=== design 1 ===
design_1/met1.png
(3 px per um) Supply wires on this layer in grey. Cells faint in the background.
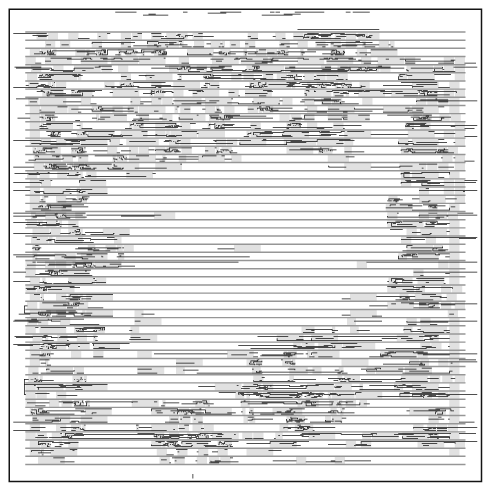
design_1/final_placement.png
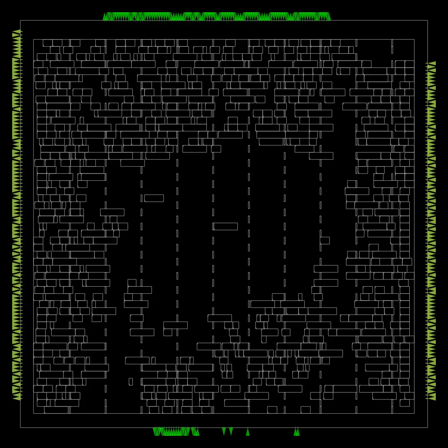
design_1/cell_classes.png
(2 px per um)
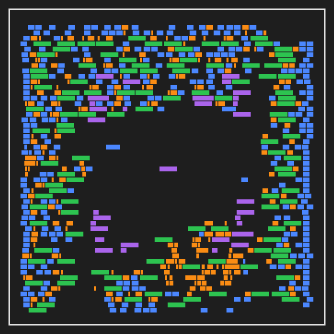
$ cat src/rtl/alu_arbiter_if.sv
// Bundle of the two requester ports and the shared ALU port of alu_arbiter.
// The slave modport is the arbiter's view; master is the surrounding pipes and ALU.
interface alu_arbiter_if;
    logic        req0_order;
    logic [2:0]  req0_func3;
    logic        req0_mode_flag;
    logic        req0_imm_flag;
    logic        req0_ext_flag;
    logic [31:0] req0_rs1;
    logic [31:0] req0_rs2;
    logic        req0_accepted;
    logic        req0_done;
    logic [31:0] req0_rd;

    logic        req1_order;
    logic [2:0]  req1_func3;
    logic        req1_mode_flag;
    logic        req1_imm_flag;
    logic        req1_ext_flag;
    logic [31:0] req1_rs1;
    logic [31:0] req1_rs2;
    logic        req1_accepted;
    logic        req1_done;
    logic [31:0] req1_rd;

    logic        err;
    logic        busy;

    logic        alu_order;
    logic [2:0]  alu_func3;
    logic        alu_mode_flag;
    logic        alu_imm_flag;
    logic        alu_ext_flag;
    logic [31:0] alu_rs1;
    logic [31:0] alu_rs2;
    logic        alu_accepted;
    logic        alu_done;
    logic [31:0] alu_rd;

    modport slave (
        input  req0_order, req0_func3, req0_mode_flag, req0_imm_flag, req0_ext_flag,
               req0_rs1, req0_rs2,
        input  req1_order, req1_func3, req1_mode_flag, req1_imm_flag, req1_ext_flag,
               req1_rs1, req1_rs2,
        output req0_accepted, req0_done, req0_rd,
        output req1_accepted, req1_done, req1_rd,
        output err, busy,
        output alu_order, alu_func3, alu_mode_flag, alu_imm_flag, alu_ext_flag,
               alu_rs1, alu_rs2,
        input  alu_accepted, alu_done, alu_rd
    );

    modport master (
        output req0_order, req0_func3, req0_mode_flag, req0_imm_flag, req0_ext_flag,
               req0_rs1, req0_rs2,
        output req1_order, req1_func3, req1_mode_flag, req1_imm_flag, req1_ext_flag,
               req1_rs1, req1_rs2,
        input  req0_accepted, req0_done, req0_rd,
        input  req1_accepted, req1_done, req1_rd,
        input  err, busy,
        input  alu_order, alu_func3, alu_mode_flag, alu_imm_flag, alu_ext_flag,
               alu_rs1, alu_rs2,
        output alu_accepted, alu_done, alu_rd
    );
endinterface

$ cat src/rtl/alu_arbiter.sv
// Round-robin sharing of one ALU between two issue ports, with an ALU handshake
// sequencer and a watchdog that aborts operations whose done never arrives.
module alu_arbiter #(
    parameter int TIMEOUT = 64
) (
    input logic          clk,
    input logic          rst,
    alu_arbiter_if.slave bus
);
    localparam int CW = $clog2(TIMEOUT + 1);

    typedef enum logic [1:0] {IDLE, ISSUE, WAIT, RESP} state_t;

    state_t      state;
    logic        owner;
    logic        rr;
    logic [2:0]  op_func3;
    logic        op_mode;
    logic        op_imm;
    logic        op_ext;
    logic [31:0] op_rs1;
    logic [31:0] op_rs2;
    logic [31:0] result;
    logic        err_flag;
    logic [CW-1:0] cnt;

    logic        grant_valid;
    logic        grant_id;
    logic [2:0]  sel_func3;
    logic        sel_mode;
    logic        sel_imm;
    logic        sel_ext;
    logic [31:0] sel_rs1;
    logic [31:0] sel_rs2;

    // Grants are only possible while no op is in flight; rr breaks ties.
    always_comb begin
        grant_valid = ((state == IDLE) || (state == RESP)) &&
                      (bus.req0_order || bus.req1_order);
        if (bus.req0_order && bus.req1_order)
            grant_id = rr;
        else
            grant_id = bus.req1_order;
        sel_func3 = grant_id ? bus.req1_func3     : bus.req0_func3;
        sel_mode  = grant_id ? bus.req1_mode_flag : bus.req0_mode_flag;
        sel_imm   = grant_id ? bus.req1_imm_flag  : bus.req0_imm_flag;
        sel_ext   = grant_id ? bus.req1_ext_flag  : bus.req0_ext_flag;
        sel_rs1   = grant_id ? bus.req1_rs1       : bus.req0_rs1;
        sel_rs2   = grant_id ? bus.req1_rs2       : bus.req0_rs2;
    end

    assign bus.req0_accepted = grant_valid && !grant_id;
    assign bus.req1_accepted = grant_valid &&  grant_id;

    assign bus.req0_done = (state == RESP) && !owner;
    assign bus.req1_done = (state == RESP) &&  owner;
    assign bus.req0_rd   = result;
    assign bus.req1_rd   = result;
    assign bus.err       = (state == RESP) && err_flag;
    assign bus.busy      = (state == ISSUE) || (state == WAIT);

    assign bus.alu_order     = (state == ISSUE);
    assign bus.alu_func3     = op_func3;
    assign bus.alu_mode_flag = op_mode;
    assign bus.alu_imm_flag  = op_imm;
    assign bus.alu_ext_flag  = op_ext;
    assign bus.alu_rs1       = op_rs1;
    assign bus.alu_rs2       = op_rs2;

    // RESP doubles as an arbitration slot so back-to-back ops take two cycles each.
    always_ff @(posedge clk or posedge rst) begin
        if (rst) begin
            state    <= IDLE;
            owner    <= 1'b0;
            rr       <= 1'b0;
            op_func3 <= '0;
            op_mode  <= 1'b0;
            op_imm   <= 1'b0;
            op_ext   <= 1'b0;
            op_rs1   <= '0;
            op_rs2   <= '0;
            result   <= '0;
            err_flag <= 1'b0;
            cnt      <= '0;
        end else begin
            case (state)
                IDLE, RESP: begin
                    err_flag <= 1'b0;
                    if (grant_valid) begin
                        owner    <= grant_id;
                        rr       <= ~grant_id;
                        op_func3 <= sel_func3;
                        op_mode  <= sel_mode;
                        op_imm   <= sel_imm;
                        op_ext   <= sel_ext;
                        op_rs1   <= sel_rs1;
                        op_rs2   <= sel_rs2;
                        state    <= ISSUE;
                    end else begin
                        state <= IDLE;
                    end
                end
                ISSUE: begin
                    if (bus.alu_done) begin
                        result <= bus.alu_rd;
                        state  <= RESP;
                    end else if (bus.alu_accepted) begin
                        cnt   <= '0;
                        state <= WAIT;
                    end
                end
                WAIT: begin
                    if (bus.alu_done) begin
                        result <= bus.alu_rd;
                        state  <= RESP;
                    end else if (cnt == CW'(TIMEOUT - 1)) begin
                        result   <= '0;
                        err_flag <= 1'b1;
                        state    <= RESP;
                    end else begin
                        cnt <= cnt + 1'b1;
                    end
                end
                default: state <= IDLE;
            endcase
        end
    end
endmodule

$ cat src/flat_wrapper.sv
// flat-port wrapper written by rule: the top's interface ports become plain ports
module alu_arbiter_flat 
#(
    parameter int TIMEOUT = 64
)
  (clk, rst, bus_req0_order, bus_req0_func3, bus_req0_mode_flag, bus_req0_imm_flag, bus_req0_ext_flag, bus_req0_rs1, bus_req0_rs2, bus_req1_order, bus_req1_func3, bus_req1_mode_flag, bus_req1_imm_flag, bus_req1_ext_flag, bus_req1_rs1, bus_req1_rs2, bus_req0_accepted, bus_req0_done, bus_req0_rd, bus_req1_accepted, bus_req1_done, bus_req1_rd, bus_err, bus_busy, bus_alu_order, bus_alu_func3, bus_alu_mode_flag, bus_alu_imm_flag, bus_alu_ext_flag, bus_alu_rs1, bus_alu_rs2, bus_alu_accepted, bus_alu_done, bus_alu_rd);
  alu_arbiter_if bus_i ();
  input logic clk;
  input logic rst;
  input wire logic [$bits(bus_i.req0_order)-1:0] bus_req0_order;
  input wire logic [$bits(bus_i.req0_func3)-1:0] bus_req0_func3;
  input wire logic [$bits(bus_i.req0_mode_flag)-1:0] bus_req0_mode_flag;
  input wire logic [$bits(bus_i.req0_imm_flag)-1:0] bus_req0_imm_flag;
  input wire logic [$bits(bus_i.req0_ext_flag)-1:0] bus_req0_ext_flag;
  input wire logic [$bits(bus_i.req0_rs1)-1:0] bus_req0_rs1;
  input wire logic [$bits(bus_i.req0_rs2)-1:0] bus_req0_rs2;
  input wire logic [$bits(bus_i.req1_order)-1:0] bus_req1_order;
  input wire logic [$bits(bus_i.req1_func3)-1:0] bus_req1_func3;
  input wire logic [$bits(bus_i.req1_mode_flag)-1:0] bus_req1_mode_flag;
  input wire logic [$bits(bus_i.req1_imm_flag)-1:0] bus_req1_imm_flag;
  input wire logic [$bits(bus_i.req1_ext_flag)-1:0] bus_req1_ext_flag;
  input wire logic [$bits(bus_i.req1_rs1)-1:0] bus_req1_rs1;
  input wire logic [$bits(bus_i.req1_rs2)-1:0] bus_req1_rs2;
  output wire logic [$bits(bus_i.req0_accepted)-1:0] bus_req0_accepted;
  output wire logic [$bits(bus_i.req0_done)-1:0] bus_req0_done;
  output wire logic [$bits(bus_i.req0_rd)-1:0] bus_req0_rd;
  output wire logic [$bits(bus_i.req1_accepted)-1:0] bus_req1_accepted;
  output wire logic [$bits(bus_i.req1_done)-1:0] bus_req1_done;
  output wire logic [$bits(bus_i.req1_rd)-1:0] bus_req1_rd;
  output wire logic [$bits(bus_i.err)-1:0] bus_err;
  output wire logic [$bits(bus_i.busy)-1:0] bus_busy;
  output wire logic [$bits(bus_i.alu_order)-1:0] bus_alu_order;
  output wire logic [$bits(bus_i.alu_func3)-1:0] bus_alu_func3;
  output wire logic [$bits(bus_i.alu_mode_flag)-1:0] bus_alu_mode_flag;
  output wire logic [$bits(bus_i.alu_imm_flag)-1:0] bus_alu_imm_flag;
  output wire logic [$bits(bus_i.alu_ext_flag)-1:0] bus_alu_ext_flag;
  output wire logic [$bits(bus_i.alu_rs1)-1:0] bus_alu_rs1;
  output wire logic [$bits(bus_i.alu_rs2)-1:0] bus_alu_rs2;
  input wire logic [$bits(bus_i.alu_accepted)-1:0] bus_alu_accepted;
  input wire logic [$bits(bus_i.alu_done)-1:0] bus_alu_done;
  input wire logic [$bits(bus_i.alu_rd)-1:0] bus_alu_rd;
  assign bus_i.req0_order = bus_req0_order;
  assign bus_i.req0_func3 = bus_req0_func3;
  assign bus_i.req0_mode_flag = bus_req0_mode_flag;
  assign bus_i.req0_imm_flag = bus_req0_imm_flag;
  assign bus_i.req0_ext_flag = bus_req0_ext_flag;
  assign bus_i.req0_rs1 = bus_req0_rs1;
  assign bus_i.req0_rs2 = bus_req0_rs2;
  assign bus_i.req1_order = bus_req1_order;
  assign bus_i.req1_func3 = bus_req1_func3;
  assign bus_i.req1_mode_flag = bus_req1_mode_flag;
  assign bus_i.req1_imm_flag = bus_req1_imm_flag;
  assign bus_i.req1_ext_flag = bus_req1_ext_flag;
  assign bus_i.req1_rs1 = bus_req1_rs1;
  assign bus_i.req1_rs2 = bus_req1_rs2;
  assign bus_req0_accepted = bus_i.req0_accepted;
  assign bus_req0_done = bus_i.req0_done;
  assign bus_req0_rd = bus_i.req0_rd;
  assign bus_req1_accepted = bus_i.req1_accepted;
  assign bus_req1_done = bus_i.req1_done;
  assign bus_req1_rd = bus_i.req1_rd;
  assign bus_err = bus_i.err;
  assign bus_busy = bus_i.busy;
  assign bus_alu_order = bus_i.alu_order;
  assign bus_alu_func3 = bus_i.alu_func3;
  assign bus_alu_mode_flag = bus_i.alu_mode_flag;
  assign bus_alu_imm_flag = bus_i.alu_imm_flag;
  assign bus_alu_ext_flag = bus_i.alu_ext_flag;
  assign bus_alu_rs1 = bus_i.alu_rs1;
  assign bus_alu_rs2 = bus_i.alu_rs2;
  assign bus_i.alu_accepted = bus_alu_accepted;
  assign bus_i.alu_done = bus_alu_done;
  assign bus_i.alu_rd = bus_alu_rd;
  alu_arbiter #(.TIMEOUT(TIMEOUT)) u_core (.clk(clk), .rst(rst), .bus(bus_i));
endmodule
$ cat config.mk
export PLATFORM = sky130hd
export DESIGN_NAME = alu_arbiter_flat
export DESIGN_NICKNAME = d
export VERILOG_FILES = /design/src/rtl/alu_arbiter_if.sv /design/src/rtl/alu_arbiter.sv /design/src/flat_wrapper.sv
export SDC_FILE = /design/constraint.sdc
export NUM_CORES = 1
export LEC_CHECK = 0
export CORE_MARGIN = 5
export CORE_UTILIZATION = 23
export CTS_CLUSTER_DIAMETER = 120
export DETAILED_ROUTE_END_ITERATION = 8
export RECOVER_POWER = 100
export SYNTH_ARGS = -nofsm -noshare
export SYNTH_HDL_FRONTEND = slang
export SYNTH_SLANG_ARGS = --single-unit
$ cat constraint.sdc
create_clock -name clk -period 5 [get_ports clk]
set_clock_uncertainty 0.15 [all_clocks]
set_input_delay 1 -clock clk [delete_from_list [all_inputs] [get_ports clk]]
set_output_delay 1 -clock clk [all_outputs]
set_load 0.02 [all_outputs]
==> summary.txt <==
Latest figures from synthesis and place and route.

The count of cells resized by post-cts repair is 0. The number of warnings printed during yosys synthesis is 0. The launching instance or port of the critical path is bus_req1_order. In the floorplan report the effective utilization is 23.5%. The number of buffers and inverters on the critical path is 3. The global routing report lists combined usage of all routing layers as 14.2%.

From synthesis to final layout, the design area changed by 78.1%. Per the CTS log, the buffer count on the longest clock path is 2. The stat command in Yosys gives a chip area of 4970 um2.

The synthesized design contains 0 enable-type register cells. The worst slew slack as a fraction of its limit is -83.8%. The number of global-route vias before repair came to 4717. The remaining antenna violation count is 0.

The switching part of the total power is 41.7%. The adder-cell share of the synthesized area is 1.01%. The flow ran to the end, but the final reports show violations. The met2 layer usage reported by global route is 22.5%. Across the run, the number of max-cap violations was 4.

OpenSTA, run right after detailed placement, puts the worst setup slack at 1330 ps. The final layout net count is 879. Global routing finished with a remaining overflow of 0. Max-slew check failures listed in the final report amount to 231. The final reports fail on max-capacitance violations, max-slew violations. In the power breakdown, the internal column shows 3.74 mW.
Notes on design_1/met1.png above:
wire length on this layer	7200 um
nets with wire on the layer	744
main direction	horizontal
share of all routed wire	40%
longest straight run	67.2 um
overall routed net length: 18.1 mm
via count: 4672

Notes on design_1/final_placement.png above:
# fillers: 2025
non-filler instance count after layout: 985
number of sequential storage elements: 114
final standard cell utilization of the core: 41.8%

Notes on design_1/cell_classes.png above:
colour	class	cells
purple	clock drivers and dummy loads	32
green	flip-flops	114
orange	all other logic	239
blue	other buffers and delay cells	325
finished layout cell area: 8850 um2
Site Rows: 53
core outline area: 21200 um2
sequential share of cell area: 32.2%


=== design 2 ===
design_2/cell_classes.png
(4 px per um)
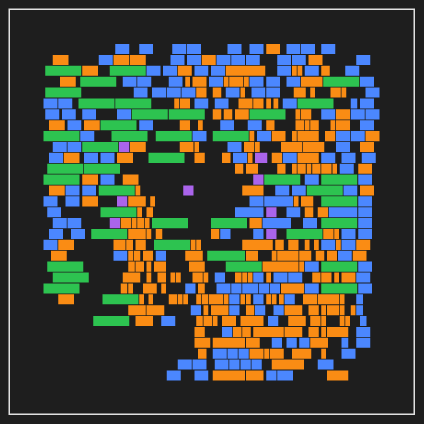
$ cat src/rtl/mul_pkg.sv
// Shared types and defaults for the multiplier scheduler.
package mul_pkg;

  localparam int unsigned M_DEF       = 8;
  localparam int unsigned N_DEF       = 8;
  // The shift-add multiplier needs one cycle per Q bit plus one to settle.
  localparam int unsigned MUL_LAT_DEF = N_DEF + 1;

  typedef enum logic [1:0] {
    S_IDLE = 2'd0,
    S_LOAD = 2'd1,
    S_RUN  = 2'd2,
    S_DONE = 2'd3
  } state_t;

endpackage

$ cat src/rtl/mul_sched_rr_arbiter.sv
// Round-robin arbiter: first asserted request at or above ptr, wrapping at NREQ.
module mul_sched_rr_arbiter #(
  parameter int unsigned NREQ = 4,
  parameter int unsigned IDW  = $clog2(NREQ)
) (
  input  logic [NREQ-1:0] req,
  input  logic [IDW-1:0]  ptr,
  output logic [NREQ-1:0] grant,
  output logic [IDW-1:0]  idx,
  output logic            any
);

  always_comb begin
    int unsigned j;
    grant = '0;
    idx   = '0;
    any   = 1'b0;
    j     = 0;
    for (int k = 0; k < int'(NREQ); k++) begin
      j = 32'(ptr) + 32'(k);
      if (j >= NREQ) j = j - NREQ;
      if (!any && req[j]) begin
        any      = 1'b1;
        grant[j] = 1'b1;
        idx      = IDW'(j);
      end
    end
  end

endmodule

$ cat src/rtl/mul_sched.sv
// Time-shares one shift-add multiplier among NREQ requesters with round-robin
// arbitration; results return tagged with the owning requester index.
module mul_sched
  import mul_pkg::*;
#(
  parameter int unsigned M        = M_DEF,
  parameter int unsigned N        = N_DEF,
  parameter int unsigned NREQ     = 4,
  parameter int unsigned LOAD_CYC = 1,
  parameter int unsigned MUL_LAT  = MUL_LAT_DEF
) (
  input  logic                    clk,
  input  logic                    rst,
  input  logic [NREQ-1:0]         req_valid,
  output logic [NREQ-1:0]         req_ready,
  input  logic [NREQ*M-1:0]       req_d,
  input  logic [NREQ*N-1:0]       req_q,
  output logic                    mul_load,
  output logic [M-1:0]            mul_d,
  output logic [N-1:0]            mul_q,
  input  logic [M+N-1:0]          mul_out,
  output logic                    rsp_valid,
  input  logic                    rsp_ready,
  output logic [$clog2(NREQ)-1:0] rsp_id,
  output logic [M+N-1:0]          rsp_prod,
  output logic                    busy
);

  localparam int unsigned IDW  = $clog2(NREQ);
  localparam int unsigned CMAX = (LOAD_CYC > MUL_LAT) ? LOAD_CYC : MUL_LAT;
  localparam int unsigned CW   = $clog2(CMAX + 1);

  state_t           state, state_n;
  logic [CW-1:0]    counter, counter_n;
  logic [IDW-1:0]   rr_ptr, rr_ptr_n;
  logic [M-1:0]     op_d, op_d_n;
  logic [N-1:0]     op_q, op_q_n;
  logic [IDW-1:0]   rsp_id_n;
  logic [M+N-1:0]   rsp_prod_n;

  logic [NREQ-1:0]  grant;
  logic [IDW-1:0]   gidx;
  logic             gany;

  mul_sched_rr_arbiter #(.NREQ(NREQ), .IDW(IDW)) u_arb (
    .req   (req_valid),
    .ptr   (rr_ptr),
    .grant (grant),
    .idx   (gidx),
    .any   (gany)
  );

  // State and datapath registers
  always_ff @(posedge clk or negedge rst) begin
    if (!rst) begin
      state    <= S_IDLE;
      counter  <= '0;
      rr_ptr   <= '0;
      op_d     <= '0;
      op_q     <= '0;
      rsp_id   <= '0;
      rsp_prod <= '0;
    end else begin
      state    <= state_n;
      counter  <= counter_n;
      rr_ptr   <= rr_ptr_n;
      op_d     <= op_d_n;
      op_q     <= op_q_n;
      rsp_id   <= rsp_id_n;
      rsp_prod <= rsp_prod_n;
    end
  end

  // Next-state and grant logic
  always_comb begin
    state_n    = state;
    counter_n  = counter;
    rr_ptr_n   = rr_ptr;
    op_d_n     = op_d;
    op_q_n     = op_q;
    rsp_id_n   = rsp_id;
    rsp_prod_n = rsp_prod;
    req_ready  = '0;
    unique case (state)
      S_IDLE: begin
        req_ready = grant;
        if (gany) begin
          op_d_n    = req_d[32'(gidx) * M +: M];
          op_q_n    = req_q[32'(gidx) * N +: N];
          rsp_id_n  = gidx;
          counter_n = CW'(LOAD_CYC - 1);
          state_n   = S_LOAD;
        end
      end
      S_LOAD: begin
        if (counter == '0) begin
          counter_n = CW'(MUL_LAT - 1);
          state_n   = S_RUN;
        end else begin
          counter_n = counter - CW'(1);
        end
      end
      S_RUN: begin
        if (counter == '0) begin
          rsp_prod_n = mul_out;
          state_n    = S_DONE;
        end else begin
          counter_n = counter - CW'(1);
        end
      end
      S_DONE: begin
        if (rsp_ready) begin
          rr_ptr_n = (rsp_id == IDW'(NREQ - 1)) ? '0 : rsp_id + IDW'(1);
          state_n  = S_IDLE;
        end
      end
      default: state_n = S_IDLE;
    endcase
  end

  assign mul_load  = (state == S_LOAD);
  assign mul_d     = op_d;
  assign mul_q     = op_q;
  assign rsp_valid = (state == S_DONE);
  assign busy      = (state != S_IDLE);

endmodule

$ cat config.mk
export PLATFORM = sky130hd
export DESIGN_NAME = mul_sched
export DESIGN_NICKNAME = d
export VERILOG_FILES = /design/src/rtl/mul_pkg.sv /design/src/rtl/mul_sched_rr_arbiter.sv /design/src/rtl/mul_sched.sv
export SDC_FILE = /design/constraint.sdc
export NUM_CORES = 1
export LEC_CHECK = 0
export CORE_MARGIN = 8
export CORE_UTILIZATION = 39
export CTS_BUF_LIST = sky130_fd_sc_hd__clkbuf_4
export CTS_CLUSTER_SIZE = 8
export DETAILED_ROUTE_END_ITERATION = 10
export HOLD_SLACK_MARGIN = 0.06
export PLACE_DENSITY = 0.83
export SLEW_MARGIN = 20
export SYNTH_ARGS = -nofsm -noshare
export SYNTH_HDL_FRONTEND = slang
export SYNTH_SLANG_ARGS = --single-unit
$ cat constraint.sdc
create_clock -name clk -period 2.81 [get_ports clk]
set_clock_uncertainty 0.15 [all_clocks]
set_input_delay 0.4215 -clock clk [delete_from_list [all_inputs] [get_ports clk]]
set_output_delay 0.4215 -clock clk [all_outputs]
set_load 0.01 [all_outputs]
==> summary.txt <==
Latest figures from synthesis and place and route.

Warnings reported by Yosys during synthesis add up to 0. STA lists the maximum fanout along the critical path as 5. The final timing report counts setup violations totalling 2. The flow ran to the end, but the final reports show violations. The capturing instance or port of the critical path is req_ready[0]. In this run, the synthesized area fraction spent on AND-OR/OR-AND gates is recorded as 21.4%. The type recorded for the worst min-delay path is input port to asynchronous set/reset pin. The highest supply drop recorded on VDD is 540 uV. The total CTS buffers is 5. Once routing completed, OpenROAD measured the worst setup slack at -20.6 ps. For the worst setup path, the data arrival time is 2260 ps. The switching part of the total power is 43.0%. The power per cell area is 1080 nW/um2. The most critical setup path has its startpoint at rr_ptr[0]. The checks that failed: negative setup slack. The vias per cell is 5.28. The floorplan step set the die width to 101 um.
Notes on design_2/cell_classes.png above:
colour	class	cells
green	flip-flops	42
orange	all other logic	220
purple	clock drivers and dummy loads	8
blue	other buffers and delay cells	162
finished layout cell area: 4550 um2
Site Rows: 31


=== design 3 ===
**src/rtl/dma_mc_fsm.sv**
```systemverilog
// rtl/dma_mc_fsm.sv - multi-channel DMA control FSM with round-robin bus arbitration
// Each channel runs IDLE/PEND/RUN/DONE; exactly one RUN owner drives the shared streamers.
module dma_mc_fsm #(
  parameter int NUM_CH       = 4,
  parameter int ADDR_W       = 32,
  parameter bit ABORT_ON_ERR = 1'b1,
  parameter int CH_W         = $clog2(NUM_CH)
) (
  input  logic                     clk,
  input  logic                     rstn,
  input  logic [NUM_CH-1:0]        dma_go_i,
  input  logic [NUM_CH-1:0]        dma_abort_i,
  output logic [NUM_CH-1:0]        dma_done_o,
  output logic [NUM_CH-1:0]        dma_active_o,
  output logic [NUM_CH-1:0]        dma_pend_o,
  output logic [NUM_CH-1:0]        clear_dma_o,
  output logic [NUM_CH-1:0]        dma_err_valid_o,
  output logic [2*NUM_CH-1:0]      dma_err_src_o,
  output logic [ADDR_W*NUM_CH-1:0] dma_err_addr_o,
  output logic                     grant_valid_o,
  output logic [CH_W-1:0]          grant_ch_o,
  input  logic                     axi_pend_txn_i,
  input  logic                     axi_err_valid_i,
  input  logic [ADDR_W-1:0]        axi_err_addr_i,
  output logic                     stream_rd_valid_o,
  input  logic                     stream_rd_done_i,
  input  logic                     stream_rd_err_valid_i,
  input  logic [ADDR_W-1:0]        stream_rd_err_addr_i,
  output logic                     stream_wr_valid_o,
  input  logic                     stream_wr_done_i,
  input  logic                     stream_wr_err_valid_i,
  input  logic [ADDR_W-1:0]        stream_wr_err_addr_i
);

  typedef enum logic [1:0] {ST_IDLE, ST_PEND, ST_RUN, ST_DONE} ch_state_e;

  localparam logic [1:0] SRC_AXI = 2'd1;
  localparam logic [1:0] SRC_RD  = 2'd2;
  localparam logic [1:0] SRC_WR  = 2'd3;

  ch_state_e         st_ff [NUM_CH];
  ch_state_e         st_nxt [NUM_CH];
  logic [NUM_CH-1:0] rd_done_ff, rd_done_nxt;
  logic [NUM_CH-1:0] wr_done_ff, wr_done_nxt;
  logic [NUM_CH-1:0] clr_ff, clr_nxt;
  logic [NUM_CH-1:0] err_v_ff, err_v_nxt;
  logic [1:0]        err_src_ff [NUM_CH];
  logic [1:0]        err_src_nxt [NUM_CH];
  logic [ADDR_W-1:0] err_addr_ff [NUM_CH];
  logic [ADDR_W-1:0] err_addr_nxt [NUM_CH];
  logic [CH_W-1:0]   last_ff, last_nxt;

  logic              own_valid;
  logic [CH_W-1:0]   own_ch;
  logic              own_stop;
  logic              pick_valid;
  logic [CH_W-1:0]   pick_ch;
  logic [CH_W:0]     cand;
  logic              any_err;
  logic [1:0]        err_src_in;
  logic [ADDR_W-1:0] err_addr_in;

  always_comb begin
    own_valid = 1'b0;
    own_ch    = '0;
    for (int i = 0; i < NUM_CH; i++) begin
      if (st_ff[i] == ST_RUN) begin
        own_valid = 1'b1;
        own_ch    = CH_W'(i);
      end
    end
  end

  // The owner stops streaming on abort or, when enabled, once an error is on record.
  assign own_stop = own_valid & (dma_abort_i[own_ch] | (ABORT_ON_ERR & err_v_ff[own_ch]));

  // Round-robin: first non-aborting PEND channel after last_ff, only while nobody is in RUN.
  always_comb begin
    pick_valid = 1'b0;
    pick_ch    = '0;
    cand       = '0;
    for (int k = 1; k <= NUM_CH; k++) begin
      cand = {1'b0, last_ff} + (CH_W+1)'(k);
      if (cand >= (CH_W+1)'(NUM_CH)) cand = cand - (CH_W+1)'(NUM_CH);
      if (!pick_valid && st_ff[cand[CH_W-1:0]] == ST_PEND && !dma_abort_i[cand[CH_W-1:0]]) begin
        pick_valid = 1'b1;
        pick_ch    = cand[CH_W-1:0];
      end
    end
    if (own_valid) pick_valid = 1'b0;
  end

  always_comb begin
    any_err     = axi_err_valid_i | stream_rd_err_valid_i | stream_wr_err_valid_i;
    err_src_in  = 2'd0;
    err_addr_in = '0;
    if (axi_err_valid_i) begin
      err_src_in  = SRC_AXI;
      err_addr_in = axi_err_addr_i;
    end else if (stream_rd_err_valid_i) begin
      err_src_in  = SRC_RD;
      err_addr_in = stream_rd_err_addr_i;
    end else if (stream_wr_err_valid_i) begin
      err_src_in  = SRC_WR;
      err_addr_in = stream_wr_err_addr_i;
    end
  end

  always_comb begin
    last_nxt = last_ff;
    for (int i = 0; i < NUM_CH; i++) begin
      st_nxt[i]       = st_ff[i];
      rd_done_nxt[i]  = rd_done_ff[i];
      wr_done_nxt[i]  = wr_done_ff[i];
      clr_nxt[i]      = 1'b0;
      err_v_nxt[i]    = err_v_ff[i];
      err_src_nxt[i]  = err_src_ff[i];
      err_addr_nxt[i] = err_addr_ff[i];
      case (st_ff[i])
        ST_IDLE: begin
          if (dma_go_i[i] && !dma_abort_i[i]) begin
            st_nxt[i]       = ST_PEND;
            err_v_nxt[i]    = 1'b0;
            err_src_nxt[i]  = 2'd0;
            err_addr_nxt[i] = '0;
          end
        end
        ST_PEND: begin
          if (dma_abort_i[i]) begin
            st_nxt[i] = ST_IDLE;
          end else if (pick_valid && pick_ch == CH_W'(i)) begin
            st_nxt[i] = ST_RUN;
            last_nxt  = pick_ch;
          end
        end
        ST_RUN: begin
          if (stream_rd_done_i) rd_done_nxt[i] = 1'b1;
          if (stream_wr_done_i) wr_done_nxt[i] = 1'b1;
          if (!err_v_ff[i] && any_err) begin
            err_v_nxt[i]    = 1'b1;
            err_src_nxt[i]  = err_src_in;
            err_addr_nxt[i] = err_addr_in;
          end
          if (!axi_pend_txn_i && (own_stop || (rd_done_ff[i] && wr_done_ff[i])))
            st_nxt[i] = ST_DONE;
        end
        ST_DONE: begin
          rd_done_nxt[i] = 1'b0;
          wr_done_nxt[i] = 1'b0;
          if (!dma_go_i[i]) begin
            st_nxt[i]  = ST_IDLE;
            clr_nxt[i] = 1'b1;
          end
        end
        default: st_nxt[i] = ST_IDLE;
      endcase
    end
  end

  always_ff @(posedge clk or negedge rstn) begin
    if (!rstn) begin
      last_ff    <= CH_W'(NUM_CH - 1);
      rd_done_ff <= '0;
      wr_done_ff <= '0;
      clr_ff     <= '0;
      err_v_ff   <= '0;
      for (int i = 0; i < NUM_CH; i++) begin
        st_ff[i]       <= ST_IDLE;
        err_src_ff[i]  <= 2'd0;
        err_addr_ff[i] <= '0;
      end
    end else begin
      last_ff    <= last_nxt;
      rd_done_ff <= rd_done_nxt;
      wr_done_ff <= wr_done_nxt;
      clr_ff     <= clr_nxt;
      err_v_ff   <= err_v_nxt;
      for (int i = 0; i < NUM_CH; i++) begin
        st_ff[i]       <= st_nxt[i];
        err_src_ff[i]  <= err_src_nxt[i];
        err_addr_ff[i] <= err_addr_nxt[i];
      end
    end
  end

  always_comb begin
    for (int i = 0; i < NUM_CH; i++) begin
      dma_done_o[i]                     = (st_ff[i] == ST_DONE);
      dma_active_o[i]                   = (st_ff[i] == ST_RUN);
      dma_pend_o[i]                     = (st_ff[i] == ST_PEND);
      dma_err_src_o[2*i +: 2]           = err_src_ff[i];
      dma_err_addr_o[ADDR_W*i +: ADDR_W] = err_addr_ff[i];
    end
  end

  assign clear_dma_o       = clr_ff;
  assign dma_err_valid_o   = err_v_ff;
  assign grant_valid_o     = own_valid;
  assign grant_ch_o        = own_ch;
  assign stream_rd_valid_o = own_valid & ~own_stop & ~rd_done_ff[own_ch];
  assign stream_wr_valid_o = own_valid & ~own_stop & ~wr_done_ff[own_ch];

endmodule
```
**config.mk**
```make
export PLATFORM = sky130hd
export DESIGN_NAME = dma_mc_fsm
export DESIGN_NICKNAME = d
export VERILOG_FILES = /design/src/rtl/dma_mc_fsm.sv
export SDC_FILE = /design/constraint.sdc
export NUM_CORES = 1
export LEC_CHECK = 0
export CAP_MARGIN = 20
export CORE_MARGIN = 10
export CORE_UTILIZATION = 49
export CTS_CLUSTER_SIZE = 40
export DETAILED_ROUTE_END_ITERATION = 10
export PLACE_DENSITY = 0.87
export REMOVE_ABC_BUFFERS = 1
export SLEW_MARGIN = 15
export SYNTH_ARGS = -nofsm -noshare
export SYNTH_HDL_FRONTEND = slang
export SYNTH_SLANG_ARGS = --single-unit
```
**constraint.sdc**
```tcl
create_clock -name clk -period 3.1 [get_ports clk]
set_clock_uncertainty 0.05 [all_clocks]
set_input_delay 0.775 -clock clk [delete_from_list [all_inputs] [get_ports clk]]
set_output_delay 0.775 -clock clk [all_outputs]
set_load 0.1 [all_outputs]
```
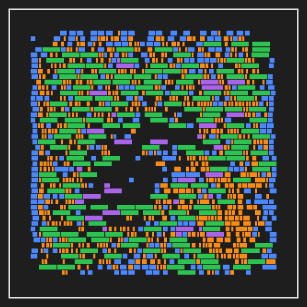
design_3/cell_classes.png
(2 px per um)
colour	class	cells
green	flip-flops	162
blue	other buffers and delay cells	303
purple	clock drivers and dummy loads	30
orange	all other logic	646
Site Rows: 45
core outline area: 15100 um2

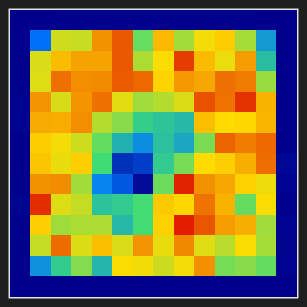
design_3/density.png
(2 px per um) 14 x 14 tiles, from dark blue (low) to red (high), 0 to 100% covered.
tiles over 75% full	33%
nearly empty tiles	27%
mean over tiles	51%
fullest tile	97%
effective utilization at floorplan: 49.5%
final standard cell utilization of the core: 70.7%

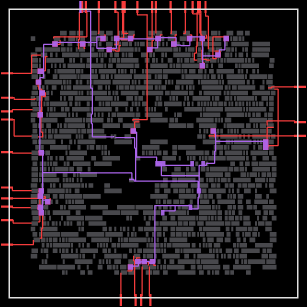
design_3/port_nets.png
(2 px per um)
colour	port	bits	direction	end cells	buffers	wire
purple	stream_rd_err_valid_i	1	input	38	3	677 um
red	stream_rd_err_addr_i	32	input	32	32	850 um
# IOs: 273
number of buffers added on ports: 272

==> summary.txt <==
Latest figures from synthesis and place and route.

The critical path data arrival time is 2140 ps. The floorplan step set the die width to 143 um. The synthesized netlist devotes 21.5% of its cell area to simple gates. OpenSTA lists the critical path endpoint as stream_rd_valid_o.

The area fraction of clock buffers and clock inverters is 5.23%. The run finished with clean final reports. Per the synthesis report, the adder-cell share of the synthesized area is 0%. The routed wire length on met3 is 2.33 mm.

The met1 usage is 31.4%. The maximum number of pins on one net before global-route repair is 64. The clock transition at the register clock pins on the worst setup and hold paths after CTS is 70 ps. The delay of the slowest cell on the worst path is 460 ps. The number of endpoints failing setup at the final stage is 0.

In this run the critical path is formed by nand2b_2, inv_4, nand2b_4, o21ai_1, o22ai_1, and3b_1, buf_12. Once detail routing completed, the nets flagged for antenna violations numbered 0. After clock tree synthesis, the setup repair step added 0 buffers. Per the layout report, the design carries 1189 filler cells. The STA report counts the stages on the worst setup path as 7.

=== design 4 ===
design_4/cell_classes.png
(1 px per um)
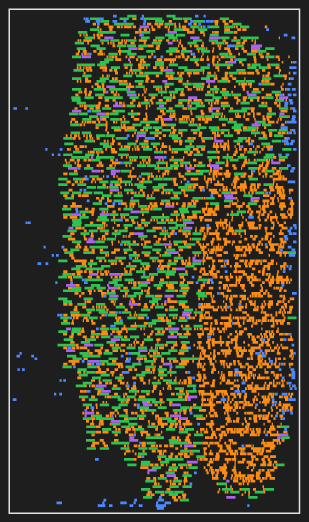
design_4/final_placement.png
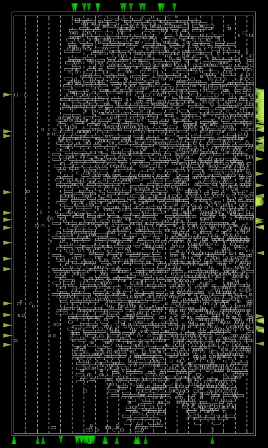
$ cat config.mk
export PLATFORM = sky130hd
export DESIGN_NAME = risc_datapath
export DESIGN_NICKNAME = d
export VERILOG_FILES = /design/src/rtl/risc_datapath.sv
export SDC_FILE = /design/constraint.sdc
export NUM_CORES = 2
export LEC_CHECK = 0
export CAP_MARGIN = 25
export CORE_ASPECT_RATIO = 1.75
export CORE_MARGIN = 2
export CORE_UTILIZATION = 30
export DETAILED_ROUTE_END_ITERATION = 16
export GPL_ROUTABILITY_DRIVEN = 0
export PLACE_DENSITY = 0.46
export SLEW_MARGIN = 20
export SYNTH_ARGS = -nofsm -noshare
export SYNTH_HDL_FRONTEND = slang
export SYNTH_SLANG_ARGS = --single-unit
$ cat constraint.sdc
create_clock -name Clock -period 16.6 [get_ports Clock]
set_clock_uncertainty 0.1 [all_clocks]
set_input_delay 3.32 -clock Clock [delete_from_list [all_inputs] [get_ports Clock]]
set_output_delay 3.32 -clock Clock [all_outputs]
set_load 0.05 [all_outputs]
$ cat src/rtl/risc_datapath.sv
// risc_datapath -- single-bus 32-bit datapath for the RISC CPU.
//
// Sixteen general registers, PC, MAR, MDR, HI, LO, Y, a 64-bit Z and an ALU,
// all joined by one combinational 32-bit bus multiplexer. The control unit
// drives every enable, bus select and the ALU opcode directly, one microstep
// per clock.
//
// Ports:
//   Clock        rising-edge clock for every register
//   clear        asynchronous active-low reset (all registers to 0)
//   Mdatain      memory read data, loaded into MDR when Read = 1
//   Read         MDR source: 1 = Mdatain, 0 = bus
//   IncPC        force ALU to bus + 1
//   Rin/Rout     per-register load enable / bus drive (bit i = Ri)
//   PCin, Zin, MDRin, MARin, Yin, HIin, LOin            load enables
//   PCout, Zhighout, Zlowout, HIout, LOout, MDRout,
//   InPortout                                           bus drive selects
//   opcode       ALU operation
//   BusMuxOut    current bus value
//
// Configuration macro: DATAPATH_MULDIV_EN -- when defined, opcodes 01111 (mul)
// and 10000 (div) are implemented; otherwise they yield Z = 0 and no
// multiplier or divider is built.

module risc_datapath (
    input  logic        Clock,
    input  logic        clear,
    input  logic [31:0] Mdatain,
    input  logic        Read,
    input  logic        IncPC,
    input  logic [15:0] Rin,
    input  logic [15:0] Rout,
    input  logic        PCin,
    input  logic        Zin,
    input  logic        MDRin,
    input  logic        MARin,
    input  logic        Yin,
    input  logic        HIin,
    input  logic        LOin,
    input  logic        PCout,
    input  logic        Zhighout,
    input  logic        Zlowout,
    input  logic        HIout,
    input  logic        LOout,
    input  logic        MDRout,
    input  logic        InPortout,
    input  logic [4:0]  opcode,
    output logic [31:0] BusMuxOut
);

    logic [31:0] r_q [16];
    logic [31:0] r_d [16];
    logic [31:0] pc_q, pc_d, mar_q, mar_d, mdr_q, mdr_d;
    logic [31:0] hi_q, hi_d, lo_q, lo_d, y_q, y_d;
    logic [63:0] z_q, z_d;
    logic [31:0] bus;
    logic [63:0] alu_res;
    logic [4:0]  amt;
    logic [63:0] rot_r, rot_l;

    // MAR feeds the memory address in the full CPU; this block has no
    // address port, so it is only stored here.
    logic unused_mar;
    assign unused_mar = ^mar_q;

    // Bus mux: assignments run from lowest to highest priority so the
    // last matching select wins; Rout loop counts down so R0 wins.
    always_comb begin
        bus = '0;
        if (InPortout) bus = '0;   // input port reserved, drives zero
        if (MDRout)    bus = mdr_q;
        if (PCout)     bus = pc_q;
        if (Zlowout)   bus = z_q[31:0];
        if (Zhighout)  bus = z_q[63:32];
        if (LOout)     bus = lo_q;
        if (HIout)     bus = hi_q;
        for (int i = 15; i >= 0; i--) begin
            if (Rout[i]) bus = r_q[i];
        end
    end

    assign BusMuxOut = bus;

`ifdef DATAPATH_MULDIV_EN
    logic signed [63:0] a_sx, b_sx, div_b, prod;
    logic [31:0]        quot, rem;

    // 64-bit signed operands keep -2^31 / -1 well defined.
    always_comb begin
        a_sx  = {{32{y_q[31]}}, y_q};
        b_sx  = {{32{bus[31]}}, bus};
        div_b = (bus == '0) ? 64'sd1 : b_sx;
        prod  = a_sx * b_sx;
        quot  = 32'(a_sx / div_b);
        rem   = 32'(a_sx % div_b);
    end
`endif

    // ALU: A = Y, B = bus. Rotates come from the doubled word shifted.
    always_comb begin
        amt     = bus[4:0];
        rot_r   = {y_q, y_q} >> amt;
        rot_l   = {y_q, y_q} << amt;
        alu_res = '0;
        if (IncPC) begin
            alu_res = {32'h0, bus + 32'd1};
        end else begin
            case (opcode)
                5'b00011, 5'b01100: alu_res = {32'h0, y_q + bus};
                5'b00100:           alu_res = {32'h0, y_q - bus};
                5'b01010, 5'b01101: alu_res = {32'h0, y_q & bus};
                5'b01011, 5'b01110: alu_res = {32'h0, y_q | bus};
                5'b00101:           alu_res = {32'h0, y_q >> amt};
                5'b00110:           alu_res = {32'h0, 32'($signed(y_q) >>> amt)};
                5'b00111:           alu_res = {32'h0, y_q << amt};
                5'b01000:           alu_res = {32'h0, rot_r[31:0]};
                5'b01001:           alu_res = {32'h0, rot_l[63:32]};
                5'b10001:           alu_res = {32'h0, -bus};
                5'b10010:           alu_res = {32'h0, ~bus};
`ifdef DATAPATH_MULDIV_EN
                5'b01111:           alu_res = prod;
                5'b10000:           alu_res = (bus == '0) ? 64'h0 : {rem, quot};
`endif
                default:            alu_res = '0;
            endcase
        end
    end

    always_comb begin
        for (int i = 0; i < 16; i++) begin
            r_d[i] = Rin[i] ? bus : r_q[i];
        end
        pc_d  = PCin  ? bus : pc_q;
        mar_d = MARin ? bus : mar_q;
        mdr_d = MDRin ? (Read ? Mdatain : bus) : mdr_q;
        hi_d  = HIin  ? bus : hi_q;
        lo_d  = LOin  ? bus : lo_q;
        y_d   = Yin   ? bus : y_q;
        z_d   = Zin   ? alu_res : z_q;
    end

    always_ff @(posedge Clock or negedge clear) begin
        if (!clear) begin
            for (int i = 0; i < 16; i++) r_q[i] <= '0;
            pc_q  <= '0;
            mar_q <= '0;
            mdr_q <= '0;
            hi_q  <= '0;
            lo_q  <= '0;
            y_q   <= '0;
            z_q   <= '0;
        end else begin
            for (int i = 0; i < 16; i++) r_q[i] <= r_d[i];
            pc_q  <= pc_d;
            mar_q <= mar_d;
            mdr_q <= mdr_d;
            hi_q  <= hi_d;
            lo_q  <= lo_d;
            y_q   <= y_d;
            z_q   <= z_d;
        end
    end

endmodule

==> summary.txt <==
Latest figures from synthesis and place and route.

Buffers outside the clock tree occupy 5.12% of the routed design's cell area. The final layout net count is 4963. The run finished with clean final reports. The synthesis run shows the most used standard cells to be dfrtp_1 (704), nor2_1 (591), a21oi_1 (582). In this run, synthesis inferred 0 flip-flops with an integrated enable. In this run the clock root is driven by a clkbuf_16.

In this run the full chip footprint comes out at 145000 um2. The reported combinational group power is 2.67 mW. The total placed instance area is 45600 um2. The global-route met3 utilization is 8.93%.

In this run, the synthesized area fraction spent on xor and xnor cells is recorded as 1.54%. The buffer depth of the longest clock path is 3. The slowest stage of the critical path belongs to the cell a221oi_1. The kind of critical path is input port to output port. Detailed routing inserted a total of 40800 vias.

The proportion of netlist area held by the largest area contributor is 41.4%. The launching instance or port of the critical path is PCout. Counting the inverters off the clock network in the layout gives 137. Grouping non-sequential cells by family puts the most area in AND-OR/OR-AND gates. The simple-gate share of the synthesized area is 15.1%. The dominant logic cell type in the layout is dfrtp_1.

The net switching power in the latest report is 2.83 mW.
## Picture notes: design_4/cell_classes.png
colour	class	cells
green	flip-flops	704
orange	all other logic	3700
blue	other buffers and delay cells	298
purple	clock drivers and dummy loads	129
final standard cell utilization of the core: 34.4%
sequential share of cell area: 36.4%
finished layout cell area: 48400 um2
core outline area: 141000 um2

## Picture notes: design_4/final_placement.png
num tapcells: 1840
# fillers: 14700
non-filler instance count after layout: 6691
Site Rows: 182


=== design 5 ===
design_5/met1.png
(3 px per um) Supply wires on this layer in grey. Cells faint in the background.
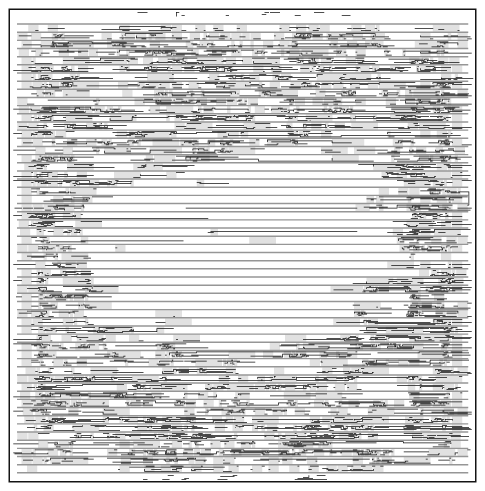
**config.mk**
```make
export PLATFORM = sky130hd
export DESIGN_NAME = cdb_arbiter
export DESIGN_NICKNAME = d
export VERILOG_FILES = /design/src/rtl/len5_pkg.sv /design/src/rtl/expipe_pkg.sv /design/src/rtl/cdb_rr_arbiter.sv /design/src/rtl/cdb_arbiter.sv
export SDC_FILE = /design/constraint.sdc
export NUM_CORES = 1
export LEC_CHECK = 0
export CORE_AREA = 2 2 153 155
export CTS_BUF_LIST = sky130_fd_sc_hd__clkbuf_8 sky130_fd_sc_hd__clkbuf_16
export CTS_CLUSTER_DIAMETER = 30
export CTS_CLUSTER_SIZE = 14
export DETAILED_ROUTE_END_ITERATION = 8
export DIE_AREA = 0 0 155 157
export HOLD_SLACK_MARGIN = 0.15
export SLEW_MARGIN = 20
export SYNTH_ARGS = -nofsm -noshare
export SYNTH_HDL_FRONTEND = slang
export SYNTH_SLANG_ARGS = --single-unit
```
**constraint.sdc**
```tcl
create_clock -name clk_i -period 4.4 [get_ports clk_i]
set_input_delay 0.66 -clock clk_i [delete_from_list [all_inputs] [get_ports clk_i]]
set_output_delay 0.66 -clock clk_i [all_outputs]
set_load 0.01 [all_outputs]
```
**src/rtl/len5_pkg.sv**
```systemverilog
// ---------------------------------------------------------------------------
// len5_pkg -- core-wide constants shared by the LEN5 pipeline blocks.
//   XLEN : architectural data width of integer results.
// ---------------------------------------------------------------------------
package len5_pkg;

  localparam int XLEN = 64;

endpackage : len5_pkg

```
**src/rtl/expipe_pkg.sv**
```systemverilog
// ---------------------------------------------------------------------------
// expipe_pkg -- execution-pipeline types and constants.
//   ROB_IDX_LEN    : width of a reorder-buffer tag.
//   ROB_EXCEPT_LEN : width of an exception code.
//   N_EU           : default number of reservation stations on the CDB.
//   cdb_data_t     : one common-data-bus beat (tag, result, exception info).
// ---------------------------------------------------------------------------
package expipe_pkg;

  import len5_pkg::*;

  localparam int ROB_IDX_LEN    = 6;
  localparam int ROB_EXCEPT_LEN = 5;
  localparam int N_EU           = 4;

  typedef struct packed {
    logic [ROB_IDX_LEN-1:0]    idx;
    logic [XLEN-1:0]           data;
    logic                      except_raised;
    logic [ROB_EXCEPT_LEN-1:0] except_code;
  } cdb_data_t;

endpackage : expipe_pkg

```
**src/rtl/cdb_rr_arbiter.sv**
```systemverilog
// ---------------------------------------------------------------------------
// cdb_rr_arbiter -- combinational rotating-priority grant for the CDB.
//   The winner is the first requesting index at or after ptr, wrapping
//   modulo N_EU. Driving ptr with zero gives plain lowest-index priority,
//   which is how the fixed-priority build (CDB_ARB_ROUND_ROBIN_EN undefined)
//   uses this block.
// Ports:
//   req  in  N_EU   request vector
//   ptr  in  PTR_W  index holding highest priority this cycle
//   gnt  out N_EU   one-hot grant, zero when no request
// ---------------------------------------------------------------------------
module cdb_rr_arbiter #(
  parameter int N_EU  = 4,
  parameter int PTR_W = $clog2(N_EU)
) (
  input  logic [N_EU-1:0]  req,
  input  logic [PTR_W-1:0] ptr,
  output logic [N_EU-1:0]  gnt
);

  // NOTE: every signal written here gets a default first so no path leaves
  // it unassigned; otherwise synthesis would infer a latch.
  always_comb begin
    logic found;
    int   j;
    gnt   = '0;
    found = 1'b0;
    j     = 0;
    for (int i = 0; i < N_EU; i++) begin
      j = int'(ptr) + i;
      if (j >= N_EU) j = j - N_EU;
      if (!found && req[j]) begin
        gnt[j] = 1'b1;
        found  = 1'b1;
      end
    end
  end

endmodule : cdb_rr_arbiter

```
**src/rtl/cdb_arbiter.sv**
```systemverilog
// ---------------------------------------------------------------------------
// cdb_arbiter -- arbitrates N_EU reservation stations onto the common data
// bus through a single registered output stage.
//   The output register is free when empty or when the ROB takes the current
//   beat; while free (and not flushing) one requester is granted in the same
//   cycle and its payload appears on cdb_* on the next cycle. A stalled beat
//   holds stable. flush_i drops the held beat without moving the pointer.
// Configuration:
//   CDB_ARB_ROUND_ROBIN_EN defined   -> round-robin with a priority pointer.
//   CDB_ARB_ROUND_ROBIN_EN undefined -> fixed priority, lowest index wins.
// Ports:
//   clk_i, rst_i (async, active-high), flush_i
//   rs_valid_i / rs_ready_o           per-RS request / one-hot grant
//   rs_idx_i, rs_data_i, rs_except_*  per-RS payload
//   rob_ready_i                       ROB accepts the current beat
//   cdb_valid_o, cdb_idx_o, cdb_data_o, cdb_except_raised_o, cdb_except_o
// ---------------------------------------------------------------------------
module cdb_arbiter
  import len5_pkg::*;
  import expipe_pkg::*;
#(
  parameter int N_EU           = expipe_pkg::N_EU,
  parameter int XLEN           = len5_pkg::XLEN,
  parameter int ROB_IDX_LEN    = expipe_pkg::ROB_IDX_LEN,
  parameter int ROB_EXCEPT_LEN = expipe_pkg::ROB_EXCEPT_LEN
) (
  input  logic                                clk_i,
  input  logic                                rst_i,
  input  logic                                flush_i,
  input  logic [N_EU-1:0]                     rs_valid_i,
  output logic [N_EU-1:0]                     rs_ready_o,
  input  logic [N_EU-1:0][ROB_IDX_LEN-1:0]    rs_idx_i,
  input  logic [N_EU-1:0][XLEN-1:0]           rs_data_i,
  input  logic [N_EU-1:0]                     rs_except_raised_i,
  input  logic [N_EU-1:0][ROB_EXCEPT_LEN-1:0] rs_except_code_i,
  input  logic                                rob_ready_i,
  output logic                                cdb_valid_o,
  output logic [ROB_IDX_LEN-1:0]              cdb_idx_o,
  output logic [XLEN-1:0]                     cdb_data_o,
  output logic                                cdb_except_raised_o,
  output logic [ROB_EXCEPT_LEN-1:0]           cdb_except_o
);

  localparam int PTR_W = $clog2(N_EU);

  logic            cdb_valid_q;
  cdb_data_t       cdb_q;
  logic [PTR_W-1:0] ptr;
  logic [N_EU-1:0] gnt;
  logic            free;
  logic            grant_en;
  logic            any_grant;
  cdb_data_t       win_beat;
  logic [PTR_W-1:0] win_idx;

  assign free     = !cdb_valid_q || rob_ready_i;
  // Gating with rst_i keeps the grant at zero while reset is held, even
  // though the emptied register already looks free.
  assign grant_en = free && !flush_i && !rst_i;

  cdb_rr_arbiter #(
    .N_EU  (N_EU),
    .PTR_W (PTR_W)
  ) u_rr_arbiter (
    .req (rs_valid_i),
    .ptr (ptr),
    .gnt (gnt)
  );

  assign rs_ready_o = grant_en ? gnt : '0;
  assign any_grant  = |rs_ready_o;

  // Select the winner's payload and remember its index for the pointer.
  always_comb begin
    win_beat = '0;
    win_idx  = '0;
    for (int i = 0; i < N_EU; i++) begin
      if (gnt[i]) begin
        win_beat.idx           = rs_idx_i[i];
        win_beat.data          = rs_data_i[i];
        win_beat.except_raised = rs_except_raised_i[i];
        win_beat.except_code   = rs_except_code_i[i];
        win_idx                = PTR_W'(i);
      end
    end
  end

  // NOTE: sequential state uses non-blocking assignments so every register
  // samples the pre-edge values regardless of statement order.
  always_ff @(posedge clk_i or posedge rst_i) begin
    if (rst_i) begin
      cdb_valid_q <= 1'b0;
      cdb_q       <= '0;
    end else if (flush_i) begin
      cdb_valid_q <= 1'b0;
    end else if (free) begin
      cdb_valid_q <= any_grant;
      if (any_grant) cdb_q <= win_beat;
    end
  end

`ifdef CDB_ARB_ROUND_ROBIN_EN
  always_ff @(posedge clk_i or posedge rst_i) begin
    if (rst_i) begin
      ptr <= '0;
    end else if (any_grant) begin
      ptr <= (int'(win_idx) == N_EU - 1) ? '0 : win_idx + 1'b1;
    end
  end
`else
  // Fixed priority: a zero pointer makes index 0 the highest priority.
  assign ptr = '0;
`endif

  assign cdb_valid_o         = cdb_valid_q;
  assign cdb_idx_o           = cdb_q.idx;
  assign cdb_data_o          = cdb_q.data;
  assign cdb_except_raised_o = cdb_q.except_raised;
  assign cdb_except_o        = cdb_q.except_code;

endmodule : cdb_arbiter
```
==> summary.txt <==
Latest figures from synthesis and place and route.

All stages included, the depth of the critical timing path comes to 4. During synthesis, Yosys emitted a total of 0 warnings. In the routed layout, each cell is associated on average with a via count of 4.90. Detailed routing placed a total of 12.0 mm of wire on met2. The clock network takes up 3.39% of total cell area after layout. The register-to-register setup slack is 2400 ps. The leakage dissipation is 3.85 nW. The flow ran to the end, and the final reports show no timing, DRC or antenna violations. The post-synthesis sequential area ratio is 36.4%. The number of tap instances is 285. Hold is met by 550 ps. The slowest stage of the critical path is the nor3_1 cell. Once the clock tree was built, the resizer swapped 0 gates to a different size. The cell family contributing the most delay on the critical path is buffers and inverters. The average cell area after synthesis is 7.57 um2. The first global-routing pass estimated 36.4 mm of wire. The non-clock inverter total of the final layout is 78. Per the layout report, the design carries 404 non-clock buffers. The share of total power in the clock network is 30.1%. Summed over all combinational cells, the power is 1.07 mW.

The flow reports power dissipated in the clock network as 0.860 mW. The number of flip-flops under the largest register name is 64. The logic share of the area is 28.6%. The width of the chip is 155 um. The combinational group share of total power is 37.7%. The post-synthesis net count is 1011. The script extracted a net switching power of 0.822 mW.

The total congestion overflow after global routing is 0. The number of levels in the clock H-tree is 3. Signal nets in the final route climb as high as met4. In the finished layout, the clock tree contains a buffer count of 9.

The finished layout cell area is 9740 um2. The number of filler instances in the final layout is 2304. The port buffer count is 392. Looking at the critical path, the highest net fanout was 4. The biggest combinational cell group after synthesis is AND-OR/OR-AND gates. Per the post-synthesis report, the number of cells in the design is 699. The number of cells on the worst reg-to-reg path is 5.

The remaining antenna violation count is 0. The chip area in the Yosys report is 5290 um2. The post-synth tally of flip-flops with integrated enable is 0. Headroom to the max-slew limit came out at 38.2%.
About design_5/met1.png:
share of all routed wire	41%
main direction	horizontal
nets with wire on the layer	1184
longest straight run	57.0 um
overall routed net length: 24.7 mm
global routing usage on met1: 23.4%
via count: 6503


=== design 6 ===
### config.mk
export PLATFORM = sky130hd
export DESIGN_NAME = riscv_imem_arb
export DESIGN_NICKNAME = d
export VERILOG_FILES = /design/src/rtl/riscv_imem_arb.sv
export SDC_FILE = /design/constraint.sdc
export NUM_CORES = 1
export LEC_CHECK = 0
export ABC_AREA = 0
export CORE_AREA = 2 2 126 128
export DETAILED_ROUTE_END_ITERATION = 10
export DIE_AREA = 0 0 128 130
export PLACE_DENSITY_LB_ADDON = 0.08
export SLEW_MARGIN = 20
export SYNTH_ARGS = -nofsm -noshare
export SYNTH_HDL_FRONTEND = slang
export SYNTH_SLANG_ARGS = --single-unit
export TNS_END_PERCENT = 100
### constraint.sdc
create_clock -name clk -period 1.95 [get_ports clk]
set_input_delay 0.2925 -clock clk [delete_from_list [all_inputs] [get_ports clk]]
set_output_delay 0.2925 -clock clk [all_outputs]
set_load 0.01 [all_outputs]
### src/rtl/riscv_imem_arb.sv
// riscv_imem_arb: single-port instruction memory arbiter for fetch and loader requesters
module riscv_imem_arb #(
  parameter int DLY_MEM    = 1,
  parameter int INST_WIDTH = 32,
  parameter int PC_WIDTH   = 15,
  parameter int STARVE_MAX = 4
) (
  input  logic                  clk,
  input  logic                  reset,
  input  logic                  f_req,
  input  logic [PC_WIDTH-1:0]   f_addr,
  input  logic                  f_flush,
  output logic                  f_gnt,
  output logic                  f_rvalid,
  output logic [INST_WIDTH-1:0] f_rdata,
  output logic                  f_err,
  input  logic                  l_req,
  input  logic                  l_we,
  input  logic [PC_WIDTH-1:0]   l_addr,
  input  logic [INST_WIDTH-1:0] l_wdata,
  output logic                  l_gnt,
  output logic                  l_rvalid,
  output logic [INST_WIDTH-1:0] l_rdata,
  output logic                  l_err,
  output logic                  m_en,
  output logic                  m_we,
  output logic [PC_WIDTH-3:0]   m_addr,
  output logic [INST_WIDTH-1:0] m_wdata,
  input  logic [INST_WIDTH-1:0] m_rdata
);
  localparam int CW = DLY_MEM > 1 ? $clog2(DLY_MEM) : 1;
  typedef enum logic {IDLE, BUSY} state_t;
  state_t                state_q, state_d;
  logic [CW-1:0]         cnt_q, cnt_d;
  logic                  owner_q, owner_d;
  logic                  we_q, we_d;
  logic                  keep_q, keep_d;
  logic [2:0]            starve_q, starve_d;
  logic                  f_rvalid_d, f_err_d, l_rvalid_d, l_err_d;
  logic [INST_WIDTH-1:0] f_rdata_d, l_rdata_d;
  logic                  idle, pick_l, mis, cap, f_fire, l_fire;
  logic [PC_WIDTH-1:0]   g_addr;
  // grant selection, memory strobe, next state and response generation
  always_comb begin
    idle       = state_q == IDLE && !reset;
    pick_l     = l_req && (!f_req || starve_q == 3'(STARVE_MAX));
    f_gnt      = idle && f_req && !pick_l;
    l_gnt      = idle && pick_l;
    g_addr     = l_gnt ? l_addr : f_addr;
    mis        = |g_addr[1:0];
    m_en       = (f_gnt || l_gnt) && !mis;
    m_we       = m_en && l_gnt && l_we;
    m_addr     = m_en ? g_addr[PC_WIDTH-1:2] : '0;
    m_wdata    = m_we ? l_wdata : '0;
    cap        = state_q == BUSY && cnt_q == '0;
    state_d    = m_en ? BUSY : cap ? IDLE : state_q;
    cnt_d      = m_en ? CW'(DLY_MEM - 1) : (state_q == BUSY && !cap) ? cnt_q - 1'b1 : cnt_q;
    owner_d    = m_en ? l_gnt : owner_q;
    we_d       = m_en ? m_we : we_q;
    keep_d     = (m_en && f_gnt) ? 1'b1 : (f_flush && state_q == BUSY && !owner_q) ? 1'b0 : keep_q;
    starve_d   = l_gnt ? 3'd0 : !f_gnt ? starve_q : !l_req ? 3'd0 :
                 starve_q == 3'(STARVE_MAX) ? starve_q : starve_q + 3'd1;
    f_fire     = (f_gnt && mis) || (cap && !owner_q && keep_q && !f_flush);
    l_fire     = (l_gnt && mis) || (cap && owner_q);
    f_rvalid_d = f_fire;
    f_err_d    = f_gnt && mis;
    f_rdata_d  = (f_gnt && mis) ? '0 : f_fire ? m_rdata : f_rdata;
    l_rvalid_d = l_fire;
    l_err_d    = l_gnt && mis;
    l_rdata_d  = (l_gnt && mis) ? '0 : l_fire ? (we_q ? '0 : m_rdata) : l_rdata;
  end
  // state and registered response outputs
  always_ff @(posedge clk) begin
    if (reset) begin
      state_q  <= IDLE;
      cnt_q    <= '0;
      owner_q  <= 1'b0;
      we_q     <= 1'b0;
      keep_q   <= 1'b0;
      starve_q <= '0;
      f_rvalid <= 1'b0;
      f_err    <= 1'b0;
      f_rdata  <= '0;
      l_rvalid <= 1'b0;
      l_err    <= 1'b0;
      l_rdata  <= '0;
    end else begin
      state_q  <= state_d;
      cnt_q    <= cnt_d;
      owner_q  <= owner_d;
      we_q     <= we_d;
      keep_q   <= keep_d;
      starve_q <= starve_d;
      f_rvalid <= f_rvalid_d;
      f_err    <= f_err_d;
      f_rdata  <= f_rdata_d;
      l_rvalid <= l_rvalid_d;
      l_err    <= l_err_d;
      l_rdata  <= l_rdata_d;
    end
  end
endmodule

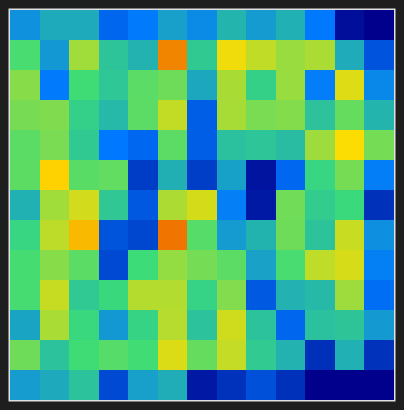
design_6/density.png
(3 px per um) 13 x 13 tiles, from dark blue (low) to red (high), 0 to 100% covered.
tiles over 75% full	2.4%
emptiest ninth of the die	lower right
fullest tile	87%
mean over tiles	44%
final standard cell utilization of the core: 48.5%
core outline area: 15400 um2
effective utilization at floorplan: 24.5%

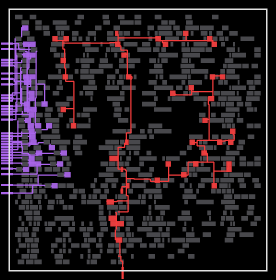
design_6/port_nets.png
(2 px per um)
colour	port	bits	direction	end cells	buffers	wire
red	reset	1	input	42	3	500 um
purple	l_wdata	32	input	32	32	584 um
# IOs: 217
number of buffers added on ports: 216

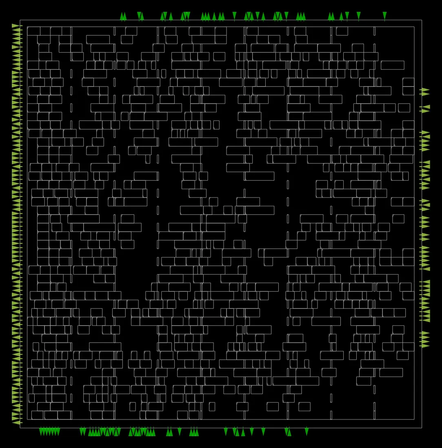
design_6/final_placement.png
number of sequential storage elements: 76
non-filler instance count after layout: 891
# fillers: 1506

==> summary.txt <==
Latest figures from synthesis and place and route.

The die outline area is 16600 um2. The number of register bits inferred by synthesis is 76. The root buffer cell is clkbuf_16. The checks that failed: negative setup slack. The minimum hold slack is 490 ps. For reference, XOR and XNOR gates occupy 0% of the area reported after synthesis. The flow ran to the end, but the final reports show violations. The power report puts the leakage power at 2.72 nW. The violation count after the first detailed-route iteration is 192.

Per the post-synthesis report, the number of cells in the design is 443. The required time of the critical path is 1660 ps. The final timing report counts setup violations totalling 59.

The total length of routed wires is 16.4 mm. The dominant logic cell type in the layout is clkdlybuf4s50_1. In the final layout, excluding clock buffers the buffer count is 291.

Walking the worst path, the cells encountered are inv_2, ha_4, and3_4, or3_4, buf_12, a22oi_2, buf_2. The chip area in the Yosys report is 3780 um2. Warnings raised by the tools during the run amount to 30. Per the timing report, the achievable frequency comes out to 0.446 GHz. The first-pass GRT wire length is 24.3 mm.

The biggest combinational cell group after synthesis is simple AND/OR/NAND/NOR gates. Warnings reported by Yosys during synthesis add up to 0. For the pin with the worst max-slew slack, the measured transition is 630 ps. The number of tap instances is 192. The setup check on the worst reg-to-reg path leaves a slack of -80 ps. The reg-to-reg startpoint is state_q. The number of clock buffers in the layout is 10. The global route stage reports its total congestion overflow as 0. For reference, the most critical setup path is categorized as register to output port.

The initial antenna violation count is 0. The maximum number of pins on one net before global-route repair is 67. The routed via count is 4429.

Across all setup checks in the final design, the least slack found is -291 ps. After synthesis the cells add up to 3780 um2.

=== design 7 ===
design_7/density.png
(3 px per um) 14 x 13 tiles, from dark blue (low) to red (high), 0 to 100% covered.
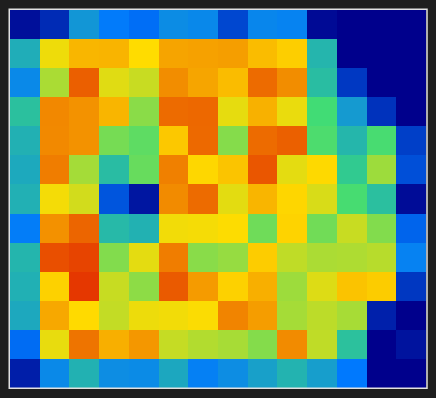
design_7/final_placement.png
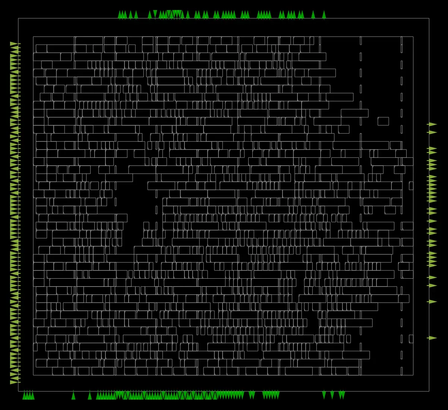
File: config.mk
export PLATFORM = sky130hd
export DESIGN_NAME = if_stage
export DESIGN_NICKNAME = d
export VERILOG_FILES = /design/src/rtl/if_stage_pkg.sv /design/src/rtl/if_stage_pc_reg.sv /design/src/rtl/if_stage.sv
export SDC_FILE = /design/constraint.sdc
export NUM_CORES = 1
export LEC_CHECK = 0
export ABC_AREA = 1
export CORE_ASPECT_RATIO = 0.9
export CORE_MARGIN = 5
export CORE_UTILIZATION = 46
export CTS_CLUSTER_DIAMETER = 30
export CTS_CLUSTER_SIZE = 30
export DETAILED_ROUTE_END_ITERATION = 12
export PLACE_DENSITY = 0.81
export SLEW_MARGIN = 20
export SYNTH_ARGS = -nofsm -noshare
export SYNTH_HDL_FRONTEND = slang
export SYNTH_SLANG_ARGS = --single-unit
File: constraint.sdc
create_clock -name clk -period 4.5 [get_ports clk]
set_input_delay 0.9 -clock clk [delete_from_list [all_inputs] [get_ports clk]]
set_output_delay 0.9 -clock clk [all_outputs]
set_load 0.03 [all_outputs]
File: src/rtl/if_stage_pkg.sv
// Shared datapath definitions for the fetch stage: next-PC select codes,
// reset constants and the IF/ID payload.
package if_stage_pkg;

    localparam int unsigned XLEN = 32;

    localparam logic [XLEN-1:0] RESET_PC = 32'h0000_0000;
    localparam logic [XLEN-1:0] NOP_INST = 32'h0000_0000;

    typedef enum logic [1:0] {
        PC_SEQ = 2'b00,
        PC_BR  = 2'b01,
        PC_J   = 2'b10,
        PC_JR  = 2'b11
    } pc_src_e;

    typedef struct packed {
        logic            valid;
        logic [XLEN-1:0] inst;
        logic [XLEN-1:0] pc4;
    } if_id_t;

    // Targets are word addresses; the byte-offset bits are dropped.
    function automatic logic [XLEN-1:0] word_align(input logic [XLEN-1:0] adr);
        return {adr[XLEN-1:2], 2'b00};
    endfunction

endpackage

File: src/rtl/if_stage_pc_reg.sv
// Program counter register: async reset to RESET_PC, loads only when enabled.
module pc_reg
    import if_stage_pkg::*;
(
    input  logic            clk,
    input  logic            rst,
    input  logic            load,
    input  logic [XLEN-1:0] pc_d,
    output logic [XLEN-1:0] pc_q
);

    always_ff @(posedge clk or posedge rst) begin
        if (rst) begin
            pc_q <= RESET_PC;
        end else if (load) begin
            pc_q <= pc_d;
        end
    end

endmodule

File: src/rtl/if_stage.sv
// Instruction-fetch stage: owns the PC, selects the next PC and fills the
// IF/ID register with the fetched word or a bubble on redirect/flush.
module if_stage
    import if_stage_pkg::*;
(
    input  logic        clk,
    input  logic        rst,
    output logic [31:0] inst_adr,
    input  logic [31:0] inst_in,
    input  logic        stall,
    input  logic        flush,
    input  logic [1:0]  pc_src,
    input  logic [31:0] br_adr,
    input  logic [31:0] jr_adr,
    output logic [31:0] if_id_inst,
    output logic [31:0] if_id_pc4,
    output logic        if_id_valid,
    output logic [31:0] fetch_cnt
);

    logic [XLEN-1:0] pc_q;
    logic [XLEN-1:0] pc_d;
    logic [XLEN-1:0] pc4;
    logic [XLEN-1:0] jump_tgt;
    if_id_t          if_id_q;
    if_id_t          if_id_d;
    logic [XLEN-1:0] fetch_cnt_q;
    logic [XLEN-1:0] fetch_cnt_d;

    pc_reg u_pc_reg (
        .clk  (clk),
        .rst  (rst),
        .load (~stall),
        .pc_d (pc_d),
        .pc_q (pc_q)
    );

    assign pc4      = pc_q + XLEN'(4);
    assign jump_tgt = {if_id_q.pc4[31:28], if_id_q.inst[25:0], 2'b00};

    // Next-PC select; stall is handled by the PC load enable.
    always_comb begin
        pc_d = pc4;
        unique case (pc_src_e'(pc_src))
            PC_SEQ: pc_d = pc4;
            PC_BR:  pc_d = word_align(br_adr);
            PC_J:   pc_d = word_align(jump_tgt);
            PC_JR:  pc_d = word_align(jr_adr);
            default: pc_d = pc4;
        endcase
    end

    // IF/ID next state: hold on stall, bubble on redirect or flush.
    always_comb begin
        if_id_d     = if_id_q;
        fetch_cnt_d = fetch_cnt_q;
        if (!stall) begin
            if ((pc_src != 2'b00) || flush) begin
                if_id_d.valid = 1'b0;
                if_id_d.inst  = NOP_INST;
                if_id_d.pc4   = '0;
            end else begin
                if_id_d.valid = 1'b1;
                if_id_d.inst  = inst_in;
                if_id_d.pc4   = pc4;
                fetch_cnt_d   = fetch_cnt_q + XLEN'(1);
            end
        end
    end

    always_ff @(posedge clk or posedge rst) begin
        if (rst) begin
            if_id_q.valid <= 1'b0;
            if_id_q.inst  <= NOP_INST;
            if_id_q.pc4   <= '0;
            fetch_cnt_q   <= '0;
        end else begin
            if_id_q     <= if_id_d;
            fetch_cnt_q <= fetch_cnt_d;
        end
    end

    assign inst_adr    = pc_q;
    assign if_id_inst  = if_id_q.inst;
    assign if_id_pc4   = if_id_q.pc4;
    assign if_id_valid = if_id_q.valid;
    assign fetch_cnt   = fetch_cnt_q;

endmodule

==> summary.txt <==
Latest figures from synthesis and place and route.

The flow ran to the end, and the final reports show no timing, DRC or antenna violations. The complex-gate fraction of the synthesized area is 10.1%. The slew at the pin closest to its max-slew limit is 971 ps.

Setup repair after global routing left no endpoint under its margin. STA lists the maximum fanout along the critical path as 21. Yosys reports that the most numerous cell types are nand2_1 (370), dfrtp_1 (125), inv_1 (73).

Global routing used 34.1% of the available met1 tracks. The final weighted congestion in routability-driven placement is 0.906. The total placed instance area is 9220 um2. According to the cell report, the number of logic gates is 684.

The instance count after placement with tap cells included is 1313. According to the hold report, the worst path is of the register to register type. Data on the critical path is required at its endpoint by 4830 ps. The count of inserted antenna diode cells is 2.

In the log, the iteration count for the first detailed-route pass is 5. The total internal power is 2.29 mW. The final layout contains a sequential cell count of 125. Entering global routing, the biggest net connects 82 pins. The launching instance or port of the critical path is pc_src[0]. After clock tree synthesis, the flow added hold-fix buffers numbering 0. The first-pass GRT wire length is 36.5 mm. The H-tree was split into 4 levels.

The post-layout worst setup margin is 1730 ps. The relative contribution of sequential cells to total power is 39.2%. The hold path depth is 2.
Notes on design_7/density.png above:
nearly empty tiles	7.1%
emptiest ninth of the die	upper right
densest ninth of the die	centre
tiles over 75% full	32%
effective utilization at floorplan: 46.8%
core outline area: 14700 um2

Notes on design_7/final_placement.png above:
sequential share of cell area: 32.0%
Site Rows: 42
non-filler instance count after layout: 1347
num tapcells: 198


=== design 8 ===
<file path="src/rtl/pipe_ctrl_pkg.sv">
// ---------------------------------------------------------------------------
// pipe_ctrl_pkg
// Shared definitions for the pipeline control path. The hazard controller
// and the pipeline latches both use this package.
//   latch_ctrl_e : per-latch command (load new data, hold, or flush to bubble)
//   hz_state_e   : hazard controller state encoding
//   MW_TIMEOUT   : consecutive memory-wait cycles that raise the timeout flag
// ---------------------------------------------------------------------------
package pipe_ctrl_pkg;

    // Latch command. 2'b11 is unused and is never driven by the controller.
    typedef enum logic [1:0] {
        LATCH_LOAD  = 2'b00,
        LATCH_HOLD  = 2'b01,
        LATCH_FLUSH = 2'b10
    } latch_ctrl_e;

    // Hazard controller states.
    typedef enum logic [1:0] {
        ST_RUN   = 2'b00,
        ST_MWAIT = 2'b01,
        ST_REDIR = 2'b10
    } hz_state_e;

    localparam logic [7:0] MW_TIMEOUT = 8'd255;

endpackage

</file>
<file path="src/rtl/sat_counter16.sv">
// ---------------------------------------------------------------------------
// sat_counter16
// 16-bit event counter that sticks at 16'hFFFF instead of wrapping.
//   clk     : clock, counts on the rising edge
//   rst_n   : asynchronous active-low clear
//   i_inc   : count one event this cycle
//   o_count : current count
// ---------------------------------------------------------------------------
module sat_counter16 (
    input  logic        clk,
    input  logic        rst_n,
    input  logic        i_inc,
    output logic [15:0] o_count
);

    logic [15:0] r_count;

    // Increment on request, but once all ones the count stays there so a
    // long-running statistic never wraps back to a small value.
    always_ff @(posedge clk or negedge rst_n) begin
        if (!rst_n) begin
            r_count <= '0;
        end else if (i_inc && (r_count != 16'hFFFF)) begin
            r_count <= r_count + 16'd1;
        end
    end

    assign o_count = r_count;

endmodule

</file>
<file path="src/rtl/hazard_ctrl.sv">
// ---------------------------------------------------------------------------
// hazard_ctrl
// Pipeline hazard controller. Decides every cycle, combinationally, what each
// pipeline latch and the PC do, resolving memory wait > jump > load-use >
// icache miss.
//   clk, rst               : clock, asynchronous active-low reset
//   id_src_x/y, id_use_x/y : ID-stage source registers and their use flags
//   ex_load, ex_dst        : EX is a load, and its destination register
//   ex_jmp                 : EX resolves a taken jump
//   mm_req, dc_ready       : MM data-cache access and its completion
//   ic_ready               : instruction cache output valid
//   ctrl_ifid..ctrl_mmwb   : latch commands (LOAD/HOLD/FLUSH)
//   pc_en, pc_sel_jmp      : PC advance, PC loads jump target
//   mw_err                 : sticky memory-wait timeout
//   stall_cnt, jmp_cnt     : saturating stall-cycle and jump counters
// ---------------------------------------------------------------------------
module hazard_ctrl
    import pipe_ctrl_pkg::*;
(
    input  logic        clk,
    input  logic        rst,
    input  logic [3:0]  id_src_x,
    input  logic [3:0]  id_src_y,
    input  logic        id_use_x,
    input  logic        id_use_y,
    input  logic        ex_load,
    input  logic [3:0]  ex_dst,
    input  logic        ex_jmp,
    input  logic        mm_req,
    input  logic        dc_ready,
    input  logic        ic_ready,
    output logic [1:0]  ctrl_ifid,
    output logic [1:0]  ctrl_idex,
    output logic [1:0]  ctrl_exmm,
    output logic [1:0]  ctrl_mmwb,
    output logic        pc_en,
    output logic        pc_sel_jmp,
    output logic        mw_err,
    output logic [15:0] stall_cnt,
    output logic [15:0] jmp_cnt
);

    hz_state_e   r_state;
    hz_state_e   w_next;
    latch_ctrl_e w_ifid;
    latch_ctrl_e w_idex;
    latch_ctrl_e w_exmm;
    latch_ctrl_e w_mmwb;
    logic        w_pc_en;
    logic        w_pc_sel_jmp;
    logic        w_jmp_acc;
    logic        w_waiting;
    logic        w_mem_wait;
    logic        w_load_use;
    logic [7:0]  r_mw_cnt;
    logic        r_mw_err;

    // Once in MWAIT we keep waiting until the cache reports completion, even
    // if mm_req drops, because MM is frozen on the outstanding access.
    assign w_mem_wait = (mm_req || (r_state == ST_MWAIT)) && !dc_ready;

    assign w_load_use = ex_load &&
                        ((id_use_x && (id_src_x == ex_dst)) ||
                         (id_use_y && (id_src_y == ex_dst)));

    // State register. Reset drops us straight back to RUN from anywhere,
    // so the first edge after release always starts from a clean pipeline.
    always_ff @(posedge clk or negedge rst) begin
        if (!rst) begin
            r_state <= ST_RUN;
        end else begin
            r_state <= w_next;
        end
    end

    // Next-state and latch control. Outputs are combinational so the latches
    // act on them in the same cycle. While in reset every latch is flushed
    // and the PC is frozen. A jump seen during a memory wait is simply
    // ignored: EX is held, so the jump is presented again once the wait ends.
    // Leaving MWAIT without a jump loads everything regardless of the other
    // hazards, since the pipeline resumes from exactly where it froze.
    always_comb begin
        w_next       = r_state;
        w_ifid       = LATCH_LOAD;
        w_idex       = LATCH_LOAD;
        w_exmm       = LATCH_LOAD;
        w_mmwb       = LATCH_LOAD;
        w_pc_en      = 1'b1;
        w_pc_sel_jmp = 1'b0;
        w_jmp_acc    = 1'b0;
        w_waiting    = 1'b0;

        if (!rst) begin
            w_next  = ST_RUN;
            w_ifid  = LATCH_FLUSH;
            w_idex  = LATCH_FLUSH;
            w_exmm  = LATCH_FLUSH;
            w_mmwb  = LATCH_FLUSH;
            w_pc_en = 1'b0;
        end else if (w_mem_wait) begin
            w_next    = ST_MWAIT;
            w_ifid    = LATCH_HOLD;
            w_idex    = LATCH_HOLD;
            w_exmm    = LATCH_HOLD;
            w_mmwb    = LATCH_FLUSH;
            w_pc_en   = 1'b0;
            w_waiting = 1'b1;
        end else if (ex_jmp) begin
            w_next       = ST_REDIR;
            w_ifid       = LATCH_FLUSH;
            w_idex       = LATCH_FLUSH;
            w_pc_sel_jmp = 1'b1;
            w_jmp_acc    = 1'b1;
        end else if (r_state == ST_MWAIT) begin
            w_next = ST_RUN;
        end else begin
            if (ic_ready) begin
                w_next = ST_RUN;
            end
            if (w_load_use) begin
                w_ifid  = LATCH_HOLD;
                w_idex  = LATCH_FLUSH;
                w_pc_en = 1'b0;
            end else if (!ic_ready) begin
                w_ifid  = LATCH_FLUSH;
                w_pc_en = 1'b0;
            end
        end
    end

    // Memory-wait watchdog. Counts consecutive wait cycles; the flag is set
    // on the edge where the count reaches MW_TIMEOUT and then stays set until
    // reset. It only reports, it never changes the stall behaviour.
    always_ff @(posedge clk or negedge rst) begin
        if (!rst) begin
            r_mw_cnt <= '0;
            r_mw_err <= 1'b0;
        end else if (w_waiting) begin
            if (r_mw_cnt != MW_TIMEOUT) begin
                r_mw_cnt <= r_mw_cnt + 8'd1;
            end
            if (r_mw_cnt >= (MW_TIMEOUT - 8'd1)) begin
                r_mw_err <= 1'b1;
            end
        end else begin
            r_mw_cnt <= '0;
        end
    end

    sat_counter16 u_stall_cnt (
        .clk     (clk),
        .rst_n   (rst),
        .i_inc   (!w_pc_en),
        .o_count (stall_cnt)
    );

    sat_counter16 u_jmp_cnt (
        .clk     (clk),
        .rst_n   (rst),
        .i_inc   (w_jmp_acc),
        .o_count (jmp_cnt)
    );

    assign ctrl_ifid  = w_ifid;
    assign ctrl_idex  = w_idex;
    assign ctrl_exmm  = w_exmm;
    assign ctrl_mmwb  = w_mmwb;
    assign pc_en      = w_pc_en;
    assign pc_sel_jmp = w_pc_sel_jmp;
    assign mw_err     = r_mw_err;

endmodule

</file>
<file path="config.mk">
export PLATFORM = sky130hd
export DESIGN_NAME = hazard_ctrl
export DESIGN_NICKNAME = d
export VERILOG_FILES = /design/src/rtl/pipe_ctrl_pkg.sv /design/src/rtl/sat_counter16.sv /design/src/rtl/hazard_ctrl.sv
export SDC_FILE = /design/constraint.sdc
export NUM_CORES = 1
export LEC_CHECK = 0
export CORE_MARGIN = 1
export CORE_UTILIZATION = 40
export DETAILED_ROUTE_END_ITERATION = 16
export PLACE_DENSITY = 0.69
export SETUP_SLACK_MARGIN = 0.15
export SLEW_MARGIN = 40
export SYNTH_ARGS = -nofsm -noshare
export SYNTH_HDL_FRONTEND = slang
export SYNTH_SLANG_ARGS = --single-unit
</file>
<file path="constraint.sdc">
create_clock -name clk -period 2.65 [get_ports clk]
set_clock_uncertainty 0.05 [all_clocks]
set_input_delay 0.265 -clock clk [delete_from_list [all_inputs] [get_ports clk]]
set_output_delay 0.265 -clock clk [all_outputs]
set_load 0.01 [all_outputs]
</file>
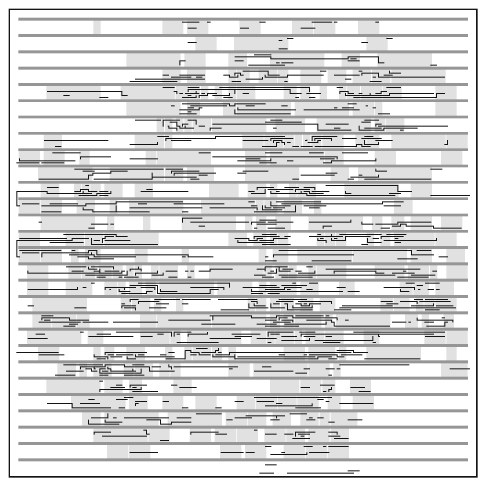
design_8/met1.png
(6 px per um) Supply wires on this layer in grey. Cells faint in the background.
main direction	horizontal
nets with wire on the layer	284
longest straight run	22.1 um
overall routed net length: 5.17 mm
via count: 1914
global routing usage on met1: 23.8%

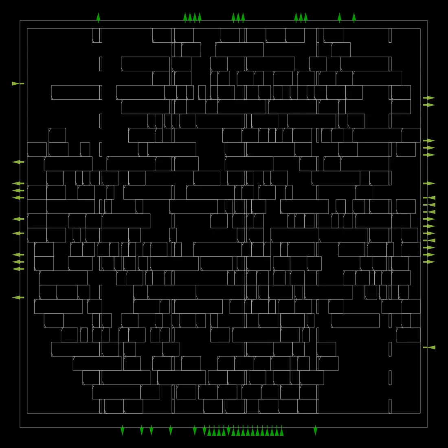
design_8/final_placement.png
sequential share of cell area: 34.4%
core outline area: 5510 um2

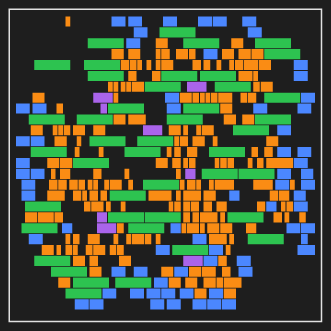
design_8/cell_classes.png
(4 px per um)
colour	class	cells
blue	other buffers and delay cells	68
orange	all other logic	186
green	flip-flops	43
purple	clock drivers and dummy loads	8
final standard cell utilization of the core: 56.9%
Site Rows: 27
finished layout cell area: 3130 um2

==> summary.txt <==
Latest figures from synthesis and place and route.

By startpoint and endpoint, the worst setup path is classified as input port to output port. The routed wire length on met3 is 207 um. In the final layout, clock buffers and inverters account for 2.84% of the cell area. The minimum hold slack is 17.5 ps. The critical path data arrival time is 2050 ps. The capturing instance or port of the critical path is pc_en. The port buffer count is 62. The biggest area consumer among cell classes is multi-input combinational cells.

The simple-gate share of the synthesized area is 25.7%. The number of max-cap violations is 0. The path type of the worst min-delay path is input port to asynchronous set/reset pin.

The net count after synthesis is 258. Yosys mapped a number of flops with a built-in enable equal to 0. The detailed router reports a met2 wire length of 2.50 mm. The remaining antenna violation count is 0. The run finished with clean final reports.

=== design 9 ===
--- src/rtl/spi_frame_writer_pkg.sv ---
// Shared types and constants for the SPI frame-buffer write path.
package spi_frame_writer_pkg;

  localparam int unsigned ADDR_W = 8;
  localparam int unsigned DATA_W = 16;
  localparam int unsigned BYTE_W = 8;
  localparam int unsigned BIT_CNT_W = 3;

  typedef enum logic [2:0] {
    ST_IDLE    = 3'd0,
    ST_CMD     = 3'd1,
    ST_ADDR    = 3'd2,
    ST_DATA_LO = 3'd3,
    ST_DATA_HI = 3'd4,
    ST_IGNORE  = 3'd5
  } state_t;

  localparam logic [1:0] TGT_BANK1 = 2'b00;
  localparam logic [1:0] TGT_BANK2 = 2'b01;
  localparam logic [1:0] TGT_BOTH  = 2'b10;

  // True when the command target includes frame buffer 1.
  function automatic logic hits_bank1(input logic [1:0] tgt);
    return (tgt == TGT_BANK1) || (tgt == TGT_BOTH);
  endfunction

  // True when the command target includes frame buffer 2.
  function automatic logic hits_bank2(input logic [1:0] tgt);
    return (tgt == TGT_BANK2) || (tgt == TGT_BOTH);
  endfunction

endpackage

--- src/rtl/spi_sync_edge.sv ---
// N-stage synchronizer with registered rise/fall pulses; pin edge to pulse is STAGES+1 cycles.
module spi_sync_edge #(
  parameter int unsigned STAGES = 2
) (
  input  logic i_clk,
  input  logic i_rst_n,
  input  logic i_din,
  output logic o_rise,
  output logic o_fall
);

  logic [STAGES-1:0] sync_q;
  logic              prev_q;

  // Synchronizer chain plus edge detector. Resets to 0 so a line already low at
  // reset release never produces a falling-edge pulse.
  always_ff @(posedge i_clk or negedge i_rst_n) begin
    if (!i_rst_n) begin
      sync_q <= '0;
      prev_q <= 1'b0;
      o_rise <= 1'b0;
      o_fall <= 1'b0;
    end else begin
      sync_q <= {sync_q[STAGES-2:0], i_din};
      prev_q <= sync_q[STAGES-1];
      o_rise <= sync_q[STAGES-1] & ~prev_q;
      o_fall <= ~sync_q[STAGES-1] & prev_q;
    end
  end

endmodule

--- src/rtl/spi_frame_writer.sv ---
// SPI mode-0 slave that turns byte pairs into 16-bit writes on two frame-buffer RAMs.
module spi_frame_writer
  import spi_frame_writer_pkg::*;
#(
  parameter int unsigned SYNC_STAGES = 2
) (
  input  logic              i_clk,
  input  logic              i_rst_n,
  input  logic              i_spi_sck,
  input  logic              i_spi_cs_n,
  input  logic              i_spi_mosi,
  output logic              o_spi_miso,
  output logic [ADDR_W-1:0] o_waddr_1,
  output logic [DATA_W-1:0] o_wdata_1,
  output logic              o_we_1,
  output logic [ADDR_W-1:0] o_waddr_2,
  output logic [DATA_W-1:0] o_wdata_2,
  output logic              o_we_2,
  output logic              o_frame_done
);

  logic sck_rise, sck_fall;
  logic cs_rise, cs_fall;
  logic [SYNC_STAGES-1:0] mosi_sync_q;
  logic mosi_s;

  state_t                 state_q, state_d;
  logic [BIT_CNT_W-1:0]   bit_cnt_q;
  logic [BYTE_W-1:0]      shift_q;
  logic [1:0]             tgt_q;
  logic [ADDR_W-1:0]      addr_q;
  logic [BYTE_W-1:0]      lo_q;
  logic                   wrote_q;
  logic [BYTE_W-1:0]      txn_cnt_q;
  logic [BYTE_W-1:0]      miso_sh_q;

  logic [BYTE_W-1:0]      byte_c;
  logic                   active_c;
  logic                   byte_done_c;

  spi_sync_edge #(.STAGES(SYNC_STAGES)) u_sck_sync (
    .i_clk  (i_clk),
    .i_rst_n(i_rst_n),
    .i_din  (i_spi_sck),
    .o_rise (sck_rise),
    .o_fall (sck_fall)
  );

  spi_sync_edge #(.STAGES(SYNC_STAGES)) u_cs_sync (
    .i_clk  (i_clk),
    .i_rst_n(i_rst_n),
    .i_din  (i_spi_cs_n),
    .o_rise (cs_rise),
    .o_fall (cs_fall)
  );

  // MOSI only needs the synchronizer; it is stable around the SCK rising edge.
  always_ff @(posedge i_clk or negedge i_rst_n) begin
    if (!i_rst_n) mosi_sync_q <= '0;
    else          mosi_sync_q <= {mosi_sync_q[SYNC_STAGES-2:0], i_spi_mosi};
  end
  assign mosi_s = mosi_sync_q[SYNC_STAGES-1];

  // State register.
  always_ff @(posedge i_clk or negedge i_rst_n) begin
    if (!i_rst_n) state_q <= ST_IDLE;
    else          state_q <= state_d;
  end

  // Next-state logic; a CS_N rise always wins over a coincident SCK edge.
  always_comb begin
    state_d     = state_q;
    byte_c      = {shift_q[BYTE_W-2:0], mosi_s};
    active_c    = (state_q == ST_CMD) || (state_q == ST_ADDR) ||
                  (state_q == ST_DATA_LO) || (state_q == ST_DATA_HI);
    byte_done_c = active_c && sck_rise && (bit_cnt_q == BIT_CNT_W'(BYTE_W - 1));
    if (cs_rise) begin
      state_d = ST_IDLE;
    end else if (cs_fall) begin
      state_d = ST_CMD;
    end else if (byte_done_c) begin
      case (state_q)
        ST_CMD:     state_d = (byte_c[7:6] == 2'b11) ? ST_IGNORE : ST_ADDR;
        ST_ADDR:    state_d = ST_DATA_LO;
        ST_DATA_LO: state_d = ST_DATA_HI;
        ST_DATA_HI: state_d = ST_DATA_LO;
        default:    state_d = state_q;
      endcase
    end
  end

  // Byte assembly, write strobes, MISO status shifter and transaction counter.
  always_ff @(posedge i_clk or negedge i_rst_n) begin
    if (!i_rst_n) begin
      bit_cnt_q    <= '0;
      shift_q      <= '0;
      tgt_q        <= TGT_BANK1;
      addr_q       <= '0;
      lo_q         <= '0;
      wrote_q      <= 1'b0;
      txn_cnt_q    <= '0;
      miso_sh_q    <= '0;
      o_spi_miso   <= 1'b0;
      o_waddr_1    <= '0;
      o_wdata_1    <= '0;
      o_we_1       <= 1'b0;
      o_waddr_2    <= '0;
      o_wdata_2    <= '0;
      o_we_2       <= 1'b0;
      o_frame_done <= 1'b0;
    end else begin
      o_we_1       <= 1'b0;
      o_we_2       <= 1'b0;
      o_frame_done <= 1'b0;
      if (cs_rise) begin
        o_frame_done <= wrote_q;
        if (wrote_q) txn_cnt_q <= txn_cnt_q + 8'd1;
        wrote_q    <= 1'b0;
        bit_cnt_q  <= '0;
        o_spi_miso <= 1'b0;
      end else if (cs_fall) begin
        bit_cnt_q  <= '0;
        wrote_q    <= 1'b0;
        o_spi_miso <= txn_cnt_q[BYTE_W-1];
        miso_sh_q  <= {txn_cnt_q[BYTE_W-2:0], 1'b0};
      end else begin
        if (active_c && sck_rise) begin
          shift_q   <= byte_c;
          bit_cnt_q <= bit_cnt_q + 3'd1;
        end
        if (byte_done_c) begin
          case (state_q)
            ST_CMD: begin
              tgt_q      <= byte_c[7:6];
              o_spi_miso <= 1'b0;
            end
            ST_ADDR:    addr_q <= byte_c;
            ST_DATA_LO: lo_q   <= byte_c;
            ST_DATA_HI: begin
              o_waddr_1 <= addr_q;
              o_waddr_2 <= addr_q;
              o_wdata_1 <= {byte_c, lo_q};
              o_wdata_2 <= {byte_c, lo_q};
              o_we_1    <= hits_bank1(tgt_q);
              o_we_2    <= hits_bank2(tgt_q);
              addr_q    <= addr_q + 8'd1;
              wrote_q   <= 1'b1;
            end
            default: ;
          endcase
        end
        if (sck_fall && (state_q == ST_CMD)) begin
          o_spi_miso <= miso_sh_q[BYTE_W-1];
          miso_sh_q  <= {miso_sh_q[BYTE_W-2:0], 1'b0};
        end
      end
    end
  end

endmodule

--- config.mk ---
export PLATFORM = sky130hd
export DESIGN_NAME = spi_frame_writer
export DESIGN_NICKNAME = d
export VERILOG_FILES = /design/src/rtl/spi_frame_writer_pkg.sv /design/src/rtl/spi_sync_edge.sv /design/src/rtl/spi_frame_writer.sv
export SDC_FILE = /design/constraint.sdc
export NUM_CORES = 1
export LEC_CHECK = 0
export ABC_AREA = 1
export CORE_MARGIN = 2
export CORE_UTILIZATION = 25
export DETAILED_ROUTE_END_ITERATION = 8
export PLACE_DENSITY = 0.53
export SLEW_MARGIN = 15
export SYNTH_ARGS = -nofsm -noshare
export SYNTH_HDL_FRONTEND = slang
export SYNTH_SLANG_ARGS = --single-unit
export TNS_END_PERCENT = 100
--- constraint.sdc ---
create_clock -name i_clk -period 1.3 [get_ports i_clk]
set_input_delay 0.39 -clock i_clk [delete_from_list [all_inputs] [get_ports i_clk]]
set_output_delay 0.39 -clock i_clk [all_outputs]
set_load 0.01 [all_outputs]
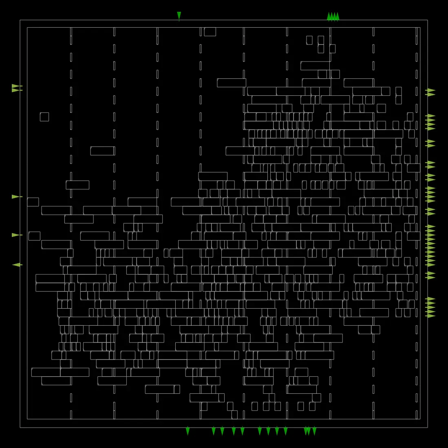
design_9/final_placement.png
sequential share of cell area: 39.2%
Site Rows: 46
core outline area: 15700 um2

==> summary.txt <==
Latest figures from synthesis and place and route.

STA lists the startpoint of the worst register-to-register path as state_q[0]. The kind of cell with the highest combined delay along the critical path is simple AND/OR/NAND/NOR gates. The chip occupies 17000 um2. The end-of-flow core utilization is 35.3%.

The cell count in the Yosys report is 454. The number of flip-flops under the largest register name is 16. The delay of the slowest cell on the worst path is 410 ps. The global routing report lists met3 layer usage as 4.26%. The number of endpoints failing setup at the final stage is 62. Registers are responsible for 45.3% of the overall power. Adding up every negative setup slack in the final design gives -3700 ps. Looking at the power breakdown, combinational cells take 14.3% of the total.

The number of global-route vias before repair is 3132. The routed length on met2 is 4.28 mm. Setup repair after global routing could not meet its margin everywhere. CTS placed an instance of clkbuf_16 at the clock tree root. The design has 87 sequential cells.

After layout, the buffer instance count without clock buffers stands at 126. The power report lists the clock group at 2.65 mW. The number of filler instances in the final layout is 1601.

The run finished, with violations left. The final antenna diode tally reported by the flow is 0. The number of cells on the worst reg-to-reg path is 8. The checks that failed: negative setup slack. The post-layout worst setup margin is -110 ps.

=== design 10 ===
**src/rtl/uart_tx.sv**
```systemverilog
// Byte-wide UART transmitter: FIFO-buffered 8N1 serialiser with registered TX pin.
// Define UART_TX_PARITY_EN to add an even-parity bit (8E1 frames).
module uart_tx #(
  parameter int CLKS_PER_BIT = 104,
  parameter int FIFO_DEPTH   = 16
) (
  input  logic       clk,
  input  logic       rst,
  input  logic       tx_en,
  input  logic [7:0] tx_data,
  output logic       tx_busy,
  output logic       tx,
  output logic       tx_idle,
  output logic       overrun
);

  localparam int PW = $clog2(FIFO_DEPTH);
  localparam int CW = PW + 1;
  localparam int BW = $clog2(CLKS_PER_BIT);
  localparam logic [BW-1:0] BAUD_LAST = BW'(CLKS_PER_BIT - 1);
  localparam logic [CW-1:0] DEPTH_C   = CW'(FIFO_DEPTH);

  typedef enum logic [2:0] {
    S_IDLE,
    S_START,
    S_DATA,
`ifdef UART_TX_PARITY_EN
    S_PARITY,
`endif
    S_STOP
  } state_t;

  // FIFO storage
  logic [7:0]    mem_q [FIFO_DEPTH];
  logic [PW-1:0] wr_ptr_q, wr_ptr_d;
  logic [PW-1:0] rd_ptr_q, rd_ptr_d;
  logic [CW-1:0] count_q, count_d;
  logic          busy_q, busy_d;
  logic          overrun_q, overrun_d;

  // Shifter
  state_t        state_q, state_d;
  logic [BW-1:0] baud_q, baud_d;
  logic [2:0]    bit_idx_q, bit_idx_d;
  logic [7:0]    data_q, data_d;
  logic          tx_q, tx_d;
  logic          idle_q, idle_d;

  logic push, pop, bit_done, have_data;

  assign push      = tx_en && !busy_q;
  assign bit_done  = (baud_q == BAUD_LAST);
  assign have_data = (count_q != '0);

  // Next-state for the shifter; pop happens on entry to START.
  always_comb begin
    state_d   = state_q;
    baud_d    = baud_q + 1'b1;
    bit_idx_d = bit_idx_q;
    data_d    = data_q;
    pop       = 1'b0;
    case (state_q)
      S_IDLE: begin
        baud_d = '0;
        if (have_data) begin
          pop     = 1'b1;
          data_d  = mem_q[rd_ptr_q];
          state_d = S_START;
        end
      end
      S_START: begin
        if (bit_done) begin
          baud_d    = '0;
          bit_idx_d = 3'd0;
          state_d   = S_DATA;
        end
      end
      S_DATA: begin
        if (bit_done) begin
          baud_d = '0;
          if (bit_idx_q == 3'd7) begin
`ifdef UART_TX_PARITY_EN
            state_d = S_PARITY;
`else
            state_d = S_STOP;
`endif
          end else begin
            bit_idx_d = bit_idx_q + 3'd1;
          end
        end
      end
`ifdef UART_TX_PARITY_EN
      S_PARITY: begin
        if (bit_done) begin
          baud_d  = '0;
          state_d = S_STOP;
        end
      end
`endif
      S_STOP: begin
        if (bit_done) begin
          baud_d = '0;
          // Chain straight into the next start bit when more data is queued.
          if (have_data) begin
            pop     = 1'b1;
            data_d  = mem_q[rd_ptr_q];
            state_d = S_START;
          end else begin
            state_d = S_IDLE;
          end
        end
      end
      default: begin
        baud_d  = '0;
        state_d = S_IDLE;
      end
    endcase
  end

  // Pin value follows the current state, one cycle behind the state register.
  always_comb begin
    tx_d = 1'b1;
    case (state_q)
      S_START:  tx_d = 1'b0;
      S_DATA:   tx_d = data_q[bit_idx_q];
`ifdef UART_TX_PARITY_EN
      S_PARITY: tx_d = ^data_q;
`endif
      default:  tx_d = 1'b1;
    endcase
    idle_d = (state_q == S_IDLE) && (count_q == '0);
  end

  always_comb begin
    wr_ptr_d = push ? wr_ptr_q + 1'b1 : wr_ptr_q;
    rd_ptr_d = pop  ? rd_ptr_q + 1'b1 : rd_ptr_q;
    case ({push, pop})
      2'b10:   count_d = count_q + 1'b1;
      2'b01:   count_d = count_q - 1'b1;
      default: count_d = count_q;
    endcase
    // Registered full flag: a same-cycle pop never frees a slot for a push.
    busy_d    = (count_d == DEPTH_C);
    overrun_d = overrun_q | (tx_en & busy_q);
  end

  always_ff @(posedge clk) begin
    if (push) mem_q[wr_ptr_q] <= tx_data;
  end

  always_ff @(posedge clk) begin
    if (rst) begin
      wr_ptr_q  <= '0;
      rd_ptr_q  <= '0;
      count_q   <= '0;
      busy_q    <= 1'b0;
      overrun_q <= 1'b0;
      state_q   <= S_IDLE;
      baud_q    <= '0;
      bit_idx_q <= 3'd0;
      data_q    <= 8'h00;
      tx_q      <= 1'b1;
      idle_q    <= 1'b1;
    end else begin
      wr_ptr_q  <= wr_ptr_d;
      rd_ptr_q  <= rd_ptr_d;
      count_q   <= count_d;
      busy_q    <= busy_d;
      overrun_q <= overrun_d;
      state_q   <= state_d;
      baud_q    <= baud_d;
      bit_idx_q <= bit_idx_d;
      data_q    <= data_d;
      tx_q      <= tx_d;
      idle_q    <= idle_d;
    end
  end

  assign tx_busy = busy_q;
  assign tx      = tx_q;
  assign tx_idle = idle_q;
  assign overrun = overrun_q;

endmodule

```
**config.mk**
```make
export PLATFORM = sky130hd
export DESIGN_NAME = uart_tx
export DESIGN_NICKNAME = d
export VERILOG_FILES = /design/src/rtl/uart_tx.sv
export SDC_FILE = /design/constraint.sdc
export NUM_CORES = 1
export LEC_CHECK = 0
export CORE_MARGIN = 2
export CORE_UTILIZATION = 40
export DETAILED_ROUTE_END_ITERATION = 8
export GPL_TIMING_DRIVEN = 0
export HOLD_SLACK_MARGIN = 0.08
export PLACE_DENSITY = 0.64
export SYNTH_ARGS = -nofsm -noshare
export SYNTH_HDL_FRONTEND = slang
export SYNTH_SLANG_ARGS = --single-unit
export TNS_END_PERCENT = 20
```
**constraint.sdc**
```tcl
create_clock -name clk -period 3.9 [get_ports clk]
set_input_delay 0.585 -clock clk [delete_from_list [all_inputs] [get_ports clk]]
set_output_delay 0.585 -clock clk [all_outputs]
set_load 0.02 [all_outputs]
```
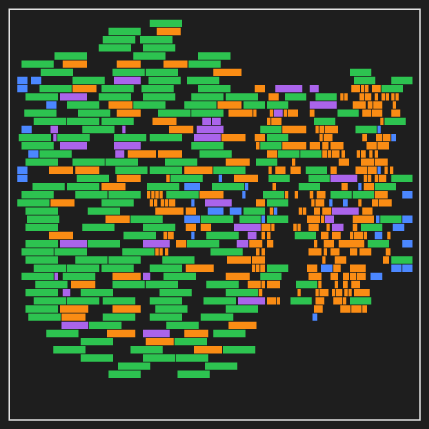
design_10/cell_classes.png
(3 px per um)
colour	class	cells
purple	clock drivers and dummy loads	32
orange	all other logic	222
blue	other buffers and delay cells	36
green	flip-flops	169
Site Rows: 48
core outline area: 17200 um2

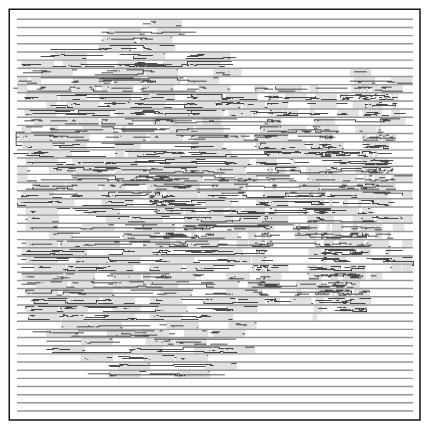
design_10/met1.png
(3 px per um) Supply wires on this layer in grey. Cells faint in the background.
longest straight run	37.3 um
main direction	horizontal
share of all routed wire	43%
global routing usage on met1: 20.9%
overall routed net length: 13.7 mm
via count: 3610

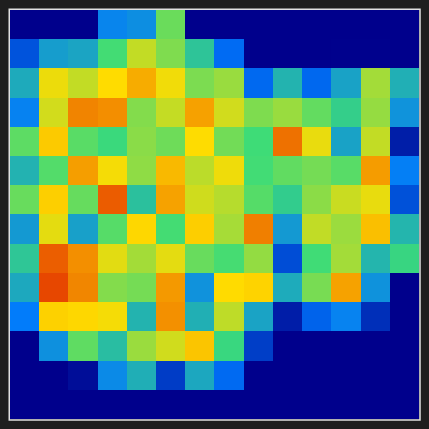
design_10/density.png
(3 px per um) 14 x 14 tiles, from dark blue (low) to red (high), 0 to 100% covered.
fullest tile	92%
tiles over 75% full	14%
mean over tiles	41%
nearly empty tiles	24%
emptiest ninth of the die	lower right
effective utilization at floorplan: 40.7%
final standard cell utilization of the core: 46.3%

==> summary.txt <==
Latest figures from synthesis and place and route.

The run finished with clean final reports. The number of flip-flops and latches is 169. Looking at the hold checks, the worst path lands on tx_busy. Total global-route track usage over all layers is 16.2%. The commonest cells after synthesis are edfxtp_1 (128), nor2_1 (54), dfxtp_1 (41). In this run the vertical extent of the chip is 136 um. The required time of the critical path is 4250 ps. Summed over all nets, the switching power comes to 1.64 mW. The cell with the most instances after synthesis is edfxtp_1. Per the post-route antenna check, the number of violating nets is 0. The worst reg2reg path endpoint is tx_busy. The detailed placer reported the number of placed instances as 652. The length of the first detailed-routing pass in iterations is 5. The path type of the worst min-delay path is input port to register. Counting I/O delays and the setup requirement, the final critical path takes 2930 ps. The number of global-route vias before repair is 3683.

=== design 11 ===
design_11/final_placement.png
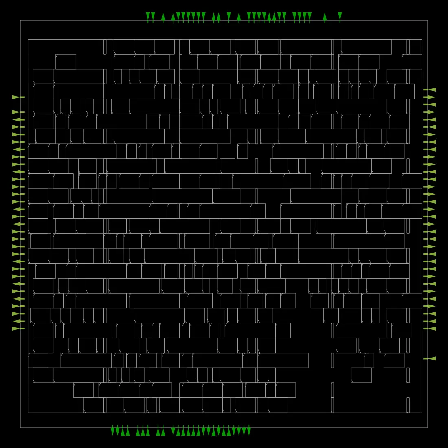
design_11/port_nets.png
(4 px per um)
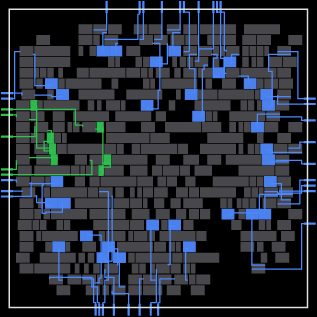
[src/rtl/cpu_types_pkg.sv]
// cpu_types_pkg: shared CPU datapath types.
//   word_t    - 32-bit machine word (register file data)
//   regbits_t - 5-bit register index (32 architectural registers)
package cpu_types_pkg;

  localparam int unsigned WORD_W = 32;
  localparam int unsigned REG_W  = 5;

  typedef logic [WORD_W-1:0] word_t;
  typedef logic [REG_W-1:0]  regbits_t;

endpackage

[src/rtl/rf_wb_arbiter.sv]
// rf_wb_arbiter: arbitrates two writeback sources onto the single register file write port.
//   Port 0 (pipeline writeback) normally has priority. Port 1 (multicycle unit) is granted
//   whenever port 0 is idle, and is forced through after STARVE_LIMIT consecutive denials.
//   One request is accepted per cycle (valid && ready). The accepted sel/dat are registered,
//   so wen/wsel/wdat appear one cycle after acceptance. Writes to register 0 are accepted but
//   never raise wen.
// Ports:
//   CLK, nRST                     - clock, asynchronous active-low reset
//   req0_valid/sel/dat, req0_ready - port 0 request, ready = accepted this cycle
//   req1_valid/sel/dat, req1_ready - port 1 request, ready = accepted this cycle
//   wen, wsel, wdat               - register file write port (registered)
module rf_wb_arbiter
  import cpu_types_pkg::*;
#(
  parameter int unsigned STARVE_LIMIT = 4
) (
  input  logic     CLK,
  input  logic     nRST,
  input  logic     req0_valid,
  input  regbits_t req0_sel,
  input  word_t    req0_dat,
  output logic     req0_ready,
  input  logic     req1_valid,
  input  regbits_t req1_sel,
  input  word_t    req1_dat,
  output logic     req1_ready,
  output logic     wen,
  output regbits_t wsel,
  output word_t    wdat
);

  localparam int unsigned CntW = $clog2(STARVE_LIMIT + 1);
  localparam logic [CntW-1:0] CntMax = CntW'(STARVE_LIMIT);

  logic [CntW-1:0] cnt_q, cnt_d;
  logic            starved;
  logic            gnt0, gnt1, accept;
  regbits_t        acc_sel;
  word_t           acc_dat;
  logic            wen_q;
  regbits_t        wsel_q;
  word_t           wdat_q;

  // Grants depend only on valids, the starvation counter and reset; never on the write port.
  always_comb begin
    starved = req1_valid && (cnt_q == CntMax);
    gnt1    = nRST && req1_valid && (!req0_valid || starved);
    gnt0    = nRST && req0_valid && !gnt1;
    accept  = gnt0 || gnt1;
    acc_sel = gnt1 ? req1_sel : req0_sel;
    acc_dat = gnt1 ? req1_dat : req0_dat;
  end

  // Counts consecutive denied cycles of a pending port 1 request, saturating at the limit.
  always_comb begin
    cnt_d = cnt_q;
    if (!req1_valid || gnt1) begin
      cnt_d = '0;
    end else if (cnt_q != CntMax) begin
      cnt_d = cnt_q + CntW'(1);
    end
  end

  always_ff @(posedge CLK or negedge nRST) begin
    if (!nRST) begin
      cnt_q  <= '0;
      wen_q  <= 1'b0;
      wsel_q <= '0;
      wdat_q <= '0;
    end else begin
      cnt_q <= cnt_d;
      // Register 0 is hard-wired: accept the request but suppress the write.
      wen_q <= accept && (acc_sel != '0);
      if (accept) begin
        wsel_q <= acc_sel;
        wdat_q <= acc_dat;
      end
    end
  end

  assign req0_ready = gnt0;
  assign req1_ready = gnt1;
  assign wen        = wen_q;
  assign wsel       = wsel_q;
  assign wdat       = wdat_q;

endmodule

[config.mk]
export PLATFORM = sky130hd
export DESIGN_NAME = rf_wb_arbiter
export DESIGN_NICKNAME = d
export VERILOG_FILES = /design/src/rtl/cpu_types_pkg.sv /design/src/rtl/rf_wb_arbiter.sv
export SDC_FILE = /design/constraint.sdc
export NUM_CORES = 1
export LEC_CHECK = 0
export CORE_MARGIN = 1
export CORE_UTILIZATION = 42
export CTS_CLUSTER_SIZE = 8
export DETAILED_ROUTE_END_ITERATION = 10
export PLACE_DENSITY = 0.95
export SYNTH_ARGS = -nofsm -noshare
export SYNTH_HDL_FRONTEND = slang
export SYNTH_SLANG_ARGS = --single-unit
[constraint.sdc]
create_clock -name CLK -period 2.39 [get_ports CLK]
set_input_delay 0.5975 -clock CLK [delete_from_list [all_inputs] [get_ports CLK]]
set_output_delay 0.5975 -clock CLK [all_outputs]
set_load 0.005 [all_outputs]
==> summary.txt <==
Latest figures from synthesis and place and route.

The time the worst path needs with I/O delays and setup is 2270 ps. In this run the number of cells on the critical path is 7. The slew at the pin closest to its max-slew limit is 444 ps. The sequential cells in the finished layout cover a total of 1030 um2.

The number of tap instances is 67. For this run, the slowest stage of the critical path takes 370 ps. The number of clock buffers in the layout is 6. The leakage dissipation is 1.38 nW. By count the netlist is led by dfrtp_1 (41), nor2_1 (38), a21oi_1 (37), a41oi_1 (37), o21ai_0 (36). CTS reports a maximum clock tree buffer depth of 2. Combinational logic burns 29.5% of the power.

The routed length on met2 is 3.41 mm. The routed via count is 2435. According to the hold report, the worst path is of the input port to asynchronous set/reset pin type.

The maximum fanout along the worst path is 4. The total half-perimeter wirelength after legalization and detailed placement is 4.80 mm. TritonCTS built the clock tree. The run finished with clean final reports. The width of the chip is 74.2 um. The worst setup path is captured at an output port. The number of warnings reported in the stage logs is 27. The count of distinct cell types in the synthesized netlist is 27. The gate count after technology mapping is 243. The worst slew slack as a fraction of its limit is 70.4%. Of the total synthesized cell area, the portion taken by AND, OR, NAND and NOR gates is 9.15%. The total placed instance area is 3420 um2.
## Picture notes: design_11/final_placement.png
sequential share of cell area: 28.8%
Site Rows: 25

## Picture notes: design_11/port_nets.png
colour	port	bits	direction	end cells	buffers	wire
blue	req1_dat	32	input	32	32	705 um
green	req0_sel	5	input	7	5	117 um
number of buffers added on ports: 117
# IOs: 118


=== design 12 ===
**config.mk**
```make
export PLATFORM = sky130hd
export DESIGN_NAME = cwiczenia_counter
export DESIGN_NICKNAME = d
export VERILOG_FILES = /design/src/rtl/cwiczenia_counter.sv
export SDC_FILE = /design/constraint.sdc
export NUM_CORES = 1
export LEC_CHECK = 0
export CORE_UTILIZATION = 40
export CTS_CLUSTER_DIAMETER = 60
export DETAILED_ROUTE_END_ITERATION = 10
export PLACE_DENSITY = 0.72
export SLEW_MARGIN = 20
export SYNTH_ARGS = -nofsm -noshare
export SYNTH_HDL_FRONTEND = slang
export SYNTH_SLANG_ARGS = --single-unit
```
**constraint.sdc**
```tcl
create_clock -name clk -period 1.3 [get_ports clk]
set_input_delay 0.26 -clock clk [delete_from_list [all_inputs] [get_ports clk]]
set_output_delay 0.26 -clock clk [all_outputs]
set_load 0.005 [all_outputs]
```
**src/rtl/cwiczenia_counter.sv**
```systemverilog
// cwiczenia_counter
// Free-running WIDTH-bit up-counter used as the timebase for a 4-digit
// multiplexed display. The top two counter bits select the active digit,
// a registered active-low one-hot enable drives the digit anodes, and a
// single-cycle tick marks every full counter period.
//
// Build option: define CWICZENIA_SCAN_EN to generate the tick and
// digit-scan logic. Without it only the counter exists; tick, sel and an_n
// are tied to their idle values (0, 2'b00, 4'b1111) and the port list is
// identical in both builds.

module cwiczenia_counter #(
  parameter  int unsigned WIDTH  = 22,
  localparam int unsigned DIGITS = 4
) (
  input  logic              clk,
  input  logic              rst_n,
  output logic [WIDTH-1:0]  cnt,
  output logic              tick,
  output logic [1:0]        sel,
  output logic [DIGITS-1:0] an_n
);

  // Digit selection uses exactly the top two counter bits, so the counter
  // must be wide enough to leave at least one bit of dwell time per digit.
  initial begin : g_param_check
    assert (WIDTH >= 3 && WIDTH <= 32)
      else $fatal(1, "cwiczenia_counter: WIDTH must be in 3..32");
  end

  localparam logic [WIDTH-1:0] CNT_ONES = {WIDTH{1'b1}};
  localparam logic [WIDTH-1:0] CNT_ONE  = WIDTH'(1);
  localparam logic [DIGITS-1:0] AN_OFF  = '1;

  // ---------------------------------------------------------------------
  // Counter
  // ---------------------------------------------------------------------
  logic [WIDTH-1:0] cnt_q;
  logic [WIDTH-1:0] cnt_d;

  // Next count: plain modulo-2^WIDTH increment, no enable, no saturation.
  always_comb begin
    cnt_d = cnt_q + CNT_ONE;
  end

  // Counter register, cleared asynchronously.
  // NOTE: sequential state uses non-blocking (<=) so every flop samples the
  // pre-edge values; blocking here would create order-dependent races.
  always_ff @(posedge clk or negedge rst_n) begin
    if (!rst_n) begin
      cnt_q <= '0;
    end else begin
      cnt_q <= cnt_d;
    end
  end

  assign cnt = cnt_q;

`ifdef CWICZENIA_SCAN_EN
  // ---------------------------------------------------------------------
  // Wrap pulse and digit scan
  // ---------------------------------------------------------------------
  logic              tick_q;
  logic              tick_d;
  logic [DIGITS-1:0] an_q;
  logic [DIGITS-1:0] an_d;
  logic [1:0]        sel_next;

  // Tick fires on the edge where the counter rolls from all-ones to zero.
  always_comb begin
    tick_d = (cnt_q == CNT_ONES);
  end

  // Decode the digit enable from the *next* count so the registered an_n
  // changes on the same edge as sel (which is taken straight from cnt).
  always_comb begin
    // NOTE: assign a default before the case so every path drives an_d;
    // otherwise an incomplete branch would infer a latch.
    an_d     = AN_OFF;
    sel_next = cnt_d[WIDTH-1 -: 2];
    case (sel_next)
      2'd0:    an_d = 4'b1110;
      2'd1:    an_d = 4'b1101;
      2'd2:    an_d = 4'b1011;
      2'd3:    an_d = 4'b0111;
      default: an_d = AN_OFF;
    endcase
  end

  // Tick and anode registers; reset blanks all digits.
  // NOTE: these are control flops, not storage, so they take the async
  // clear; a visible "all off" state during reset is part of the contract.
  always_ff @(posedge clk or negedge rst_n) begin
    if (!rst_n) begin
      tick_q <= 1'b0;
      an_q   <= AN_OFF;
    end else begin
      tick_q <= tick_d;
      an_q   <= an_d;
    end
  end

  assign tick = tick_q;
  assign sel  = cnt_q[WIDTH-1 -: 2];
  assign an_n = an_q;
`else
  // Scan disabled: outputs held at their idle values.
  assign tick = 1'b0;
  assign sel  = 2'b00;
  assign an_n = AN_OFF;
`endif

endmodule

```
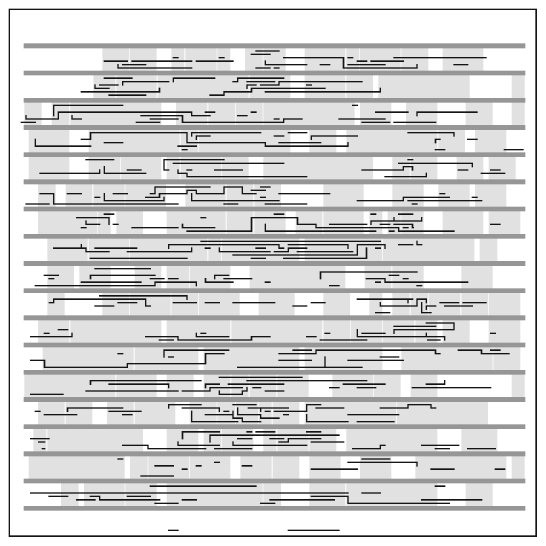
design_12/met1.png
(10 px per um) Supply wires on this layer in grey. Cells faint in the background.
share of all routed wire	41%
wire length on this layer	1250 um
nets with wire on the layer	146
longest straight run	31.7 um
main direction	horizontal
via count: 949
overall routed net length: 3.03 mm
global routing usage on met1: 23.6%

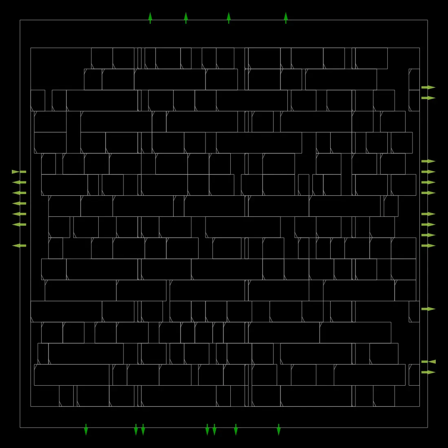
design_12/final_placement.png
final standard cell utilization of the core: 80.6%
non-filler instance count after layout: 198
number of sequential storage elements: 22

==> summary.txt <==
Latest figures from synthesis and place and route.

Once routing completed, OpenROAD measured the worst setup slack at -184 ps. The clock transition at the register clock pins on the worst setup and hold paths after CTS is 130 ps. The dominant logic cell type in the layout is buf_4. The data-path buffer share of cell area in the final layout is 36.9%. The run finished, with violations left. Pins over their slew limit in the final report were tallied at 0. The minimum hold slack is 280 ps. The adder-cell share of the synthesized area is 1.22%. Per the layout area report, the combinational gate area comes to 532 um2. The area recorded from the Yosys report for this design is 1020 um2. The final reports fail on negative setup slack.

The number of endpoints failing setup at the final stage is 17. TritonCTS built the clock tree. According to the timing report, the critical path is captured at cnt[19]. The biggest area consumer among cell classes is buffers. The number of global-route vias before repair was 951. The post-place setup slack is -66.3 ps. The commonest cells after synthesis are dfrtp_1 (22), xnor2_1 (10), xor2_1 (10). The power per cell area is 668 nW/um2.

The largest delay contributor family on the critical path is simple AND/OR/NAND/NOR gates. Global routing consumed, on the met2 layer, 40.3% of the routing resources. The filler cells instantiated in the layout total 144.

Sequential cells burn 54.8% of the power. The aggregate negative setup slack is -2020 ps.

=== design 13 ===
design_13/final_placement.png
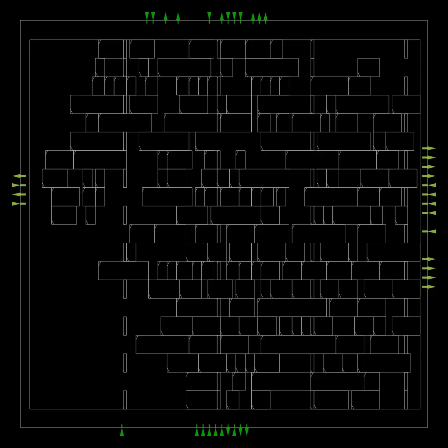
File: src/rtl/fsm_control_multich.sv
// rtl/fsm_control_multich.sv - multi-channel FIFO control FSM with timed threshold latch
// INIT latches thresholds, then IDLE/ACTIVE/ERROR follow per-channel FIFO status.
module fsm_control_multich #(
   parameter int NUM_CH   = 4,
   parameter int MF_W     = 2,
   parameter int VC_W     = 4,
   parameter int D_W      = 2,
   parameter int INIT_CYC = 4,
   parameter int IDLE_DLY = 3
) (
   input  logic                       clk,
   input  logic                       reset,
   input  logic                       init,
   input  logic                       err_clear,
   input  logic [MF_W-1:0]            umbral_MF,
   input  logic [VC_W-1:0]            umbral_VC,
   input  logic [D_W-1:0]             umbral_D,
   input  logic [NUM_CH-1:0]          fifo_error,
   input  logic [NUM_CH-1:0]          fifo_empty,
   output logic [MF_W+VC_W+D_W-1:0]   umbrales_I,
   output logic                       umbrales_vld,
   output logic                       idle_out,
   output logic                       active_out,
   output logic                       error_out,
   output logic [NUM_CH-1:0]          error_ch,
   output logic [2:0]                 state_out
);

   localparam int MAX_CYC = (INIT_CYC > IDLE_DLY) ? INIT_CYC : IDLE_DLY;
   localparam int CW      = $clog2(MAX_CYC) + 1;
   localparam int UW      = MF_W + VC_W + D_W;
   localparam logic [CW-1:0] INIT_LAST = CW'(INIT_CYC - 1);
   localparam logic [CW-1:0] IDLE_LAST = CW'(IDLE_DLY - 1);

   typedef enum logic [2:0] {
      S_RESET  = 3'd0,
      S_INIT   = 3'd1,
      S_IDLE   = 3'd2,
      S_ACTIVE = 3'd3,
      S_ERROR  = 3'd4
   } state_t;

   state_t              state_q;
   logic [CW-1:0]       init_cnt_q;
   logic [CW-1:0]       idle_cnt_q;
   logic [UW-1:0]       umbrales_q;
   logic                vld_q;
   logic [NUM_CH-1:0]   error_ch_q;

   logic any_err;
   logic all_empty;

   assign any_err   = |fifo_error;
   assign all_empty = &fifo_empty;

   always_ff @(posedge clk) begin
      if (!reset) begin
         state_q    <= S_RESET;
         init_cnt_q <= '0;
         idle_cnt_q <= '0;
         umbrales_q <= '0;
         vld_q      <= 1'b0;
         error_ch_q <= '0;
      end else begin
         if (state_q inside {S_INIT, S_IDLE, S_ACTIVE})
            error_ch_q <= error_ch_q | fifo_error;

         case (state_q)
            S_RESET: begin
               vld_q <= 1'b0;
               if (init) begin
                  state_q    <= S_INIT;
                  init_cnt_q <= '0;
               end
            end
            S_INIT: begin
               // Sampled every INIT cycle; the last sample is what stays frozen.
               umbrales_q <= {umbral_MF, umbral_VC, umbral_D};
               init_cnt_q <= init_cnt_q + 1'b1;
               if (any_err) begin
                  state_q <= S_ERROR;
                  vld_q   <= 1'b0;
               end else if (init_cnt_q == INIT_LAST) begin
                  state_q <= S_IDLE;
                  vld_q   <= 1'b1;
               end
            end
            S_IDLE: begin
               if (any_err) begin
                  state_q <= S_ERROR;
                  vld_q   <= 1'b0;
               end else if (!all_empty) begin
                  state_q    <= S_ACTIVE;
                  idle_cnt_q <= '0;
               end
            end
            S_ACTIVE: begin
               if (any_err) begin
                  state_q <= S_ERROR;
                  vld_q   <= 1'b0;
               end else if (all_empty) begin
                  if (idle_cnt_q == IDLE_LAST)
                     state_q <= S_IDLE;
                  else
                     idle_cnt_q <= idle_cnt_q + 1'b1;
               end else begin
                  idle_cnt_q <= '0;
               end
            end
            S_ERROR: begin
               vld_q <= 1'b0;
               if (err_clear) begin
                  state_q    <= S_RESET;
                  error_ch_q <= '0;
               end
            end
            default: begin
               state_q <= S_RESET;
               vld_q   <= 1'b0;
            end
         endcase
      end
   end

   assign umbrales_I   = umbrales_q;
   assign umbrales_vld = vld_q;
   assign idle_out     = (state_q == S_IDLE);
   assign active_out   = (state_q == S_ACTIVE);
   assign error_out    = (state_q == S_ERROR);
   assign error_ch     = error_ch_q;
   assign state_out    = state_q;

endmodule

File: config.mk
export PLATFORM = sky130hd
export DESIGN_NAME = fsm_control_multich
export DESIGN_NICKNAME = d
export VERILOG_FILES = /design/src/rtl/fsm_control_multich.sv
export SDC_FILE = /design/constraint.sdc
export NUM_CORES = 1
export LEC_CHECK = 0
export CAP_MARGIN = 20
export CELL_PAD_IN_SITES_DETAIL_PLACEMENT = 0
export CELL_PAD_IN_SITES_GLOBAL_PLACEMENT = 1
export CORE_UTILIZATION = 30
export DETAILED_ROUTE_END_ITERATION = 6
export PLACE_DENSITY = 0.88
export REMOVE_ABC_BUFFERS = 1
export SETUP_SLACK_MARGIN = 0.3
export SYNTH_ARGS = -nofsm -noshare
export SYNTH_HDL_FRONTEND = slang
export SYNTH_SLANG_ARGS = --single-unit
export TNS_END_PERCENT = 1
File: constraint.sdc
create_clock -name clk -period 1.9 [get_ports clk]
set_clock_uncertainty 0.2 [all_clocks]
set_input_delay 0.57 -clock clk [delete_from_list [all_inputs] [get_ports clk]]
set_output_delay 0.57 -clock clk [all_outputs]
set_load 0.01 [all_outputs]
==> summary.txt <==
Latest figures from synthesis and place and route.

The run finished with clean final reports. The cell sitting at the root of the clock tree is a clkbuf_4. The clock network burns 30.5% of the power. For this design the top-level I/O count stands at 39. STA shows the worst reg2reg path with a cell count of 6. For the pin with the worst max-slew slack, the measured transition is 325 ps.

The worst vdd rail ir drop is 337 uV. The complex-gate fraction of the synthesized area is 17.7%. The number of hold violations in the final report is 0.

The synthesis report gives the async set-or-reset register share as 0%. By area, the class that comes first in the final layout consists of multi-input combinational cells. Of the post-synthesis cell area, the dominant cell type holds 43.7%.

Net switching is 26.2% of the power. The proportion of synthesized area in mux cells is 1.99%. The biggest combinational cell group after synthesis is simple AND/OR/NAND/NOR gates. TritonCTS built the clock tree.

Per the layout report, the design carries 60 non-clock buffers. The synthesized netlist was found by Yosys to have 124 cells. The commonest register cell is dfxtp_1. The area fraction of clock buffers and clock inverters is 2.89%. The die outline area is 3600 um2. The count of cells resized by post-cts repair is 44. For reference, the critical path is launched at state_out[1].

By count the netlist is led by nand2_1 (23), dfxtp_1 (22), a21oi_1 (17). Setup repair after global routing could not meet its margin everywhere. The remaining antenna violation count is 0. The latest clock arrival within the worst-skew pair is 310 ps. The final count of pins violating max slew is 0.

The routed layout reports a DRC error count of 0. The gate count after technology mapping is 124. The uppermost signal routing layer after detailed routing is met4. The most crowded layer after global routing is met2. The post-layout worst setup margin is 23.7 ps. The number of flip-flops and latches is 22. Per the detail_route report, routed wire per instance is 13.5 um. The average cell area after synthesis is 8.13 um2. Cells with a size suffix above 1 make up 49.7% of the layout. The final layout contains routed wiring with a total length of 3.07 mm. The critical path data arrival time is 1110 ps. STA puts the critical path data required time at 1130 ps. The path type of the worst min-delay path is register to register.

Setup violations remaining at the end of the flow were counted as 0. Overall power consumption after layout is estimated at 1.19 mW.
Notes on design_13/final_placement.png above:
num tapcells: 44
core outline area: 3130 um2
Site Rows: 20



==> notes/layouts.md <==
Pictures saved along the way, in no particular order.

I/O nets highlighted.
Plate I
(3 px per um)
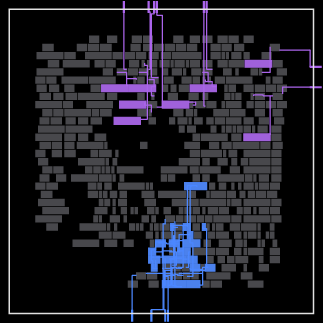
Plate II
(1 px per um)
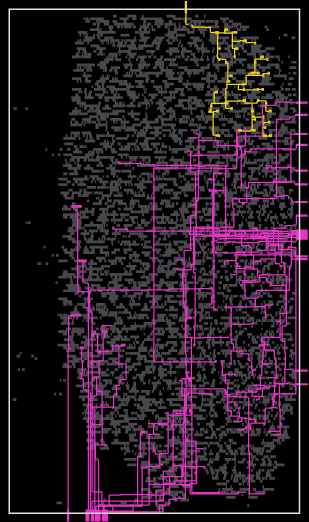
Plate III
(4 px per um)
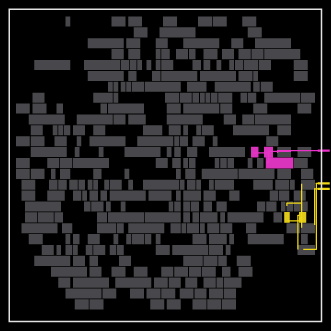
Plate IV
(4 px per um)
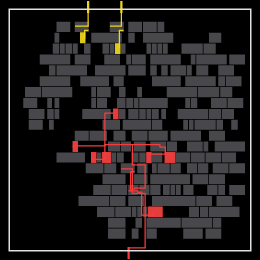
Plate V
(2 px per um)
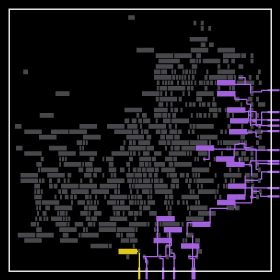
Plate VI
(2 px per um)
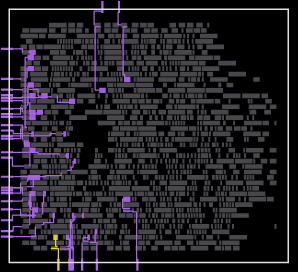
Of these, smallest die: Plate IV
Of these, largest die: Plate II
design 4 -> Plate II
design 8 -> Plate III
design 13 -> Plate IV
design 9 -> Plate V
design 7 -> Plate VI
design 2 -> Plate I

Key to Plate I:
colour	port	bits	direction	end cells	buffers	wire
blue	req_valid	4	input	21	11	359 um
purple	mul_d	8	output	8	8	283 um


==> gallery <==
Placed cells, one colour a class.
(a)
(6 px per um)
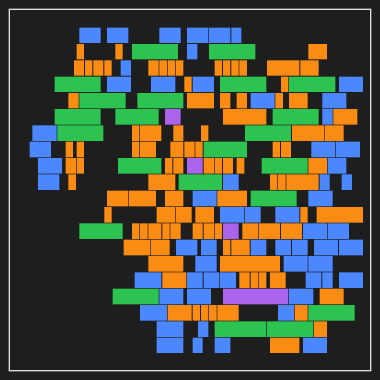
(b)
(8 px per um)
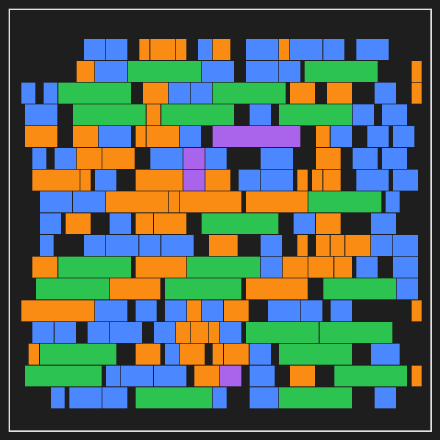
(c)
(3 px per um)
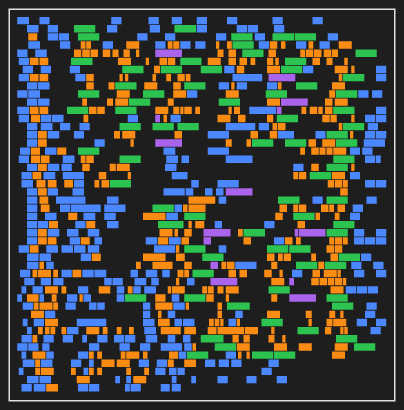
(d)
(3 px per um)
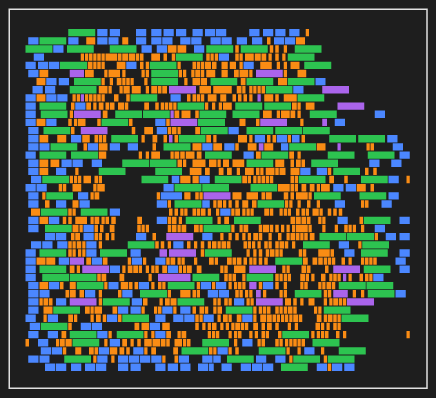
(e)
(4 px per um)
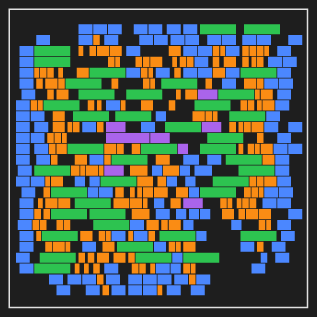
(f)
(3 px per um)
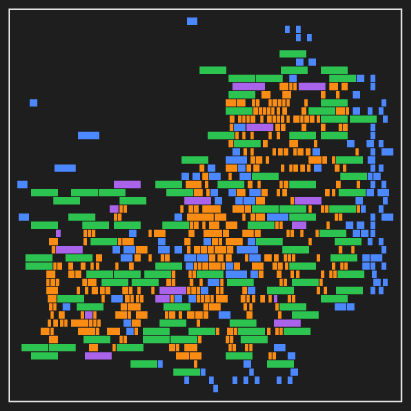
| from | picture |
|---|---|
| design 13 | (a) |
| design 12 | (b) |
| design 6 | (c) |
| design 9 | (f) |
| design 7 | (d) |
| design 11 | (e) |

No activity file was given, so power comes from the tool's default toggle rates.
